=== block 1 ===
==> block_1/m2.png <==
Scale: 6 px per um. Cells faint in the background.
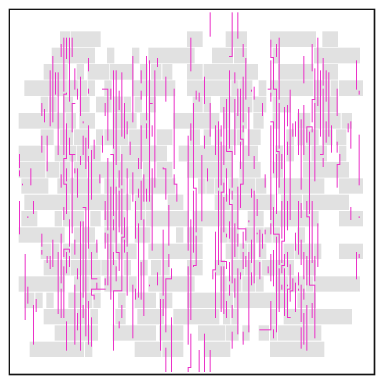

[config.mk]
export PLATFORM = sky130hd
export DESIGN_NAME = clk_gate_ctrl
export DESIGN_NICKNAME = d
export VERILOG_FILES = /design/src/rtl/clk_gate_ctrl.sv
export SDC_FILE = /design/constraint.sdc
export NUM_CORES = 1
export LEC_CHECK = 0
export ABC_AREA = 1
export CORE_UTILIZATION = 47
export CTS_BUF_LIST = sky130_fd_sc_hd__clkbuf_2 sky130_fd_sc_hd__clkbuf_4 sky130_fd_sc_hd__clkbuf_8
export DETAILED_ROUTE_END_ITERATION = 16
export PLACE_DENSITY = 0.72
export SLEW_MARGIN = 25
export SYNTH_ARGS = -nofsm -noshare
export SYNTH_HDL_FRONTEND = slang
export SYNTH_SLANG_ARGS = --single-unit
[constraint.sdc]
create_clock -name clk -period 1.2 [get_ports clk]
set_input_delay 0.36 -clock clk [delete_from_list [all_inputs] [get_ports clk]]
set_output_delay 0.36 -clock clk [all_outputs]
set_load 0.02 [all_outputs]
[src/rtl/clk_gate_ctrl.sv]
// ----------------------------------------------------------------------------
// clk_gate_ctrl
//   Per-unit clock-gating enable controller. Each gateable unit has its own
//   small FSM that drops the clk_gate enable after a run of idle cycles and,
//   on a wake condition, reasserts the enable and reports ready once the gated
//   clock has had time to settle.
//
// Ports
//   clk       in   processor clock (ungated)
//   rst_n     in   synchronous active-low reset, all units come up ON
//   active    in   [NUM_UNITS] per-unit "in use this cycle"
//   wake_req  in   [NUM_UNITS] per-unit explicit turn-on request
//   force_on  in   global override, holds or brings every unit on
//   enable    out  [NUM_UNITS] registered enable to the clk_gate cells
//   ready     out  [NUM_UNITS] registered "gated clock running and settled"
//
// Per-unit FSM
//   state   | meaning
//   --------+--------------------------------------------------------------
//   ST_ON   | clock running, enable=1 ready=1, idle_cnt counts idle cycles
//   ST_OFF  | clock gated,   enable=0 ready=0, waits for a wake condition
//   ST_WAKE | clock resumed, enable=1 ready=0, wake_cnt counts settle cycles
// ----------------------------------------------------------------------------
module clk_gate_ctrl #(
    parameter int NUM_UNITS   = 4,
    parameter int IDLE_CYCLES = 8,
    parameter int WAKE_CYCLES = 2
) (
    input  logic                 clk,
    input  logic                 rst_n,
    input  logic [NUM_UNITS-1:0] active,
    input  logic [NUM_UNITS-1:0] wake_req,
    input  logic                 force_on,
    output logic [NUM_UNITS-1:0] enable,
    output logic [NUM_UNITS-1:0] ready
);

    localparam int IW = (IDLE_CYCLES > 1) ? $clog2(IDLE_CYCLES) : 1;
    localparam int WW = (WAKE_CYCLES > 1) ? $clog2(WAKE_CYCLES) : 1;

    localparam logic [IW-1:0] IDLE_LAST = IW'(IDLE_CYCLES - 1);
    localparam logic [WW-1:0] WAKE_LAST = WW'(WAKE_CYCLES - 1);

    localparam logic [1:0] ST_ON   = 2'd0;
    localparam logic [1:0] ST_OFF  = 2'd1;
    localparam logic [1:0] ST_WAKE = 2'd2;

    for (genvar g = 0; g < NUM_UNITS; g++) begin : g_unit
        logic [1:0]    state_q,    state_d;
        logic [IW-1:0] idle_cnt_q, idle_cnt_d;
        logic [WW-1:0] wake_cnt_q, wake_cnt_d;
        logic          enable_q,   enable_d;
        logic          ready_q,    ready_d;
        logic          wake_cond;

        assign wake_cond = active[g] | wake_req[g] | force_on;

        always_comb begin
            state_d    = state_q;
            idle_cnt_d = idle_cnt_q;
            wake_cnt_d = wake_cnt_q;
            enable_d   = enable_q;
            ready_d    = ready_q;
            case (state_q)
                ST_ON: begin
                    if (wake_cond) begin
                        idle_cnt_d = '0;
                    end else if (idle_cnt_q == IDLE_LAST) begin
                        state_d    = ST_OFF;
                        idle_cnt_d = '0;
                        enable_d   = 1'b0;
                        ready_d    = 1'b0;
                    end else begin
                        idle_cnt_d = idle_cnt_q + 1'b1;
                    end
                end
                ST_OFF: begin
                    if (wake_cond) begin
                        state_d    = ST_WAKE;
                        wake_cnt_d = '0;
                        enable_d   = 1'b1;
                    end
                end
                ST_WAKE: begin
                    // Inputs are deliberately ignored: a started wake always
                    // runs to completion so ready never glitches.
                    if (wake_cnt_q == WAKE_LAST) begin
                        state_d    = ST_ON;
                        wake_cnt_d = '0;
                        idle_cnt_d = '0;
                        ready_d    = 1'b1;
                    end else begin
                        wake_cnt_d = wake_cnt_q + 1'b1;
                    end
                end
                default: begin
                    // Unreachable encoding: recover to a running clock.
                    state_d    = ST_ON;
                    idle_cnt_d = '0;
                    wake_cnt_d = '0;
                    enable_d   = 1'b1;
                    ready_d    = 1'b1;
                end
            endcase
        end

        always_ff @(posedge clk) begin
            if (!rst_n) begin
                state_q    <= ST_ON;
                idle_cnt_q <= '0;
                wake_cnt_q <= '0;
                enable_q   <= 1'b1;
                ready_q    <= 1'b1;
            end else begin
                state_q    <= state_d;
                idle_cnt_q <= idle_cnt_d;
                wake_cnt_q <= wake_cnt_d;
                enable_q   <= enable_d;
                ready_q    <= ready_d;
            end
        end

        assign enable[g] = enable_q;
        assign ready[g]  = ready_q;
    end

endmodule

=== block 2 ===
$ cat src/rtl/fetch_pkg.sv
// Shared types and constants for the instruction fetch stage.
package fetch_pkg;

    typedef enum logic [1:0] {
        BOOT  = 2'd0,
        FETCH = 2'd1,
        FAULT = 2'd2
    } fetch_state_t;

    localparam logic [31:0] NOP_INSTR   = 32'h0000_0013;
    localparam int          INSTR_BYTES = 4;

endpackage

$ cat src/rtl/fetch_perf_counter.sv
// 32-bit saturating event counter; counts one per cycle with inc_i high.
// Latency: count_o updates on the edge after inc_i; no backpressure.
module fetch_perf_counter (
    input  logic        clk,
    input  logic        rst_n,
    input  logic        inc_i,
    output logic [31:0] count_o
);

    logic [31:0] count_q;

    always_ff @(posedge clk or negedge rst_n) begin
        if (!rst_n) begin
            count_q <= 32'd0;
        end else if (inc_i && (count_q != 32'hFFFF_FFFF)) begin
            count_q <= count_q + 32'd1;
        end
    end

    assign count_o = count_q;

endmodule

$ cat src/rtl/instruction_fetch.sv
// Fetch stage: PC, combinational imem read, registered IF/ID slot with valid/ready.
// First capture two edges after reset release; one instr/cycle; slot holds while id_ready=0.
// Optional FETCH_PERF_CNT_EN adds saturating fetched/stall counters.
module instruction_fetch
    import fetch_pkg::*;
#(
    parameter int              XLEN             = 32,
    parameter logic [XLEN-1:0] RESET_PC         = '0,
    parameter int              IMEM_DEPTH_WORDS = 256
) (
    input  logic            clk,
    input  logic            rst_n,
    output logic [XLEN-1:0] imem_addr,
    input  logic [31:0]     imem_rdata,
    input  logic            redirect_valid,
    input  logic [XLEN-1:0] redirect_target,
    input  logic            id_ready,
    output logic            id_valid,
    output logic [31:0]     id_instr,
    output logic [XLEN-1:0] id_pc,
    output logic [XLEN-1:0] id_pc_plus4,
    output logic            fetch_fault
`ifdef FETCH_PERF_CNT_EN
    ,
    output logic [31:0]     perf_fetched,
    output logic [31:0]     perf_stall_cycles
`endif
);

    localparam logic [XLEN-1:0] IMEM_LIMIT = XLEN'(IMEM_DEPTH_WORDS * INSTR_BYTES);
    localparam logic [XLEN-1:0] PC_STEP    = XLEN'(INSTR_BYTES);

    fetch_state_t    state_q, state_d;
    logic [XLEN-1:0] pc_q, pc_d;
    logic            vld_q, vld_d;
    logic [31:0]     instr_q, instr_d;
    logic [XLEN-1:0] ipc_q, ipc_d;
    logic [XLEN-1:0] ipc4_q, ipc4_d;
    logic            fault_q, fault_d;
    logic            target_bad;
    logic            slot_stalled;

    assign target_bad   = (redirect_target[1:0] != 2'b00) || (redirect_target >= IMEM_LIMIT);
    assign slot_stalled = vld_q && !id_ready;

    always_comb begin
        state_d = state_q;
        pc_d    = pc_q;
        vld_d   = vld_q;
        instr_d = instr_q;
        ipc_d   = ipc_q;
        ipc4_d  = ipc4_q;
        fault_d = fault_q;
        unique case (state_q)
            BOOT: state_d = FETCH;
            FETCH: begin
                if (redirect_valid) begin
                    // Flush the slot; a bad target leaves PC at the last good address.
                    vld_d   = 1'b0;
                    instr_d = NOP_INSTR;
                    if (target_bad) begin
                        state_d = FAULT;
                        fault_d = 1'b1;
                    end else begin
                        pc_d = redirect_target;
                    end
                end else if (slot_stalled) begin
                    state_d = FETCH;
                end else if (pc_q >= IMEM_LIMIT) begin
                    state_d = FAULT;
                    fault_d = 1'b1;
                    vld_d   = 1'b0;
                    instr_d = NOP_INSTR;
                end else begin
                    vld_d   = 1'b1;
                    instr_d = imem_rdata;
                    ipc_d   = pc_q;
                    ipc4_d  = pc_q + PC_STEP;
                    pc_d    = pc_q + PC_STEP;
                end
            end
            FAULT: state_d = FAULT;
            default: state_d = BOOT;
        endcase
    end

    always_ff @(posedge clk or negedge rst_n) begin
        if (!rst_n) begin
            state_q <= BOOT;
            pc_q    <= RESET_PC;
            vld_q   <= 1'b0;
            instr_q <= NOP_INSTR;
            ipc_q   <= RESET_PC;
            ipc4_q  <= RESET_PC + PC_STEP;
            fault_q <= 1'b0;
        end else begin
            state_q <= state_d;
            pc_q    <= pc_d;
            vld_q   <= vld_d;
            instr_q <= instr_d;
            ipc_q   <= ipc_d;
            ipc4_q  <= ipc4_d;
            fault_q <= fault_d;
        end
    end

    assign imem_addr   = pc_q;
    assign id_valid    = vld_q;
    assign id_instr    = instr_q;
    assign id_pc       = ipc_q;
    assign id_pc_plus4 = ipc4_q;
    assign fetch_fault = fault_q;

`ifdef FETCH_PERF_CNT_EN
    logic fetch_active;
    logic capture_evt;
    logic stall_evt;

    assign fetch_active = (state_q == FETCH) && !redirect_valid;
    assign stall_evt    = fetch_active && slot_stalled;
    assign capture_evt  = fetch_active && !slot_stalled && (pc_q < IMEM_LIMIT);

    fetch_perf_counter u_cnt_fetched (
        .clk     (clk),
        .rst_n   (rst_n),
        .inc_i   (capture_evt),
        .count_o (perf_fetched)
    );

    fetch_perf_counter u_cnt_stall (
        .clk     (clk),
        .rst_n   (rst_n),
        .inc_i   (stall_evt),
        .count_o (perf_stall_cycles)
    );
`endif

endmodule
$ cat config.mk
export PLATFORM = sky130hd
export DESIGN_NAME = instruction_fetch
export DESIGN_NICKNAME = d
export VERILOG_FILES = /design/src/rtl/fetch_pkg.sv /design/src/rtl/fetch_perf_counter.sv /design/src/rtl/instruction_fetch.sv
export SDC_FILE = /design/constraint.sdc
export NUM_CORES = 1
export LEC_CHECK = 0
export ABC_AREA = 1
export CAP_MARGIN = 10
export CORE_MARGIN = 3
export CORE_UTILIZATION = 45
export CTS_CLUSTER_DIAMETER = 40
export DETAILED_ROUTE_END_ITERATION = 10
export HOLD_SLACK_MARGIN = 0.03
export PLACE_DENSITY = 0.86
export SYNTH_ARGS = -nofsm -noshare
export SYNTH_HDL_FRONTEND = slang
export SYNTH_SLANG_ARGS = --single-unit
$ cat constraint.sdc
create_clock -name clk -period 2.51 [get_ports clk]
set_input_delay 0.6275 -clock clk [delete_from_list [all_inputs] [get_ports clk]]
set_output_delay 0.6275 -clock clk [all_outputs]
set_load 0.05 [all_outputs]
=== block 3 ===
`src/rtl/xnor_chk_pkg.sv`:
```
// Shared definitions for the XNOR frame checker.
//   lock_state_e : lock FSM states
//   cnt_w()      : width needed to hold a mismatch count of 0..frame_len
package xnor_chk_pkg;

  typedef enum logic [1:0] {HUNT, CONFIRM, LOCKED, FLYWHEEL} lock_state_e;

  function automatic int cnt_w(input int frame_len);
    return $clog2(frame_len + 1);
  endfunction

endpackage

```
`src/rtl/xnor_bit_acc.sv`:
```
// Per-bit XNOR compare, bit index counter and mismatch accumulator.
// Ports:
//   clk, rst           : clock, asynchronous active-high reset
//   in_valid           : in_a/in_b carry a bit this cycle
//   in_a, in_b         : stream bits
//   frame_end          : current valid bit is the last bit of a frame (comb.)
//   frame_mism         : mismatches in the frame including the current bit (comb.)
//   frame_good         : frame_mism is zero (comb.)
module xnor_bit_acc
  import xnor_chk_pkg::*;
#(
  parameter int FRAME_LEN = 8,
  parameter int CNT_W     = cnt_w(FRAME_LEN)
) (
  input  logic             clk,
  input  logic             rst,
  input  logic             in_valid,
  input  logic             in_a,
  input  logic             in_b,
  output logic             frame_end,
  output logic [CNT_W-1:0] frame_mism,
  output logic             frame_good
);

  localparam int IDX_W = $clog2(FRAME_LEN);
  localparam logic [IDX_W-1:0] LAST_IDX = IDX_W'(FRAME_LEN - 1);

  logic [IDX_W-1:0] bit_idx_reg;
  logic [CNT_W-1:0] acc_reg;
  logic             bit_match;

  assign bit_match  = ~(in_a ^ in_b);
  assign frame_end  = in_valid && (bit_idx_reg == LAST_IDX);
  // Running total including the bit on the inputs now; also the next acc value.
  // acc never exceeds FRAME_LEN, so CNT_W bits cannot overflow.
  assign frame_mism = acc_reg + CNT_W'(~bit_match);
  assign frame_good = (frame_mism == '0);

  always_ff @(posedge clk or posedge rst) begin
    if (rst) begin
      bit_idx_reg <= '0;
      acc_reg     <= '0;
    end else if (in_valid) begin
      if (frame_end) begin
        // Next valid bit starts a new frame with no gap.
        bit_idx_reg <= '0;
        acc_reg     <= '0;
      end else begin
        bit_idx_reg <= bit_idx_reg + 1'b1;
        acc_reg     <= frame_mism;
      end
    end
  end

endmodule

```
`config.mk`:
```
export PLATFORM = sky130hd
export DESIGN_NAME = xnor_bit_acc
export DESIGN_NICKNAME = d
export VERILOG_FILES = /design/src/rtl/xnor_chk_pkg.sv /design/src/rtl/xnor_bit_acc.sv
export SDC_FILE = /design/constraint.sdc
export NUM_CORES = 1
export LEC_CHECK = 0
export CORE_AREA = 2 2 39 41
export CTS_CLUSTER_SIZE = 30
export DETAILED_ROUTE_END_ITERATION = 10
export DIE_AREA = 0 0 41 43
export HOLD_SLACK_MARGIN = 0.15
export PLACE_DENSITY = 0.56
export SYNTH_ARGS = -nofsm -noshare
export SYNTH_HDL_FRONTEND = slang
export SYNTH_SLANG_ARGS = --single-unit
export TNS_END_PERCENT = 1
```
`constraint.sdc`:
```
create_clock -name clk -period 1.75 [get_ports clk]
set_input_delay 0.35 -clock clk [delete_from_list [all_inputs] [get_ports clk]]
set_output_delay 0.35 -clock clk [all_outputs]
set_load 0.02 [all_outputs]
```
=== block 4 ===
### config.mk
export PLATFORM = sky130hd
export DESIGN_NAME = robber_language_arbiter
export DESIGN_NICKNAME = d
export VERILOG_FILES = /design/src/rtl/robber_language_pkg.sv /design/src/rtl/robber_language_rr_pick.sv /design/src/rtl/robber_language_arbiter.sv
export SDC_FILE = /design/constraint.sdc
export NUM_CORES = 1
export LEC_CHECK = 0
export CAP_MARGIN = 20
export CELL_PAD_IN_SITES_DETAIL_PLACEMENT = 1
export CELL_PAD_IN_SITES_GLOBAL_PLACEMENT = 2
export CORE_ASPECT_RATIO = 0.8
export CORE_MARGIN = 5
export CORE_UTILIZATION = 23
export CTS_BUF_LIST = sky130_fd_sc_hd__clkbuf_4 sky130_fd_sc_hd__clkbuf_8
export CTS_CLUSTER_SIZE = 28
export DETAILED_ROUTE_END_ITERATION = 10
export PLACE_DENSITY_LB_ADDON = 0.1
export SLEW_MARGIN = 10
export SYNTH_ARGS = -nofsm -noshare
export SYNTH_HDL_FRONTEND = slang
export SYNTH_SLANG_ARGS = --single-unit
### constraint.sdc
create_clock -name clk -period 2.2 [get_ports clk]
set_input_delay 0.22 -clock clk [delete_from_list [all_inputs] [get_ports clk]]
set_output_delay 0.22 -clock clk [all_outputs]
set_load 0.05 [all_outputs]
### src/rtl/robber_language_pkg.sv
// rtl/robber_language_pkg.sv - shared constants and FSM encoding for the robber_language arbiter
package robber_language_pkg;

    localparam int BYTE_W           = 8;
    localparam int CHAN_W           = 1;
    localparam int DRAIN_CYCLES_DEF = 4;

    typedef enum logic [2:0] {
        ST_IDLE     = 3'd0,
        ST_INIT     = 3'd1,
        ST_WAIT_RDY = 3'd2,
        ST_STREAM   = 3'd3,
        ST_DRAIN    = 3'd4
    } arb_state_e;

endpackage

### src/rtl/robber_language_rr_pick.sv
// rtl/robber_language_rr_pick.sv - combinational two-way round-robin picker
module robber_language_rr_pick (
    input  logic req0_i,
    input  logic req1_i,
    input  logic last_grant_i,
    output logic grant_any_o,
    output logic grant_idx_o
);

    // On a tie the channel that did not win last time gets the core.
    always_comb begin
        grant_any_o = req0_i | req1_i;
        if (req0_i && req1_i) begin
            grant_idx_o = ~last_grant_i;
        end else begin
            grant_idx_o = req1_i;
        end
    end

endmodule

### src/rtl/robber_language_arbiter.sv
// rtl/robber_language_arbiter.sv - shares one robber_language core between two byte streams
module robber_language_arbiter
    import robber_language_pkg::*;
#(
    parameter int DRAIN_CYCLES = DRAIN_CYCLES_DEF,
    parameter int CNT_W        = 8
) (
    input  logic              clk,
    input  logic              reset_l,

    input  logic [BYTE_W-1:0] ch0_data,
    input  logic              ch0_valid,
    input  logic              ch0_last,
    input  logic              ch0_encdec,
    output logic              ch0_ready,

    input  logic [BYTE_W-1:0] ch1_data,
    input  logic              ch1_valid,
    input  logic              ch1_last,
    input  logic              ch1_encdec,
    output logic              ch1_ready,

    output logic [BYTE_W-1:0] out_data,
    output logic              out_valid,
    output logic              out_chan,
    output logic              done,
    output logic              done_chan,
    output logic              grant_valid,
    output logic              grant_chan,
    output logic              err_stray,

    output logic [BYTE_W-1:0] core_data_in,
    output logic              core_data_in_valid,
    output logic              core_init,
    output logic              core_encdec,
    input  logic              core_busy,
    input  logic [BYTE_W-1:0] core_data_out,
    input  logic              core_data_out_valid
);

    localparam logic [CNT_W-1:0] DRAIN_LOAD = CNT_W'(DRAIN_CYCLES);
    localparam logic [CNT_W-1:0] CNT_ONE    = CNT_W'(1);

    arb_state_e       state_q;
    logic             grant_valid_q;
    logic             grant_chan_q;
    logic             last_grant_q;
    logic             core_encdec_q;
    logic             core_init_q;
    logic             done_q;
    logic             done_chan_q;
    logic             err_stray_q;
    logic [CNT_W-1:0] cnt_q;

    logic              pick_any;
    logic              pick_idx;
    logic              streaming;
    logic              sel_valid;
    logic              sel_last;
    logic [BYTE_W-1:0] sel_data;
    logic              xfer;
    logic              drain_reload;

    robber_language_rr_pick u_rr_pick (
        .req0_i       (ch0_valid),
        .req1_i       (ch1_valid),
        .last_grant_i (last_grant_q),
        .grant_any_o  (pick_any),
        .grant_idx_o  (pick_idx)
    );

    // Steer the owning channel onto the core input with zero latency while streaming.
    always_comb begin
        streaming          = (state_q == ST_STREAM);
        sel_valid          = grant_chan_q ? ch1_valid : ch0_valid;
        sel_last           = grant_chan_q ? ch1_last  : ch0_last;
        sel_data           = grant_chan_q ? ch1_data  : ch0_data;
        core_data_in       = streaming ? sel_data : '0;
        core_data_in_valid = streaming & sel_valid & ~core_busy;
        ch0_ready          = streaming & ~grant_chan_q & ~core_busy;
        ch1_ready          = streaming &  grant_chan_q & ~core_busy;
        xfer               = core_data_in_valid;
        drain_reload       = core_busy | core_data_out_valid;
    end

    // Core output is passed through and tagged; bytes arriving with no owner are dropped.
    always_comb begin
        out_data  = core_data_out;
        out_valid = core_data_out_valid & grant_valid_q;
        out_chan  = grant_chan_q;
    end

    // Message-level FSM: arbitrate, init the core, stream, then wait out the idle window.
    always_ff @(posedge clk or negedge reset_l) begin
        if (!reset_l) begin
            state_q       <= ST_IDLE;
            grant_valid_q <= 1'b0;
            grant_chan_q  <= 1'b0;
            last_grant_q  <= 1'b1;
            core_encdec_q <= 1'b0;
            core_init_q   <= 1'b0;
            done_q        <= 1'b0;
            done_chan_q   <= 1'b0;
            err_stray_q   <= 1'b0;
            cnt_q         <= '0;
        end else begin
            core_init_q <= 1'b0;
            done_q      <= 1'b0;
            if (core_data_out_valid && !grant_valid_q) begin
                err_stray_q <= 1'b1;
            end
            case (state_q)
                ST_IDLE: begin
                    if (pick_any) begin
                        grant_chan_q  <= pick_idx;
                        core_encdec_q <= pick_idx ? ch1_encdec : ch0_encdec;
                        grant_valid_q <= 1'b1;
                        core_init_q   <= 1'b1;
                        state_q       <= ST_INIT;
                    end
                end
                ST_INIT: begin
                    state_q <= ST_WAIT_RDY;
                end
                ST_WAIT_RDY: begin
                    if (!core_busy) begin
                        state_q <= ST_STREAM;
                    end
                end
                ST_STREAM: begin
                    if (xfer && sel_last) begin
                        cnt_q   <= DRAIN_LOAD;
                        state_q <= ST_DRAIN;
                    end
                end
                ST_DRAIN: begin
                    // The cycle showing a zero count is the done cycle; release after it.
                    if (cnt_q == '0) begin
                        grant_valid_q <= 1'b0;
                        core_encdec_q <= 1'b0;
                        last_grant_q  <= grant_chan_q;
                        state_q       <= ST_IDLE;
                    end else if (drain_reload) begin
                        cnt_q <= DRAIN_LOAD;
                    end else begin
                        cnt_q <= cnt_q - CNT_ONE;
                        if (cnt_q == CNT_ONE) begin
                            done_q      <= 1'b1;
                            done_chan_q <= grant_chan_q;
                        end
                    end
                end
                default: begin
                    state_q <= ST_IDLE;
                end
            endcase
        end
    end

    assign grant_valid = grant_valid_q;
    assign grant_chan  = grant_chan_q;
    assign core_init   = core_init_q;
    assign core_encdec = core_encdec_q;
    assign done        = done_q;
    assign done_chan   = done_chan_q;
    assign err_stray   = err_stray_q;

endmodule

==> block_2/m2.png <==
Scale: 3 px per um. Cells faint in the background.
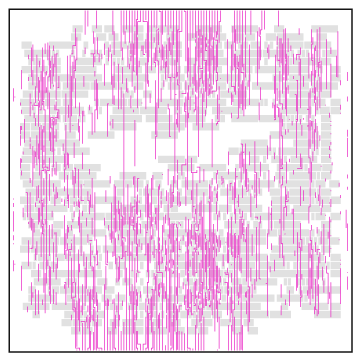
The wires run mostly vertical. 718 nets have wire on it.

==> flow_summary.rst, block 2 <==
Metrics
=======

.. list-table::
   :header-rows: 1

   * - Metric
     - Value
   * - Via count normalized by instance count
     - 4.83
   * - CP cell instances
     - clkdlybuf4s50_1
   * - Worst stage delay on the critical path
     - 0.81 ns
   * - Data required time of the worst path
     - approximately 1.9 ns
   * - DRC Markers
     - 0
   * - Hold Slack
     - 0.213 ns
   * - Number of instances in the synthesized netlist
     - roughly 580
   * - Sequential element share of the synthesized area
     - 62.4%
   * - Number of synthesized register bits
     - 130
   * - Total number of yosys warnings
     - 0
   * - Internal reg-to-reg setup slack
     - 0.70 ns
   * - Pwr Total
     - around 4.5 mW
   * - Run status
     - finished clean
   * - Cell type with the largest total area
     - dfrtp_1
   * - Post-detail-place hpwl
     - between 10 and 15 mm
   * - Clock transition at the registers of the reported paths
     - about 0.06 ns
   * - Buf/Inv on CP
     - 1
   * - Total cell area reported by yosys after synthesis
     - approximately 5200 um^2
   * - Post-Synthesis Net Count
     - 654
   * - ANT cells
     - 0
   * - Total routing resource utilization after global routing
     - 22.6%
   * - Number of signal-net inverters in the final layout
     - 89
   * - Number of cells upsized or downsized after cts
     - 0
   * - Switching power share of the total
     - 20.4%
   * - M3 GR Usage
     - ~7.6%
   * - Count of routing violations after the opening detailed-route iteration
     - roughly 350
   * - Xor/xnor cell area share of the yosys netlist
     - 0.503%
   * - Count of maximum capacitance violations
     - 0
   * - Area growth from synthesis to layout
     - 51.2%
   * - Number of placed I/O pins
     - 198
==> block 2: worst paths after layout <==
path	startpoint	endpoint	cells past startpoint
worst max-delay path	id_pc_plus4[2]	id_pc_plus4[2]	1
worst max register to register	imem_addr[22]	id_pc_plus4[9]	8
min in group clk	id_pc_plus4[5]	id_pc_plus4[5]	2
max in group asynchronous	rst_n	id_instr[20]	2
worst min register to register	id_pc_plus4[5]	id_pc_plus4[5]	2
worst min-delay path	rst_n	id_pc[9]	2
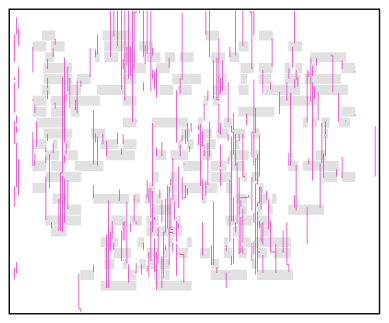
(block_4/m2.png)
Scale: 4 px per um. Cells faint in the background.
The wires run mostly vertical. The longest straight run is 27.7 um.
DRT Wirelength: 3.74 mm
global-route met2 utilization: 17.9%
total vias in the final route: 1,160

==> flow_summary.rst, block 4 <==
Metrics
=======

.. list-table::
   :header-rows: 1

   * - Metric
     - Value
   * - Share of the final layout cell area in multi-input gates
     - 34.0%
   * - Final net count
     - 216
   * - Average footprint of a synthesized cell
     - between 9 and 10 um^2
   * - Hold Slack
     - roughly 0.30 ns
   * - Slew at the pin closest to its max-slew limit
     - a little over 0.5 ns
   * - Post-detail-place hpwl
     - 3.05 mm
   * - Post-Synthesis Net Count
     - around 170
   * - MUX area fraction
     - 9.87%
   * - Leakage power summed over all cells
     - 0.816 nW
   * - Count of endpoints failing hold in the final timing report
     - 0
   * - Clock buf count
     - 3
   * - Number of antenna violations at the first check in global routing
     - 0
   * - Post-route ant nets
     - 0
   * - Crit path max-delay cell type
     - dfrtp_1
   * - Cell count in the Yosys report
     - 138
   * - DRC Markers
     - 0
   * - Most numerous cell in the Yosys netlist
     - dfrtp_1
   * - Endpoint kind of the worst setup timing path
     - register
   * - Number of buffers inserted during clock tree synthesis
     - 3
   * - Worst setup skew after layout
     - 0.00383 ns
   * - Number of synthesized register bits
     - 19
   * - Commonest Layout Cell
     - clkdlybuf4s50_1
   * - Count of maximum capacitance violations
     - 0
   * - Pwr Total
     - 2.34 mW
   * - Number of cells on the critical path
     - 7
   * - Via count normalized by instance count
     - 4.75
   * - Run status
     - finished clean
   * - Port bufs
     - between 40 and 50
   * - Sequential cells
     - 19
   * - Worst slew margin
     - 65.4%
[block 4: layer usage]
metal | track usage (%) | up-vias | routed length [um]
li1 | - | 558 | -
met1 | 14.8 | 558 | 1770
met2 | 17.9 | 38 | 1700
met3 | 3.95 | 6 | 245
met4 | 1.65 | 0 | 22
met5 | 0 | - | 0
[block 4: report_power, final]
group | internal [mW] | switching [mW] | leakage, nW
sequential | 0.413 | 0.0965 | 0.240
clock | 0.126 | 0.126 | 0.0255
combinational | 0.691 | 0.889 | 0.551
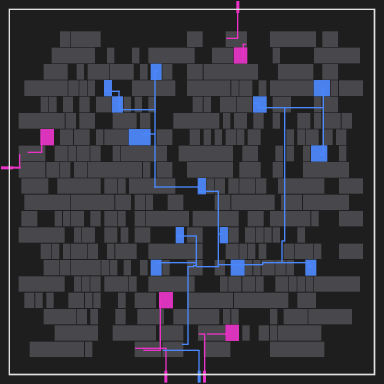
(block_1/port_trees.png)
Scale: 6 px per um.
Key: rst_n = blue [direction input, end cells 13, buffers 2, wire 169 um]; active = magenta [direction input, end cells 4, buffers 4, wire 48.0 um]

## Picture notes: block_1/m2.png
The layer carries 1,870 um of wire. The wires run mostly vertical. The layer holds 51% of the routed length. The longest straight run is 23.5 um.

==> flow_summary.rst, block 1 <==
Metrics
=======

.. list-table::
   :header-rows: 1

   * - Metric
     - Value
   * - Final non-clock buffer share
     - 14.6%
   * - Clock latency on the worst-skew pair
     - 0.33 ns
   * - Count of endpoints failing hold in the final timing report
     - 0
   * - Worst stage delay on the critical path
     - 0.33 ns
   * - Number of antenna violations at the first check in global routing
     - 0
   * - Cell count of the worst hold path
     - 4
   * - Post-route ant nets
     - 0
   * - Total negative slack
     - 0 ns
   * - Chip width
     - 60.6 um
   * - CP cell instances
     - buf_4
   * - Top-area cell share
     - between 30% and 40%
   * - CTS H-Tree Depth
     - 2
   * - Run status
     - finished clean
   * - Peak clock frequency supported by timing
     - 856 MHz
   * - Post-Synthesis Net Count
     - between 200 and 250
   * - Cell group occupying the most layout area
     - logic gates
   * - Highest routed metal layer
     - met4
   * - DP Worst Slack
     - -0.342 ns
   * - Comb pwr share
     - 12.6%
   * - Vertical die dimension
     - 60.6 um
   * - Post-detail-place hpwl
     - 2.20 mm
   * - Total non-filler cell area in the finished layout
     - 2190 um^2
   * - Total number of yosys warnings
     - 0
   * - Maximum clock path buffer count
     - 2
   * - Tally of unique sky130hd cells used after synthesis
     - 26
   * - Number of cells on the critical path
     - 1
==> block 1: power by group through the flow <==
stage	Clock (mW)	Combinational [mW]	Sequential [mW]
final	0.707	0.262	1.11
after global routing	0.772	0.288	1.11
after CTS	0.726	0.221	1.10
after detailed placement	0	0.216	1.12
after global placement	0	0.217	1.12
after floorplan	0	0.141	1.12
==> block 1: Yosys cell counts, drive strengths merged <==
cell type,instances
o21ai,5
nor3,1
clkbuf,1
nand4,6
dfxtp,32
clkinv,1
a21oi,23
nand2,63
ha,8
nand3b,2
nor2,20
nand3,21
buf,9
o22ai,1
o211ai,2
inv,24
o21bai,1
o211a,1
==> block_3/clock_nets.png <==
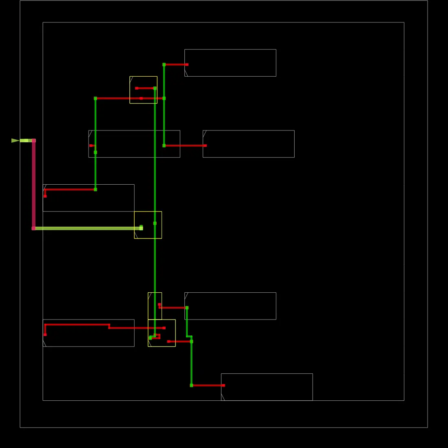
worst setup skew after layout: 0.000402 ns
Sinks on Clock Net: 7

==> block_3/m2.png <==
Scale: 8 px per um. Cells faint in the background.
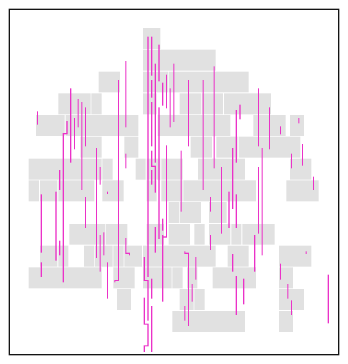
The longest straight run is 29.9 um. 65 nets have wire on it. The layer carries 454 um of wire. The wires run mostly vertical. The layer holds 52% of the routed length.

==> flow_summary.rst, block 3 <==
Metrics
=======

.. list-table::
   :header-rows: 1

   * - Metric
     - Value
   * - Share of the final layout cell area in multi-input gates
     - 37.4%
   * - MUX area fraction
     - around 2.7%
   * - Via count normalized by instance count
     - ~4.3
   * - Number of cells on the critical path
     - 8
   * - Final worst-path setup slack
     - -0.191 ns
   * - Number of signal-net inverters in the final layout
     - 7
   * - Clock group share of total power
     - about 10%
   * - Internal reg-to-reg setup slack
     - 0.23 ns
   * - GR Layer Usage met1
     - 15.1%
   * - M3 GR Usage
     - under 10%
   * - Run status
     - finished with violations
   * - Number of cells upsized or downsized after cts
     - 34
   * - Number of cells traversed by the worst register-to-register path
     - 6
   * - Failing checks
     - negative setup slack
   * - Finish-stage setup viols
     - 3
   * - Routing layer with the top usage in global route
     - met2
   * - Cell group occupying the most layout area
     - logic gates
   * - Cell area after synthesis
     - 423 um^2
   * - Count of routing violations after the opening detailed-route iteration
     - 1
   * - TritonCTS clock tree
     - done
   * - Total non-filler cell area in the finished layout
     - 692 um^2
   * - Commonest Layout Cell
     - buf_4
## block 3: power groups by stage
stage          Combinational, mW  Sequential, mW  Clock, mW
6_report                   0.998           0.299      0.149
3_5_place_dp               0.979           0.304          0
2_1_floorplan              0.544           0.316          0
4_1_cts                     1.01           0.302      0.155
5_1_grt                     1.10           0.310      0.163
3_3_place_gp               0.968           0.299          0
## block 3: final timing paths
check	to
setup / recovery	frame_good
setup reg to reg	acc_reg[3]
hold / removal	acc_reg[1]
hold reg to reg	acc_reg[0]
max in group asynchronous	acc_reg[2]
min in group clk	acc_reg[0]

==> layout pictures side by side <==
Close-up of the layout.
picture 1
Window x 59 to 79, y 47 to 67 um. Cells in gray, sequential cells in the stronger gray; small squares are vias.
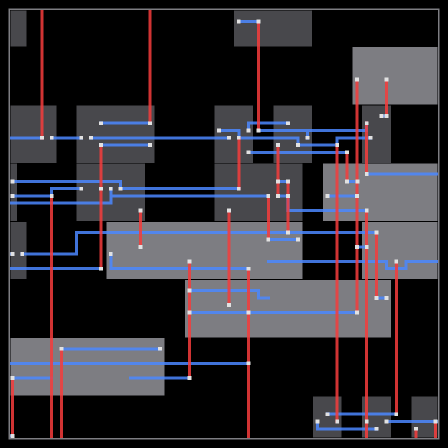
picture 2
Window x 75 to 95, y 75 to 95 um. Cells in gray, sequential cells in the stronger gray; small squares are vias.
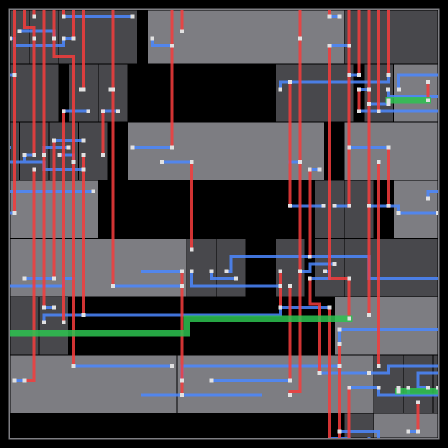
picture 3
Window x 35 to 55, y 35 to 55 um. Cells in gray, sequential cells in the stronger gray; small squares are vias.
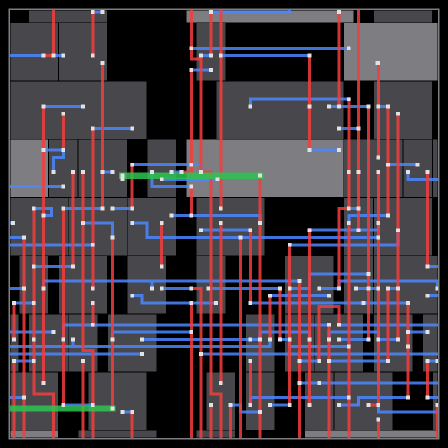
picture 4
Window x 21 to 41, y 22 to 42 um. Cells in gray, sequential cells in the stronger gray; small squares are vias.
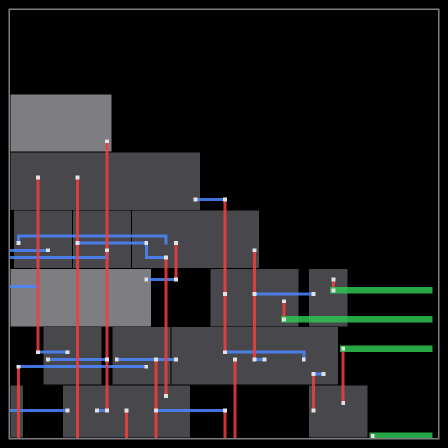
block 3: picture 4
block 2: picture 2
block 4: picture 1
block 1: picture 3


=== block 5 ===
==> block_5/port_trees.png <==
Scale: 8 px per um.
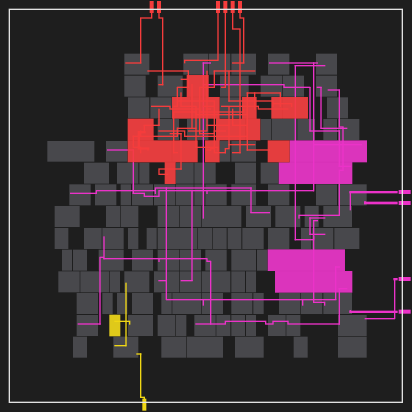

===== src/rtl/multi_main_fsm_pkg.sv =====
// Shared types and constants for the multicycle CPU control path.
// State encoding, opcodes and datapath select values.
package lib_cpu;

   typedef logic [5:0] OPECODE;

   typedef enum logic [3:0] {
      ST_IDLE    = 4'd0,
      ST_FETCH   = 4'd1,
      ST_DECODE  = 4'd2,
      ST_MEMADR  = 4'd3,
      ST_MEMRD   = 4'd4,
      ST_MEMWB   = 4'd5,
      ST_MEMWR   = 4'd6,
      ST_EXECUTE = 4'd7,
      ST_ALUWB   = 4'd8,
      ST_BRANCH  = 4'd9,
      ST_ADDIEX  = 4'd10,
      ST_ADDIWB  = 4'd11,
      ST_JUMP    = 4'd12,
      ST_SPARE   = 4'd13
   } MAIN_STATE;

   localparam OPECODE OP_RTYPE = 6'b000000;
   localparam OPECODE OP_J     = 6'b000010;
   localparam OPECODE OP_BEQ   = 6'b000100;
   localparam OPECODE OP_ADDI  = 6'b001000;
   localparam OPECODE OP_LW    = 6'b100011;
   localparam OPECODE OP_SW    = 6'b101011;

   typedef enum logic [1:0] {
      ALU_ADD   = 2'b00,
      ALU_SUB   = 2'b01,
      ALU_FUNCT = 2'b10,
      ALU_RSVD  = 2'b11
   } ALU_OP;

   localparam logic [1:0] SRCB_B      = 2'b00;
   localparam logic [1:0] SRCB_FOUR   = 2'b01;
   localparam logic [1:0] SRCB_IMM    = 2'b10;
   localparam logic [1:0] SRCB_IMMSH  = 2'b11;

   localparam logic [1:0] PCSRC_ALU    = 2'b00;
   localparam logic [1:0] PCSRC_ALUOUT = 2'b01;
   localparam logic [1:0] PCSRC_JUMP   = 2'b10;

   function automatic logic op_known(input OPECODE o);
      return (o == OP_RTYPE) || (o == OP_J)
          || (o == OP_BEQ)   || (o == OP_ADDI)
          || (o == OP_LW)    || (o == OP_SW);
   endfunction

endpackage


===== src/rtl/main_fsm_out_dec.sv =====
// Control output decode for the main FSM.
// Pure function of the state register, plus mem_ready in FETCH.
module main_fsm_out_dec
   import lib_cpu::*;
(
   input  MAIN_STATE  state,
   input  logic       mem_ready,
   output logic       mem_req,
   output logic       mem_write,
   output logic       iord,
   output logic       ir_write,
   output logic       pc_write,
   output logic       branch,
   output logic       alu_src_a,
   output logic [1:0] alu_src_b,
   output logic [1:0] alu_op,
   output logic [1:0] pc_src,
   output logic       reg_dst,
   output logic       mem_to_reg,
   output logic       reg_write
);

   // map each state to its datapath controls; unlisted ones stay 0
   always_comb begin
      mem_req    = 1'b0;
      mem_write  = 1'b0;
      iord       = 1'b0;
      ir_write   = 1'b0;
      pc_write   = 1'b0;
      branch     = 1'b0;
      alu_src_a  = 1'b0;
      alu_src_b  = SRCB_B;
      alu_op     = ALU_ADD;
      pc_src     = PCSRC_ALU;
      reg_dst    = 1'b0;
      mem_to_reg = 1'b0;
      reg_write  = 1'b0;
      unique case (state)
         ST_FETCH: begin
            mem_req   = 1'b1;
            alu_src_b = SRCB_FOUR;
            ir_write  = mem_ready;
            pc_write  = mem_ready;
         end
         ST_DECODE: begin
            alu_src_b = SRCB_IMMSH;
         end
         ST_MEMADR: begin
            alu_src_a = 1'b1;
            alu_src_b = SRCB_IMM;
         end
         ST_MEMRD: begin
            mem_req = 1'b1;
            iord    = 1'b1;
         end
         ST_MEMWB: begin
            reg_write  = 1'b1;
            mem_to_reg = 1'b1;
         end
         ST_MEMWR: begin
            mem_req   = 1'b1;
            mem_write = 1'b1;
            iord      = 1'b1;
         end
         ST_EXECUTE: begin
            alu_src_a = 1'b1;
            alu_op    = ALU_FUNCT;
         end
         ST_ALUWB: begin
            reg_write = 1'b1;
            reg_dst   = 1'b1;
         end
         ST_BRANCH: begin
            alu_src_a = 1'b1;
            alu_op    = ALU_SUB;
            pc_src    = PCSRC_ALUOUT;
            branch    = 1'b1;
         end
         ST_ADDIEX: begin
            alu_src_a = 1'b1;
            alu_src_b = SRCB_IMM;
         end
         ST_ADDIWB: begin
            reg_write = 1'b1;
         end
         ST_JUMP: begin
            pc_src   = PCSRC_JUMP;
            pc_write = 1'b1;
         end
         default: begin
         end
      endcase
   end

endmodule


===== src/rtl/multi_main_fsm.sv =====
// Main sequencing FSM of the multicycle CPU.
// Holds the state register; outputs come from main_fsm_out_dec.
module multi_main_fsm
   import lib_cpu::*;
#(
   parameter int OP_W = 6
) (
   input  logic            clk,
   input  logic            rst_n,
   input  logic [OP_W-1:0] op,
   input  logic            mem_ready,
   output logic            mem_req,
   output logic            mem_write,
   output logic            iord,
   output logic            ir_write,
   output logic            pc_write,
   output logic            branch,
   output logic            alu_src_a,
   output logic [1:0]      alu_src_b,
   output logic [1:0]      alu_op,
   output logic [1:0]      pc_src,
   output logic            reg_dst,
   output logic            mem_to_reg,
   output logic            reg_write,
   output logic            illegal_op,
   output MAIN_STATE       state
);

   OPECODE opc;

   assign opc = OPECODE'(op);

   // unknown opcode flagged only while DECODE is looking at it
   assign illegal_op = (state == ST_DECODE) && !op_known(opc);

   // state register with next-state selection
   always_ff @(posedge clk or negedge rst_n) begin
      if (!rst_n) begin
         state <= ST_IDLE;
      end else begin
         unique case (state)
            ST_IDLE:
               state <= ST_FETCH;
            ST_FETCH:
               if (mem_ready) state <= ST_DECODE;
            ST_DECODE: begin
               if ((opc == OP_LW) || (opc == OP_SW))
                  state <= ST_MEMADR;
               else if (opc == OP_RTYPE)
                  state <= ST_EXECUTE;
               else if (opc == OP_BEQ)
                  state <= ST_BRANCH;
               else if (opc == OP_ADDI)
                  state <= ST_ADDIEX;
               else if (opc == OP_J)
                  state <= ST_JUMP;
               else
                  state <= ST_FETCH;
            end
            ST_MEMADR:
               if (opc == OP_SW) state <= ST_MEMWR;
               else              state <= ST_MEMRD;
            ST_MEMRD:
               if (mem_ready) state <= ST_MEMWB;
            ST_MEMWR:
               if (mem_ready) state <= ST_FETCH;
            ST_EXECUTE:
               state <= ST_ALUWB;
            ST_ADDIEX:
               state <= ST_ADDIWB;
            ST_MEMWB,
            ST_ALUWB,
            ST_ADDIWB,
            ST_BRANCH,
            ST_JUMP:
               state <= ST_FETCH;
            default:
               state <= ST_IDLE;
         endcase
      end
   end

   main_fsm_out_dec u_dec (
      .state      (state),
      .mem_ready  (mem_ready),
      .mem_req    (mem_req),
      .mem_write  (mem_write),
      .iord       (iord),
      .ir_write   (ir_write),
      .pc_write   (pc_write),
      .branch     (branch),
      .alu_src_a  (alu_src_a),
      .alu_src_b  (alu_src_b),
      .alu_op     (alu_op),
      .pc_src     (pc_src),
      .reg_dst    (reg_dst),
      .mem_to_reg (mem_to_reg),
      .reg_write  (reg_write)
   );

endmodule


===== config.mk =====
export PLATFORM = sky130hd
export DESIGN_NAME = multi_main_fsm
export DESIGN_NICKNAME = d
export VERILOG_FILES = /design/src/rtl/multi_main_fsm_pkg.sv /design/src/rtl/main_fsm_out_dec.sv /design/src/rtl/multi_main_fsm.sv
export SDC_FILE = /design/constraint.sdc
export NUM_CORES = 1
export LEC_CHECK = 0
export CAP_MARGIN = 30
export CORE_MARGIN = 4
export CORE_UTILIZATION = 30
export CTS_CLUSTER_DIAMETER = 40
export DETAILED_ROUTE_END_ITERATION = 6
export PLACE_DENSITY = 0.7
export SLEW_MARGIN = 30
export SYNTH_ARGS = -nofsm -noshare
export SYNTH_HDL_FRONTEND = slang
export SYNTH_SLANG_ARGS = --single-unit
export TNS_END_PERCENT = 20

===== constraint.sdc =====
create_clock -name clk -period 1.75 [get_ports clk]
set_input_delay 0.2625 -clock clk [delete_from_list [all_inputs] [get_ports clk]]
set_output_delay 0.2625 -clock clk [all_outputs]
set_load 0.01 [all_outputs]

=== block 6 ===
### config.mk
export PLATFORM = sky130hd
export DESIGN_NAME = ldst_router
export DESIGN_NICKNAME = d
export VERILOG_FILES = /design/src/rtl/ldst_router_pkg.sv /design/src/rtl/ldst_decode.sv /design/src/rtl/ldst_router.sv
export SDC_FILE = /design/constraint.sdc
export NUM_CORES = 1
export LEC_CHECK = 0
export ABC_AREA = 1
export CELL_PAD_IN_SITES_DETAIL_PLACEMENT = 1
export CELL_PAD_IN_SITES_GLOBAL_PLACEMENT = 1
export CORE_MARGIN = 2
export CORE_UTILIZATION = 35
export DETAILED_ROUTE_END_ITERATION = 10
export PLACE_DENSITY_LB_ADDON = 0.1
export SYNTH_ARGS = -nofsm -noshare
export SYNTH_HDL_FRONTEND = slang
export SYNTH_SLANG_ARGS = --single-unit
### constraint.sdc
create_clock -name clk -period 4.6 [get_ports clk]
set_input_delay 0.92 -clock clk [delete_from_list [all_inputs] [get_ports clk]]
set_output_delay 0.92 -clock clk [all_outputs]
set_load 0.01 [all_outputs]
### src/rtl/ldst_router_pkg.sv
// Shared types for the load/store router: pointer/word types, FSM states and the
// request record used by both the issue latch and the holding buffer.
package ldst_router_pkg;

    localparam int PTR_W  = 30;
    localparam int WORD_W = 32;

    typedef logic [PTR_W-1:0]  ptr;
    typedef logic [WORD_W-1:0] word;

    typedef enum logic [1:0] {
        ROUTER_IDLE,
        ROUTER_WAIT,
        ROUTER_FAULT
    } ldst_router_state;

    typedef struct packed {
        ptr   addr;
        logic write;
        word  data;
    } ldst_req;

    // Index width that stays legal when there is only one port.
    function automatic int idx_width(input int n);
        return (n > 1) ? $clog2(n) : 1;
    endfunction

endpackage

### src/rtl/ldst_decode.sv
// Combinational address-window matcher: lowest-indexed matching port wins and its
// window bits are stripped to form the port-local address.
module ldst_decode
    import ldst_router_pkg::*;
#(
    parameter int                           NUM_PORTS = 2,
    parameter logic [PTR_W*NUM_PORTS-1:0]   PORT_BASE = '0,
    parameter logic [PTR_W*NUM_PORTS-1:0]   PORT_MASK = '0,
    localparam int                          IDX_W     = idx_width(NUM_PORTS)
) (
    input  ptr               addr,
    output logic             hit,
    output logic [IDX_W-1:0] index,
    output ptr               local_addr
);

    logic [NUM_PORTS-1:0] match;
    ptr                   local_k [NUM_PORTS];

    generate
        for (genvar gi = 0; gi < NUM_PORTS; gi++) begin : g_match
            localparam ptr BASE_K = PORT_BASE[gi*PTR_W +: PTR_W];
            localparam ptr MASK_K = PORT_MASK[gi*PTR_W +: PTR_W];
            assign match[gi]   = ((addr & MASK_K) == (BASE_K & MASK_K));
            assign local_k[gi] = addr & ~MASK_K;
        end
    endgenerate

    // Scan from the top down so the lowest matching index is the last one written.
    always_comb begin
        hit        = |match;
        index      = '0;
        local_addr = addr;
        for (int k = NUM_PORTS - 1; k >= 0; k--) begin
            if (match[k]) begin
                index      = IDX_W'(k);
                local_addr = local_k[k];
            end
        end
    end

endmodule

### src/rtl/ldst_router.sv
// Routes one CPU load/store port to NUM_PORTS slaves by address window, with a
// one-entry holding buffer, fault responses for unmapped addresses and a wait timeout.
module ldst_router
    import ldst_router_pkg::*;
#(
    parameter int                         NUM_PORTS      = 2,
    parameter logic [PTR_W*NUM_PORTS-1:0] PORT_BASE      = {NUM_PORTS{30'h0}},
    parameter logic [PTR_W*NUM_PORTS-1:0] PORT_MASK      = {NUM_PORTS{30'h0}},
    parameter int                         TIMEOUT_CYCLES = 1024,
    parameter int                         FAULT_CNT_W    = 8
) (
    input  logic                          clk,
    input  logic                          rst,
    input  logic [PTR_W-1:0]              in_addr,
    input  logic                          in_start,
    input  logic                          in_write,
    input  logic [WORD_W-1:0]             in_data_wr,
    output logic                          in_ready,
    output logic [WORD_W-1:0]             in_data_rd,
    output logic                          in_fault,
    output logic [PTR_W*NUM_PORTS-1:0]    out_addr,
    output logic [NUM_PORTS-1:0]          out_start,
    output logic                          out_write,
    output logic [WORD_W-1:0]             out_data_wr,
    input  logic [NUM_PORTS-1:0]          out_ready,
    input  logic [WORD_W*NUM_PORTS-1:0]   out_data_rd,
    output logic                          busy,
    output logic                          overflow,
    output logic [FAULT_CNT_W-1:0]        fault_count
);

    localparam int   IDX_W  = idx_width(NUM_PORTS);
    localparam int   CNT_W  = (TIMEOUT_CYCLES > 1) ? $clog2(TIMEOUT_CYCLES) : 1;
    localparam bit   TMO_EN = (TIMEOUT_CYCLES != 0);
    localparam logic [CNT_W-1:0] TMO_LAST =
        CNT_W'((TIMEOUT_CYCLES > 0) ? TIMEOUT_CYCLES - 1 : 0);

    ldst_router_state       state_reg, state_next;
    ldst_req                req_reg, req_next;
    ldst_req                buf_reg, buf_next;
    logic                   buf_valid_reg, buf_valid_next;
    logic [IDX_W-1:0]       sel_reg, sel_next;
    ptr                     local_reg, local_next;
    logic [CNT_W-1:0]       cnt_reg, cnt_next;
    logic [NUM_PORTS-1:0]   out_start_reg, out_start_next;
    logic                   in_ready_reg, in_ready_next;
    logic                   in_fault_reg, in_fault_next;
    word                    in_data_rd_reg, in_data_rd_next;
    logic                   overflow_reg, overflow_next;
    logic [FAULT_CNT_W-1:0] fault_count_reg, fault_count_next;

    ldst_req          in_req, src_req;
    logic             dec_hit;
    logic [IDX_W-1:0] dec_index;
    ptr               dec_local;
    word              rd_words [NUM_PORTS];

    assign in_req  = '{addr: in_addr, write: in_write, data: in_data_wr};
    assign src_req = buf_valid_reg ? buf_reg : in_req;

    ldst_decode #(
        .NUM_PORTS (NUM_PORTS),
        .PORT_BASE (PORT_BASE),
        .PORT_MASK (PORT_MASK)
    ) u_decode (
        .addr       (src_req.addr),
        .hit        (dec_hit),
        .index      (dec_index),
        .local_addr (dec_local)
    );

    generate
        for (genvar gi = 0; gi < NUM_PORTS; gi++) begin : g_port
            localparam ptr MASK_K = PORT_MASK[gi*PTR_W +: PTR_W];
            assign rd_words[gi] = out_data_rd[gi*WORD_W +: WORD_W];
            assign out_addr[gi*PTR_W +: PTR_W] =
                (sel_reg == IDX_W'(gi)) ? local_reg : (req_reg.addr & ~MASK_K);
        end
    endgenerate

    always_ff @(posedge clk) begin
        if (rst) begin
            state_reg       <= ROUTER_IDLE;
            req_reg         <= '0;
            buf_reg         <= '0;
            buf_valid_reg   <= 1'b0;
            sel_reg         <= '0;
            local_reg       <= '0;
            cnt_reg         <= '0;
            out_start_reg   <= '0;
            in_ready_reg    <= 1'b0;
            in_fault_reg    <= 1'b0;
            in_data_rd_reg  <= '0;
            overflow_reg    <= 1'b0;
            fault_count_reg <= '0;
        end else begin
            state_reg       <= state_next;
            req_reg         <= req_next;
            buf_reg         <= buf_next;
            buf_valid_reg   <= buf_valid_next;
            sel_reg         <= sel_next;
            local_reg       <= local_next;
            cnt_reg         <= cnt_next;
            out_start_reg   <= out_start_next;
            in_ready_reg    <= in_ready_next;
            in_fault_reg    <= in_fault_next;
            in_data_rd_reg  <= in_data_rd_next;
            overflow_reg    <= overflow_next;
            fault_count_reg <= fault_count_next;
        end
    end

    always_comb begin
        state_next       = state_reg;
        req_next         = req_reg;
        buf_next         = buf_reg;
        buf_valid_next   = buf_valid_reg;
        sel_next         = sel_reg;
        local_next       = local_reg;
        cnt_next         = cnt_reg;
        out_start_next   = '0;
        in_ready_next    = 1'b0;
        in_fault_next    = 1'b0;
        in_data_rd_next  = in_data_rd_reg;
        overflow_next    = overflow_reg;
        fault_count_next = fault_count_reg;

        // Requests arriving while busy go to the buffer, or are lost if it is occupied.
        if (state_reg != ROUTER_IDLE && in_start) begin
            if (!buf_valid_reg) begin
                buf_next       = in_req;
                buf_valid_next = 1'b1;
            end else begin
                overflow_next = 1'b1;
            end
        end

        unique case (state_reg)
            ROUTER_IDLE: begin
                if (buf_valid_reg || in_start) begin
                    // A buffered request goes first; a coincident new one takes its slot.
                    if (buf_valid_reg) begin
                        buf_valid_next = in_start;
                        buf_next       = in_start ? in_req : buf_reg;
                    end
                    if (dec_hit) begin
                        req_next       = src_req;
                        sel_next       = dec_index;
                        local_next     = dec_local;
                        out_start_next = NUM_PORTS'(1) << dec_index;
                        cnt_next       = '0;
                        state_next     = ROUTER_WAIT;
                    end else begin
                        state_next = ROUTER_FAULT;
                    end
                end
            end
            ROUTER_WAIT: begin
                cnt_next = cnt_reg + CNT_W'(1);
                if (TMO_EN && cnt_reg == TMO_LAST) begin
                    in_ready_next   = 1'b1;
                    in_fault_next   = 1'b1;
                    in_data_rd_next = '0;
                    if (fault_count_reg != '1)
                        fault_count_next = fault_count_reg + FAULT_CNT_W'(1);
                    state_next = ROUTER_IDLE;
                end else if (out_ready[sel_reg]) begin
                    in_ready_next   = 1'b1;
                    in_data_rd_next = rd_words[sel_reg];
                    state_next      = ROUTER_IDLE;
                end
            end
            ROUTER_FAULT: begin
                in_ready_next   = 1'b1;
                in_fault_next   = 1'b1;
                in_data_rd_next = '0;
                if (fault_count_reg != '1)
                    fault_count_next = fault_count_reg + FAULT_CNT_W'(1);
                state_next = ROUTER_IDLE;
            end
            default: state_next = ROUTER_IDLE;
        endcase
    end

    assign in_ready    = in_ready_reg;
    assign in_fault    = in_fault_reg;
    assign in_data_rd  = in_data_rd_reg;
    assign out_start   = out_start_reg;
    assign out_write   = req_reg.write;
    assign out_data_wr = req_reg.data;
    assign busy        = (state_reg != ROUTER_IDLE) || buf_valid_reg;
    assign overflow    = overflow_reg;
    assign fault_count = fault_count_reg;

endmodule

=== block 7 ===
$ cat src/rtl/ascon_pkg.sv
// ascon_pkg: shared types and constants for the ASCON permutation.
// Holds the sequencer state enum, round counts and rcmode codes.
package ascon_pkg;

  typedef enum logic [1:0] {
    S_IDLE = 2'b00,
    S_LOAD = 2'b01,
    S_RUN  = 2'b10,
    S_DONE = 2'b11
  } perm_state_t;

  localparam logic [3:0] ROUNDS_A  = 4'd12;
  localparam logic [3:0] ROUNDS_B6 = 4'd6;
  localparam logic [3:0] ROUNDS_B8 = 4'd8;

  localparam logic [1:0] RC_HOLD = 2'b00;
  localparam logic [1:0] RC_STEP = 2'b01;
  localparam logic [1:0] RC_LOAD = 2'b10;

  function automatic logic rounds_legal(
    input logic [3:0] n
  );
    return (n == ROUNDS_A) ||
           (n == ROUNDS_B6) ||
           (n == ROUNDS_B8);
  endfunction

endpackage

$ cat src/rtl/ascon_perm_ctrl.sv
// ascon_perm_ctrl: round sequencer for the ASCON permutation.
// Ports: clk, RST (async, active-high); start/nrounds/abort in;
// busy, round_en, first_round, last_round, done, err status out;
// rcmode/constti to the round-constant generator; round_idx count.
module ascon_perm_ctrl
  import ascon_pkg::*;
#(
  parameter int UNROLL = 1
) (
  input  logic       clk,
  input  logic       RST,
  input  logic       start,
  input  logic [3:0] nrounds,
  input  logic       abort,
  output logic       busy,
  output logic       round_en,
  output logic       first_round,
  output logic       last_round,
  output logic       done,
  output logic       err,
  output logic [1:0] rcmode,
  output logic [3:0] constti,
  output logic [3:0] round_idx
);

  localparam logic [3:0] STEP = 4'(UNROLL);

  perm_state_t state;
  perm_state_t state_nx;

  logic [3:0] n_q;
  logic [3:0] cti_q;
  logic [3:0] idx_q;
  logic       err_q;
  logic       run;
  logic       last;
  logic       accept;

  assign run    = (state == S_RUN);
  // Final RUN cycle: this cycle's rounds bring the count to N.
  assign last   = run && (idx_q == n_q - STEP);
  assign accept = (state == S_IDLE) && start &&
                  rounds_legal(nrounds);

  always_ff @(posedge clk or posedge RST) begin
    if (RST) begin
      state <= S_IDLE;
    end else begin
      state <= state_nx;
    end
  end

  always_comb begin
    state_nx = state;
    unique case (state)
      S_IDLE: if (accept) state_nx = S_LOAD;
      S_LOAD: state_nx = S_RUN;
      S_RUN:  if (last) state_nx = S_DONE;
      S_DONE: state_nx = S_IDLE;
      default: state_nx = S_IDLE;
    endcase
    if (abort && state != S_IDLE) begin
      state_nx = S_IDLE;
    end
  end

  always_ff @(posedge clk or posedge RST) begin
    if (RST) begin
      n_q   <= '0;
      cti_q <= '0;
      idx_q <= '0;
      err_q <= 1'b0;
    end else begin
      err_q <= (state == S_IDLE) && start &&
               !rounds_legal(nrounds);
      if (accept) begin
        n_q   <= nrounds;
        cti_q <= ROUNDS_A - nrounds;
        idx_q <= '0;
      end else if (run) begin
        idx_q <= idx_q + STEP;
      end
    end
  end

  assign busy        = (state != S_IDLE);
  assign round_en    = run;
  assign first_round = run && (idx_q == 4'd0);
  assign last_round  = last;
  assign done        = (state == S_DONE);
  assign err         = err_q;
  assign constti     = cti_q;
  assign round_idx   = idx_q;

  // Hold on the final RUN cycle so the index never wraps past 11.
  always_comb begin
    rcmode = RC_HOLD;
    if (state == S_LOAD) begin
      rcmode = RC_LOAD;
    end else if (run && !last) begin
      rcmode = RC_STEP;
    end
  end

endmodule

$ cat config.mk
export PLATFORM = sky130hd
export DESIGN_NAME = ascon_perm_ctrl
export DESIGN_NICKNAME = d
export VERILOG_FILES = /design/src/rtl/ascon_pkg.sv /design/src/rtl/ascon_perm_ctrl.sv
export SDC_FILE = /design/constraint.sdc
export NUM_CORES = 1
export LEC_CHECK = 0
export CAP_MARGIN = 20
export CORE_UTILIZATION = 45
export CTS_CLUSTER_SIZE = 16
export DETAILED_ROUTE_END_ITERATION = 12
export PLACE_DENSITY = 0.83
export SETUP_SLACK_MARGIN = 0.2
export SYNTH_ARGS = -nofsm -noshare
export SYNTH_HDL_FRONTEND = slang
export SYNTH_SLANG_ARGS = --single-unit
export TNS_END_PERCENT = 100
$ cat constraint.sdc
create_clock -name clk -period 5.25 [get_ports clk]
set_input_delay 1.05 -clock clk [delete_from_list [all_inputs] [get_ports clk]]
set_output_delay 1.05 -clock clk [all_outputs]
set_load 0.1 [all_outputs]
=== block 8 ===
[src/rtl/reg_writeback.sv]
`default_nettype none
// ============================================================================
// Module   : reg_writeback
// Brief    : Sole register-file writer; merges ALU results with FIFO-buffered
//            LSU results, squashes overtaken LSU writes, exports busy flags.
// Revision : 1.0
// ============================================================================
module reg_writeback #(
    parameter int DEPTH = 4
) (
    input  logic        clk,
    input  logic        rst,
    input  logic        alu_valid,
    input  logic [4:0]  alu_rd,
    input  logic [31:0] alu_data,
    input  logic        lsu_valid,
    output logic        lsu_ready,
    input  logic [4:0]  lsu_rd,
    input  logic [31:0] lsu_data,
    output logic        WriteReg,
    output logic [4:0]  Rd_Addr,
    output logic [31:0] WriteData,
    input  logic [4:0]  rs_q,
    input  logic [4:0]  rt_q,
    output logic        rs_busy,
    output logic        rt_busy
);

    localparam int c_AW = $clog2(DEPTH);
    localparam int c_CW = c_AW + 1;

    logic [DEPTH-1:0] r_vld;
    logic [4:0]       r_rd   [DEPTH];
    logic [31:0]      r_data [DEPTH];
    logic [c_AW-1:0]  r_wr_ptr;
    logic [c_AW-1:0]  r_rd_ptr;
    logic [c_CW-1:0]  r_count;

    logic             r_wr_en;
    logic [4:0]       r_wr_addr;
    logic [31:0]      r_wr_data;

    logic w_alu_sel;
    logic w_pop;
    logic w_push;
    logic w_store;
    logic w_rs_hit;
    logic w_rt_hit;

    // Writes to r0 are architectural no-ops, so they neither win the port nor squash.
    assign w_alu_sel = alu_valid && (alu_rd != 5'd0);
    assign w_pop     = !w_alu_sel && (r_count != '0);
    assign lsu_ready = (r_count < c_CW'(DEPTH));
    assign w_push    = lsu_valid && lsu_ready;
    assign w_store   = w_push && (lsu_rd != 5'd0);

    always_ff @(posedge clk or negedge rst) begin
        if (!rst) begin
            r_wr_ptr <= '0;
            r_rd_ptr <= '0;
            r_count  <= '0;
        end else begin
            if (w_store) r_wr_ptr <= r_wr_ptr + 1'b1;
            if (w_pop)   r_rd_ptr <= r_rd_ptr + 1'b1;
            case ({w_store, w_pop})
                2'b10:   r_count <= r_count + 1'b1;
                2'b01:   r_count <= r_count - 1'b1;
                default: r_count <= r_count;
            endcase
        end
    end

    // A freshly pushed slot is set last-wins, so a same-edge push is never squashed.
    always_ff @(posedge clk or negedge rst) begin
        if (!rst) begin
            r_vld <= '0;
        end else begin
            for (int i = 0; i < DEPTH; i++) begin
                if (w_store && (r_wr_ptr == c_AW'(i))) begin
                    r_vld[i] <= 1'b1;
                end else if ((w_pop && (r_rd_ptr == c_AW'(i))) ||
                             (w_alu_sel && (r_rd[i] == alu_rd))) begin
                    r_vld[i] <= 1'b0;
                end
            end
        end
    end

    always_ff @(posedge clk) begin
        if (w_store) begin
            r_rd[r_wr_ptr]   <= lsu_rd;
            r_data[r_wr_ptr] <= lsu_data;
        end
    end

    // Squashed heads consume the slot but leave address/data holding.
    always_ff @(posedge clk or negedge rst) begin
        if (!rst) begin
            r_wr_en   <= 1'b0;
            r_wr_addr <= 5'd0;
            r_wr_data <= 32'd0;
        end else if (w_alu_sel) begin
            r_wr_en   <= 1'b1;
            r_wr_addr <= alu_rd;
            r_wr_data <= alu_data;
        end else if (w_pop) begin
            r_wr_en <= r_vld[r_rd_ptr];
            if (r_vld[r_rd_ptr]) begin
                r_wr_addr <= r_rd[r_rd_ptr];
                r_wr_data <= r_data[r_rd_ptr];
            end
        end else begin
            r_wr_en <= 1'b0;
        end
    end

    assign WriteReg  = r_wr_en;
    assign Rd_Addr   = r_wr_addr;
    assign WriteData = r_wr_data;

    always_comb begin
        w_rs_hit = 1'b0;
        w_rt_hit = 1'b0;
        for (int i = 0; i < DEPTH; i++) begin
            if (r_vld[i] && (r_rd[i] == rs_q)) w_rs_hit = 1'b1;
            if (r_vld[i] && (r_rd[i] == rt_q)) w_rt_hit = 1'b1;
        end
    end

    // The in-flight output stage counts as busy until the file has actually been written.
    assign rs_busy = (rs_q != 5'd0) && (w_rs_hit || (r_wr_en && (r_wr_addr == rs_q)));
    assign rt_busy = (rt_q != 5'd0) && (w_rt_hit || (r_wr_en && (r_wr_addr == rt_q)));

endmodule
`default_nettype wire

[config.mk]
export PLATFORM = sky130hd
export DESIGN_NAME = reg_writeback
export DESIGN_NICKNAME = d
export VERILOG_FILES = /design/src/rtl/reg_writeback.sv
export SDC_FILE = /design/constraint.sdc
export NUM_CORES = 1
export LEC_CHECK = 0
export CAP_MARGIN = 30
export CELL_PAD_IN_SITES_DETAIL_PLACEMENT = 1
export CELL_PAD_IN_SITES_GLOBAL_PLACEMENT = 1
export CORE_AREA = 2 2 124 246
export CTS_CLUSTER_DIAMETER = 60
export DETAILED_ROUTE_END_ITERATION = 8
export DIE_AREA = 0 0 126 248
export PLACE_DENSITY_LB_ADDON = 0.1
export SETUP_SLACK_MARGIN = 0.5
export SLEW_MARGIN = 25
export SYNTH_ARGS = -nofsm -noshare
export SYNTH_HDL_FRONTEND = slang
export SYNTH_SLANG_ARGS = --single-unit
[constraint.sdc]
create_clock -name clk -period 2.6 [get_ports clk]
set_input_delay 0.39 -clock clk [delete_from_list [all_inputs] [get_ports clk]]
set_output_delay 0.39 -clock clk [all_outputs]
set_load 0.01 [all_outputs]

==> notes/layouts.md <==
Pictures saved along the way, in no particular order.

Close-up of the layout.
panel A
Window x 84 to 104, y 176 to 196 um. Cells in gray, sequential cells in the stronger gray; small squares are vias.
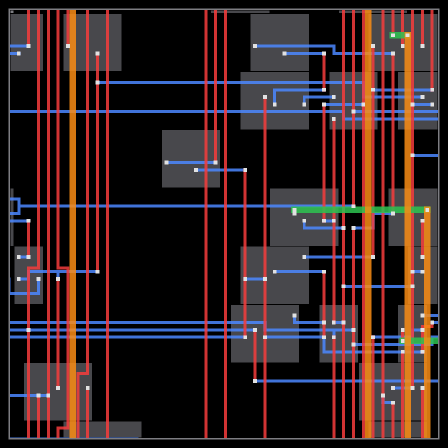
panel B
Window x 25 to 45, y 25 to 45 um. Cells in gray, sequential cells in the stronger gray; small squares are vias.
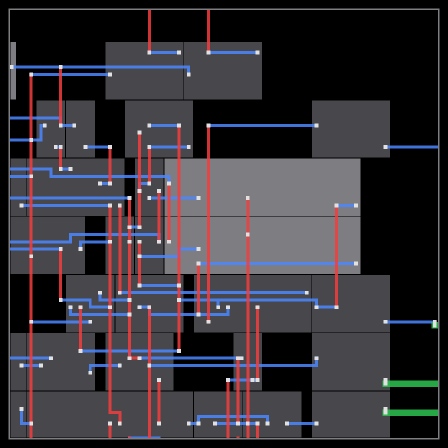
panel C
Window x 108 to 128, y 108 to 128 um. Cells in gray, sequential cells in the stronger gray; small squares are vias.
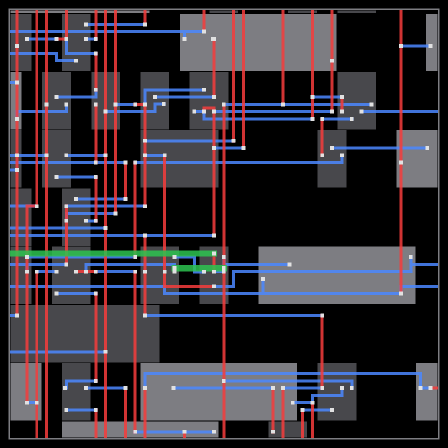
panel D
Window x 27 to 47, y 27 to 47 um. Cells in gray, sequential cells in the stronger gray; small squares are vias.
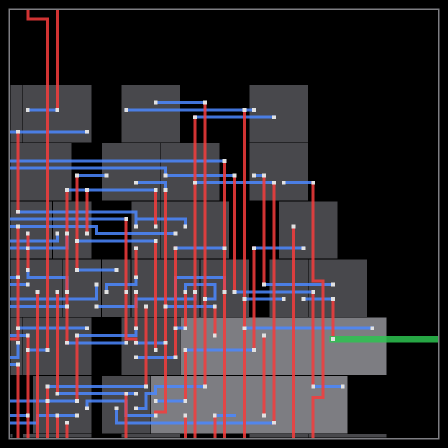
| picture | from |
|---|---|
| panel C | block 6 |
| panel B | block 7 |
| panel D | block 5 |
| panel A | block 8 |

Key to panel D:
Key: M1 = blue; M3 = green; M2 = red
Sequential cells in the window: 2. Netlist names of flops here include state (2). 25 logic cells have their middle in the window. Most frequent: buf_4 (7), dlygate4sd2_1 (2).

==> block_5/layers.png <==
Scale: 12 px per um. Two of the layers only.
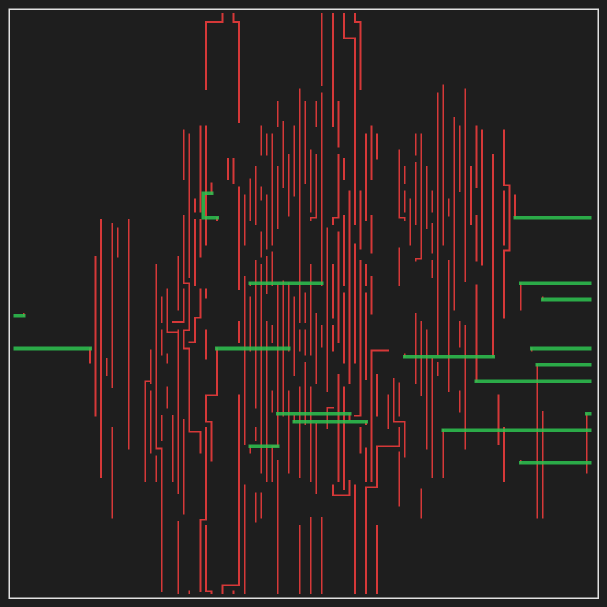
Key: M2 = red [wire length 1,210 um]; M3 = green [wire length 97.0 um]
DRT Wirelength: 2.23 mm
total vias in the final route: 805

About block_5/port_trees.png:
Key: op = red [direction input, end cells 14, buffers 10, wire 267 um]; branch = yellow [direction output, end cells 1, buffers 1, wire 17.9 um]; state = magenta [direction output, end cells 4, buffers 9, wire 359 um]

==> flow_summary.rst, block 5 <==
Metrics
=======

.. list-table::
   :header-rows: 1

   * - Metric
     - Value
   * - Fraction of area in registers
     - under 10%
   * - Ratio of cells with drive above 1 in the final layout
     - 42.3%
   * - Peak clock frequency supported by timing
     - about 570 MHz
   * - Average footprint of a synthesized cell
     - roughly 7 um^2
   * - Via count normalized by instance count
     - 5.26
   * - Finish-stage setup viols
     - 1
   * - Final worst-path setup slack
     - -0.00245 ns
   * - Worst slew margin
     - ~77%
   * - Data required time of the worst path
     - ~1.5 ns
   * - Number of cells upsized or downsized after cts
     - 35
   * - CTS hold repair buffers
     - 0
   * - Flip-flops with a built-in enable
     - 0
   * - Total cell area reported by yosys after synthesis
     - 503 um^2
   * - Run status
     - finished with violations
   * - Failing checks
     - negative setup slack
   * - Final max-slew violation count
     - 0
[block 5: cell families after synthesis]
kind of cell    Yosys count  synth area share, %
mux                       1                 1.99
flops                     4                 19.9
compound gates           22                 32.1
simple gates             35                 33.6
buf+inv                  10                 8.95
xor+xnor                  2                 3.48
[block 5: routing by layer]
metal	vias up	wire length [um]
li1	391	-
met1	388	931
met2	26	1210
met3	0	97
met4	0	0
met5	-	0
[block 5: worst max-delay path, delay by kind of cell, from the launching register on]
family	cells	cell delay (ns)
simple gates	4	0.43
buf+inv	3	0.42
flops	1	0.41
==> block_7/clock_nets.png <==
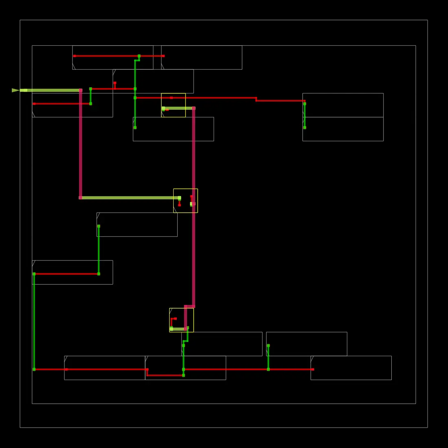
clock buf count: 3
worst setup skew after layout: 0.00160 ns
Sinks on Clock Net: 14
number of buffers inserted during clock tree synthesis: 3
sequential cells: 14

==> flow_summary.rst, block 7 <==
Metrics
=======

.. list-table::
   :header-rows: 1

   * - Metric
     - Value
   * - Run status
     - finished clean
   * - Total non-filler cell area in the finished layout
     - 1160 um^2
   * - Worst hold path type
     - register to register
   * - Placer Congestion
     - 0.804
   * - Worst stage delay on the critical path
     - 1.12 ns
   * - CP cell instances
     - inv_1 -> ha_1 -> xnor2_1 -> nor4_4 -> and2_2 -> clkdlybuf4s50_1
   * - Pin count of the biggest net entering global routing
     - 15
   * - Vertical die dimension
     - 46.4 um
   * - Synth Flop Type
     - dfrtp_1
   * - Number of placed I/O pins
     - 24
   * - Cell count of the worst hold path
     - 1
   * - Count of maximum capacitance violations
     - 0
   * - Count of routing violations after the opening detailed-route iteration
     - 7
   * - Origin of the worst min-delay path
     - constti[3]
   * - Post-route ant nets
     - 0
   * - Sequential element share of the synthesized area
     - 39.4%
   * - Number of synthesized register bits
     - 14
   * - CTS hold repair buffers
     - 0
   * - Floorplan Utilization
     - 49.8%
   * - Clock root cell
     - clkbuf_4
   * - Site Rows
     - 15
block 7: registers in the layout, indices dropped and copies added (netlist names):
signal and count:
constti 3, err 1, n_q 4, round_idx 4, state 2
block 7: worst max-delay path by stage:
stage                     cells past startpoint  startpoint     endpoint
after floorplan                               5    state[0]  first_round
after global placement                        6      n_q[0]   last_round
after detailed placement                      6      n_q[0]   last_round
after CTS                                     6      n_q[0]   last_round
after global routing                          6      n_q[0]   last_round
final                                         6      n_q[0]   last_round
block 7: layer usage:
metal  routed length [um]  vias up
met5                    0        -
met4                   38        0
met3                   69        5
met2                  770       22
met1                  773      314
li1                     -      338
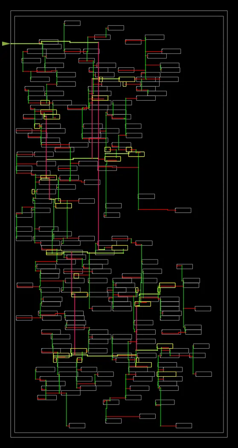
(block_8/clock_nets.png)
number of buffers inserted during clock tree synthesis: 17
clock buf count: 19
Sinks on Clock Net: 197
sequential cells: 197

==> flow_summary.rst, block 8 <==
Metrics
=======

.. list-table::
   :header-rows: 1

   * - Metric
     - Value
   * - Leading cell types in the layout, fill and taps excluded
     - 148 x edfxtp_1, 111 x clkdlybuf4s50_1, 63 x buf_4
   * - Finish-stage setup viols
     - 0
   * - Floorplan Utilization
     - 29.5%
   * - Endpoint kind of the worst setup timing path
     - output port
   * - Total negative slack
     - 0 ns
   * - DP Worst Slack
     - -0.279 ns
   * - Vertical die dimension
     - 248 um
   * - Top cells by count, synth
     - 148 x edfxtp_1, 53 x xor2_1, 49 x dfrtp_1
   * - Cell area after synthesis
     - 8670 um^2
   * - CTS hold repair buffers
     - 0
   * - Number of instances in the synthesized netlist
     - 563
   * - DRC Markers
     - 0
   * - Worst stage delay on the critical path
     - between 0.4 and 0.5 ns
   * - Post-Synthesis Net Count
     - 661
   * - Placer Congestion
     - around 0.9
   * - Total routing resource utilization after global routing
     - 17.3%
   * - Final net count
     - roughly 850
   * - Run status
     - finished clean
   * - Clock transition at the registers of the reported paths
     - 0.07 ns
   * - Total vias in the final route
     - ~5,400
   * - Routed wire length per instance
     - ~23 um
   * - Post-synthesis share of cell area spent on full adders, half adders and majority gates
     - approximately 1.5%
block 8: state kept, by name, summed over array words and instances (netlist names):
signal / cells
WriteData: 32
r_wr_ptr: 2
WriteReg: 1
r_rd: 20
r_count: 3
r_vld: 4
r_rd_ptr: 2
r_data: 128
Rd_Addr: 5
block 8: area by class of cell:
class | instances | area, um^2 | area share, %
Clock buffer | 19 | 443 | 3.85
Clock inverter | 13 | 106 | 0.924
Inverter | 15 | 61.3 | 0.533
Multi-Input combinational cell | 315 | 2850 | 24.8
Sequential cell | 197 | 5680 | 49.3
Tap cell | 364 | 455 | 3.96
Timing Repair Buffer | 203 | 1920 | 16.7
==> block_6/clock_nets.png <==
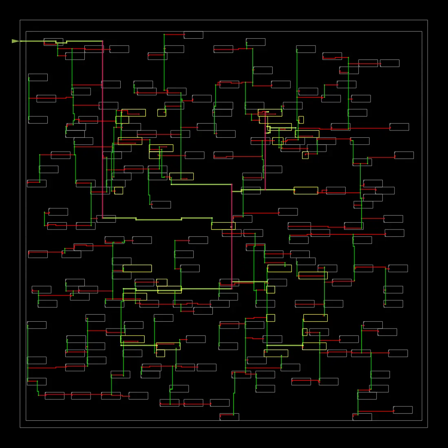
number of buffers inserted during clock tree synthesis: 17
clock buf count: 18
worst setup skew after layout: 0.0109 ns

==> block_6/layers.png <==
Scale: 4 px per um. Two of the layers only.
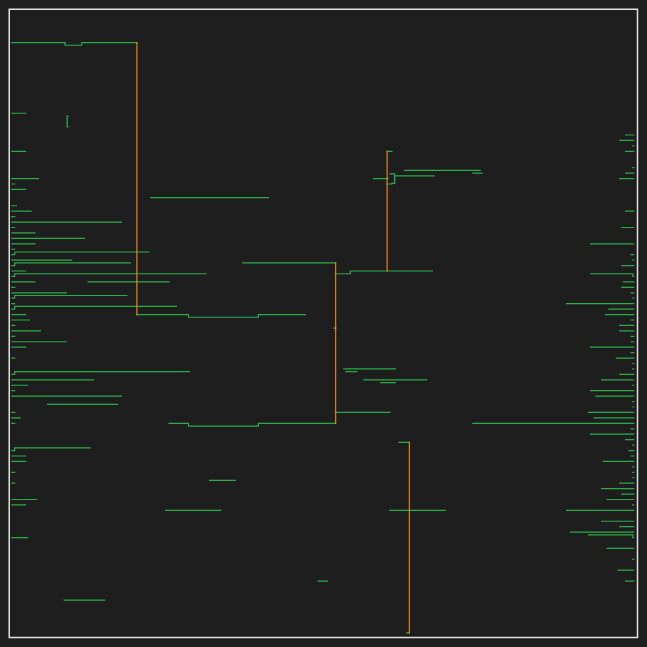
Key: M4 = orange [wire length 186 um]; M3 = green [wire length 1,180 um]

==> flow_summary.rst, block 6 <==
Metrics
=======

.. list-table::
   :header-rows: 1

   * - Metric
     - Value
   * - Flip-flops with a built-in enable
     - 0
   * - Tool warning count
     - 59
   * - Post-layout util
     - around half
   * - Iteration tally of the first detailed-router pass
     - 4
   * - Number of instances in the synthesized netlist
     - 1,112
   * - Vertical die dimension
     - approximately 160 um
   * - Final period util
     - a little over two thirds
   * - Top cells by count, synth
     - 280 x nand2_1, 182 x dfxtp_1, 137 x o21ai_0
   * - Final worst-path setup slack
     - 1.36 ns
   * - Share of the final layout cell area in multi-input gates
     - around a third
   * - Clock transition at the registers of the reported paths
     - approximately 0.08 ns
   * - Endpoint of the worst-slack reg-to-reg timing path
     - buf_reg[41]
   * - Number of placed I/O pins
     - about 270
   * - Type of the worst setup path
     - register to output port
   * - Routing layer with the top usage in global route
     - met2
   * - Clock root cell
     - clkbuf_16
   * - Cell area after synthesis
     - 8160 um^2
   * - Worst slew margin
     - around two fifths
   * - Run status
     - finished clean
   * - Placed Area
     - roughly 10,000 um^2
   * - Final non-clock buffer share
     - 22.5%
   * - Number of cells traversed by the worst register-to-register path
     - 5
[block 6: kinds of logic (layout without fill, tap and decap cells)]
family	count (synthesis)	count (layout)
muxes	28	28
and+or+nand+nor	460	460
xor gates and xnor gates	4	4
other	1	1
adders and majority gates	2	2
buffers and inverters	162	335
AOI/OAI and AO/OA	273	273
DFF	182	182
[block 6: critical path, stage by stage, from the launching register on]
cell,delay (ns)
dfxtp_4,0.64
inv_2,0.44
nand2_1,0.22
clkdlybuf4s50_1,0.59
[block 6: per-layer routing]
metal	wire length (um)	vias to the layer above
met5	0	-
met4	185	0
met3	1180	12
met2	12900	160
met1	12300	3925
li1	-	3963


==> notes/layouts.md <==
Pictures saved along the way, in no particular order.

I/O nets highlighted.
image #1
Scale: 2 px per um.
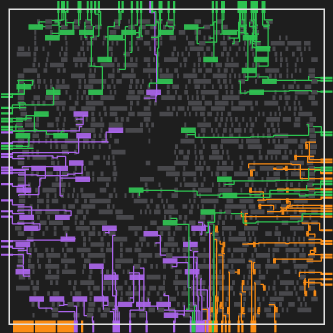
image #2
Scale: 8 px per um.
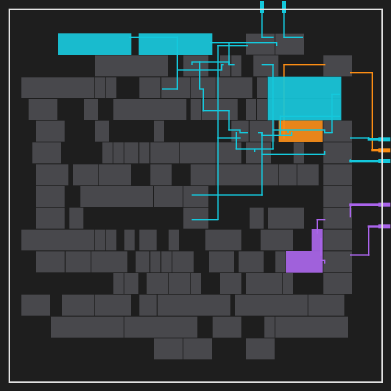
image #3
Scale: 8 px per um.
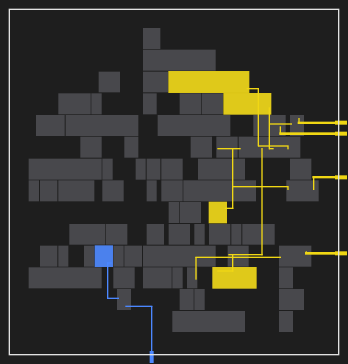
image #4
Scale: 2 px per um.
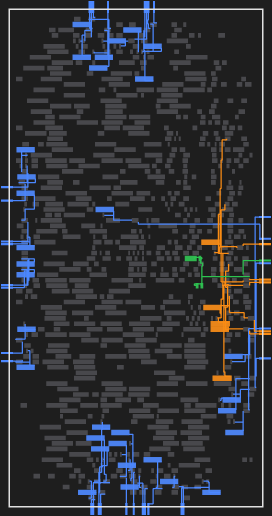
image #5
Scale: 3 px per um.
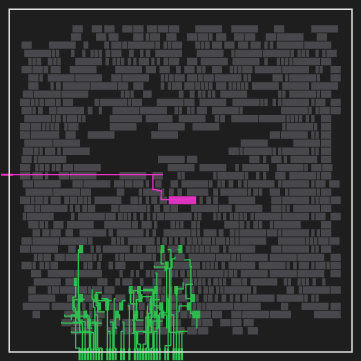
image #6
Scale: 4 px per um.
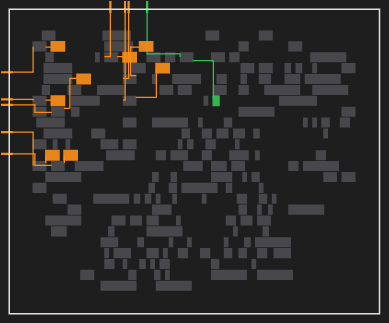
| picture | from |
|---|---|
| image #6 | block 4 |
| image #2 | block 7 |
| image #1 | block 6 |
| image #3 | block 3 |
| image #5 | block 2 |
| image #4 | block 8 |

Key to image #2:
Key: rcmode = purple [direction output, end cells 2, buffers 2, wire 17.5 um]; round_idx = cyan [direction output, end cells 4, buffers 4, wire 173 um]; first_round = orange [direction output, end cells 1, buffers 1, wire 27.4 um]


## Gallery

Clock wiring as the flow saved it.
shot_01.png
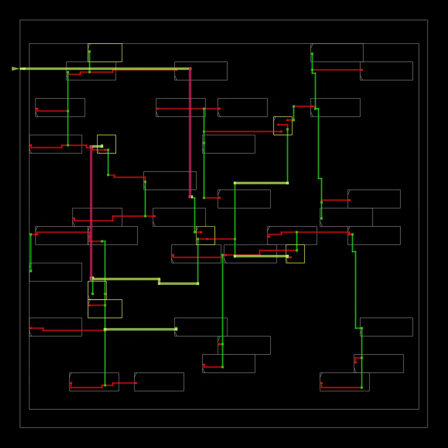
shot_02.png
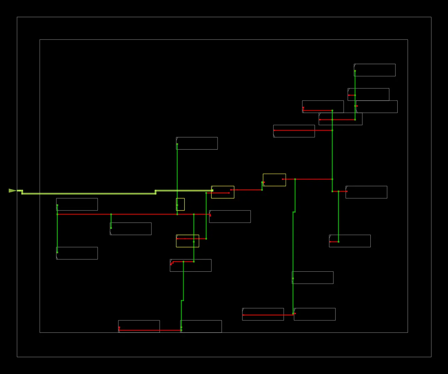
shot_03.png
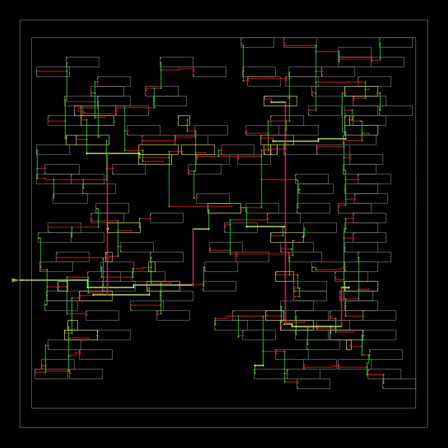
shot_04.png
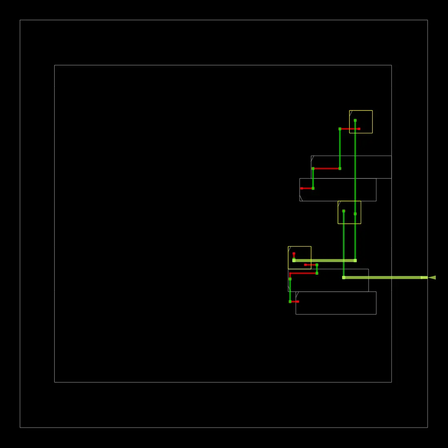
- fewest sequential cells: shot_04.png
- most clock buffers: shot_03.png
| picture | from |
|---|---|
| shot_03.png | block 2 |
| shot_04.png | block 5 |
| shot_02.png | block 4 |
| shot_01.png | block 1 |

Power figures rest on the tool's default switching activity, not on a simulated workload.
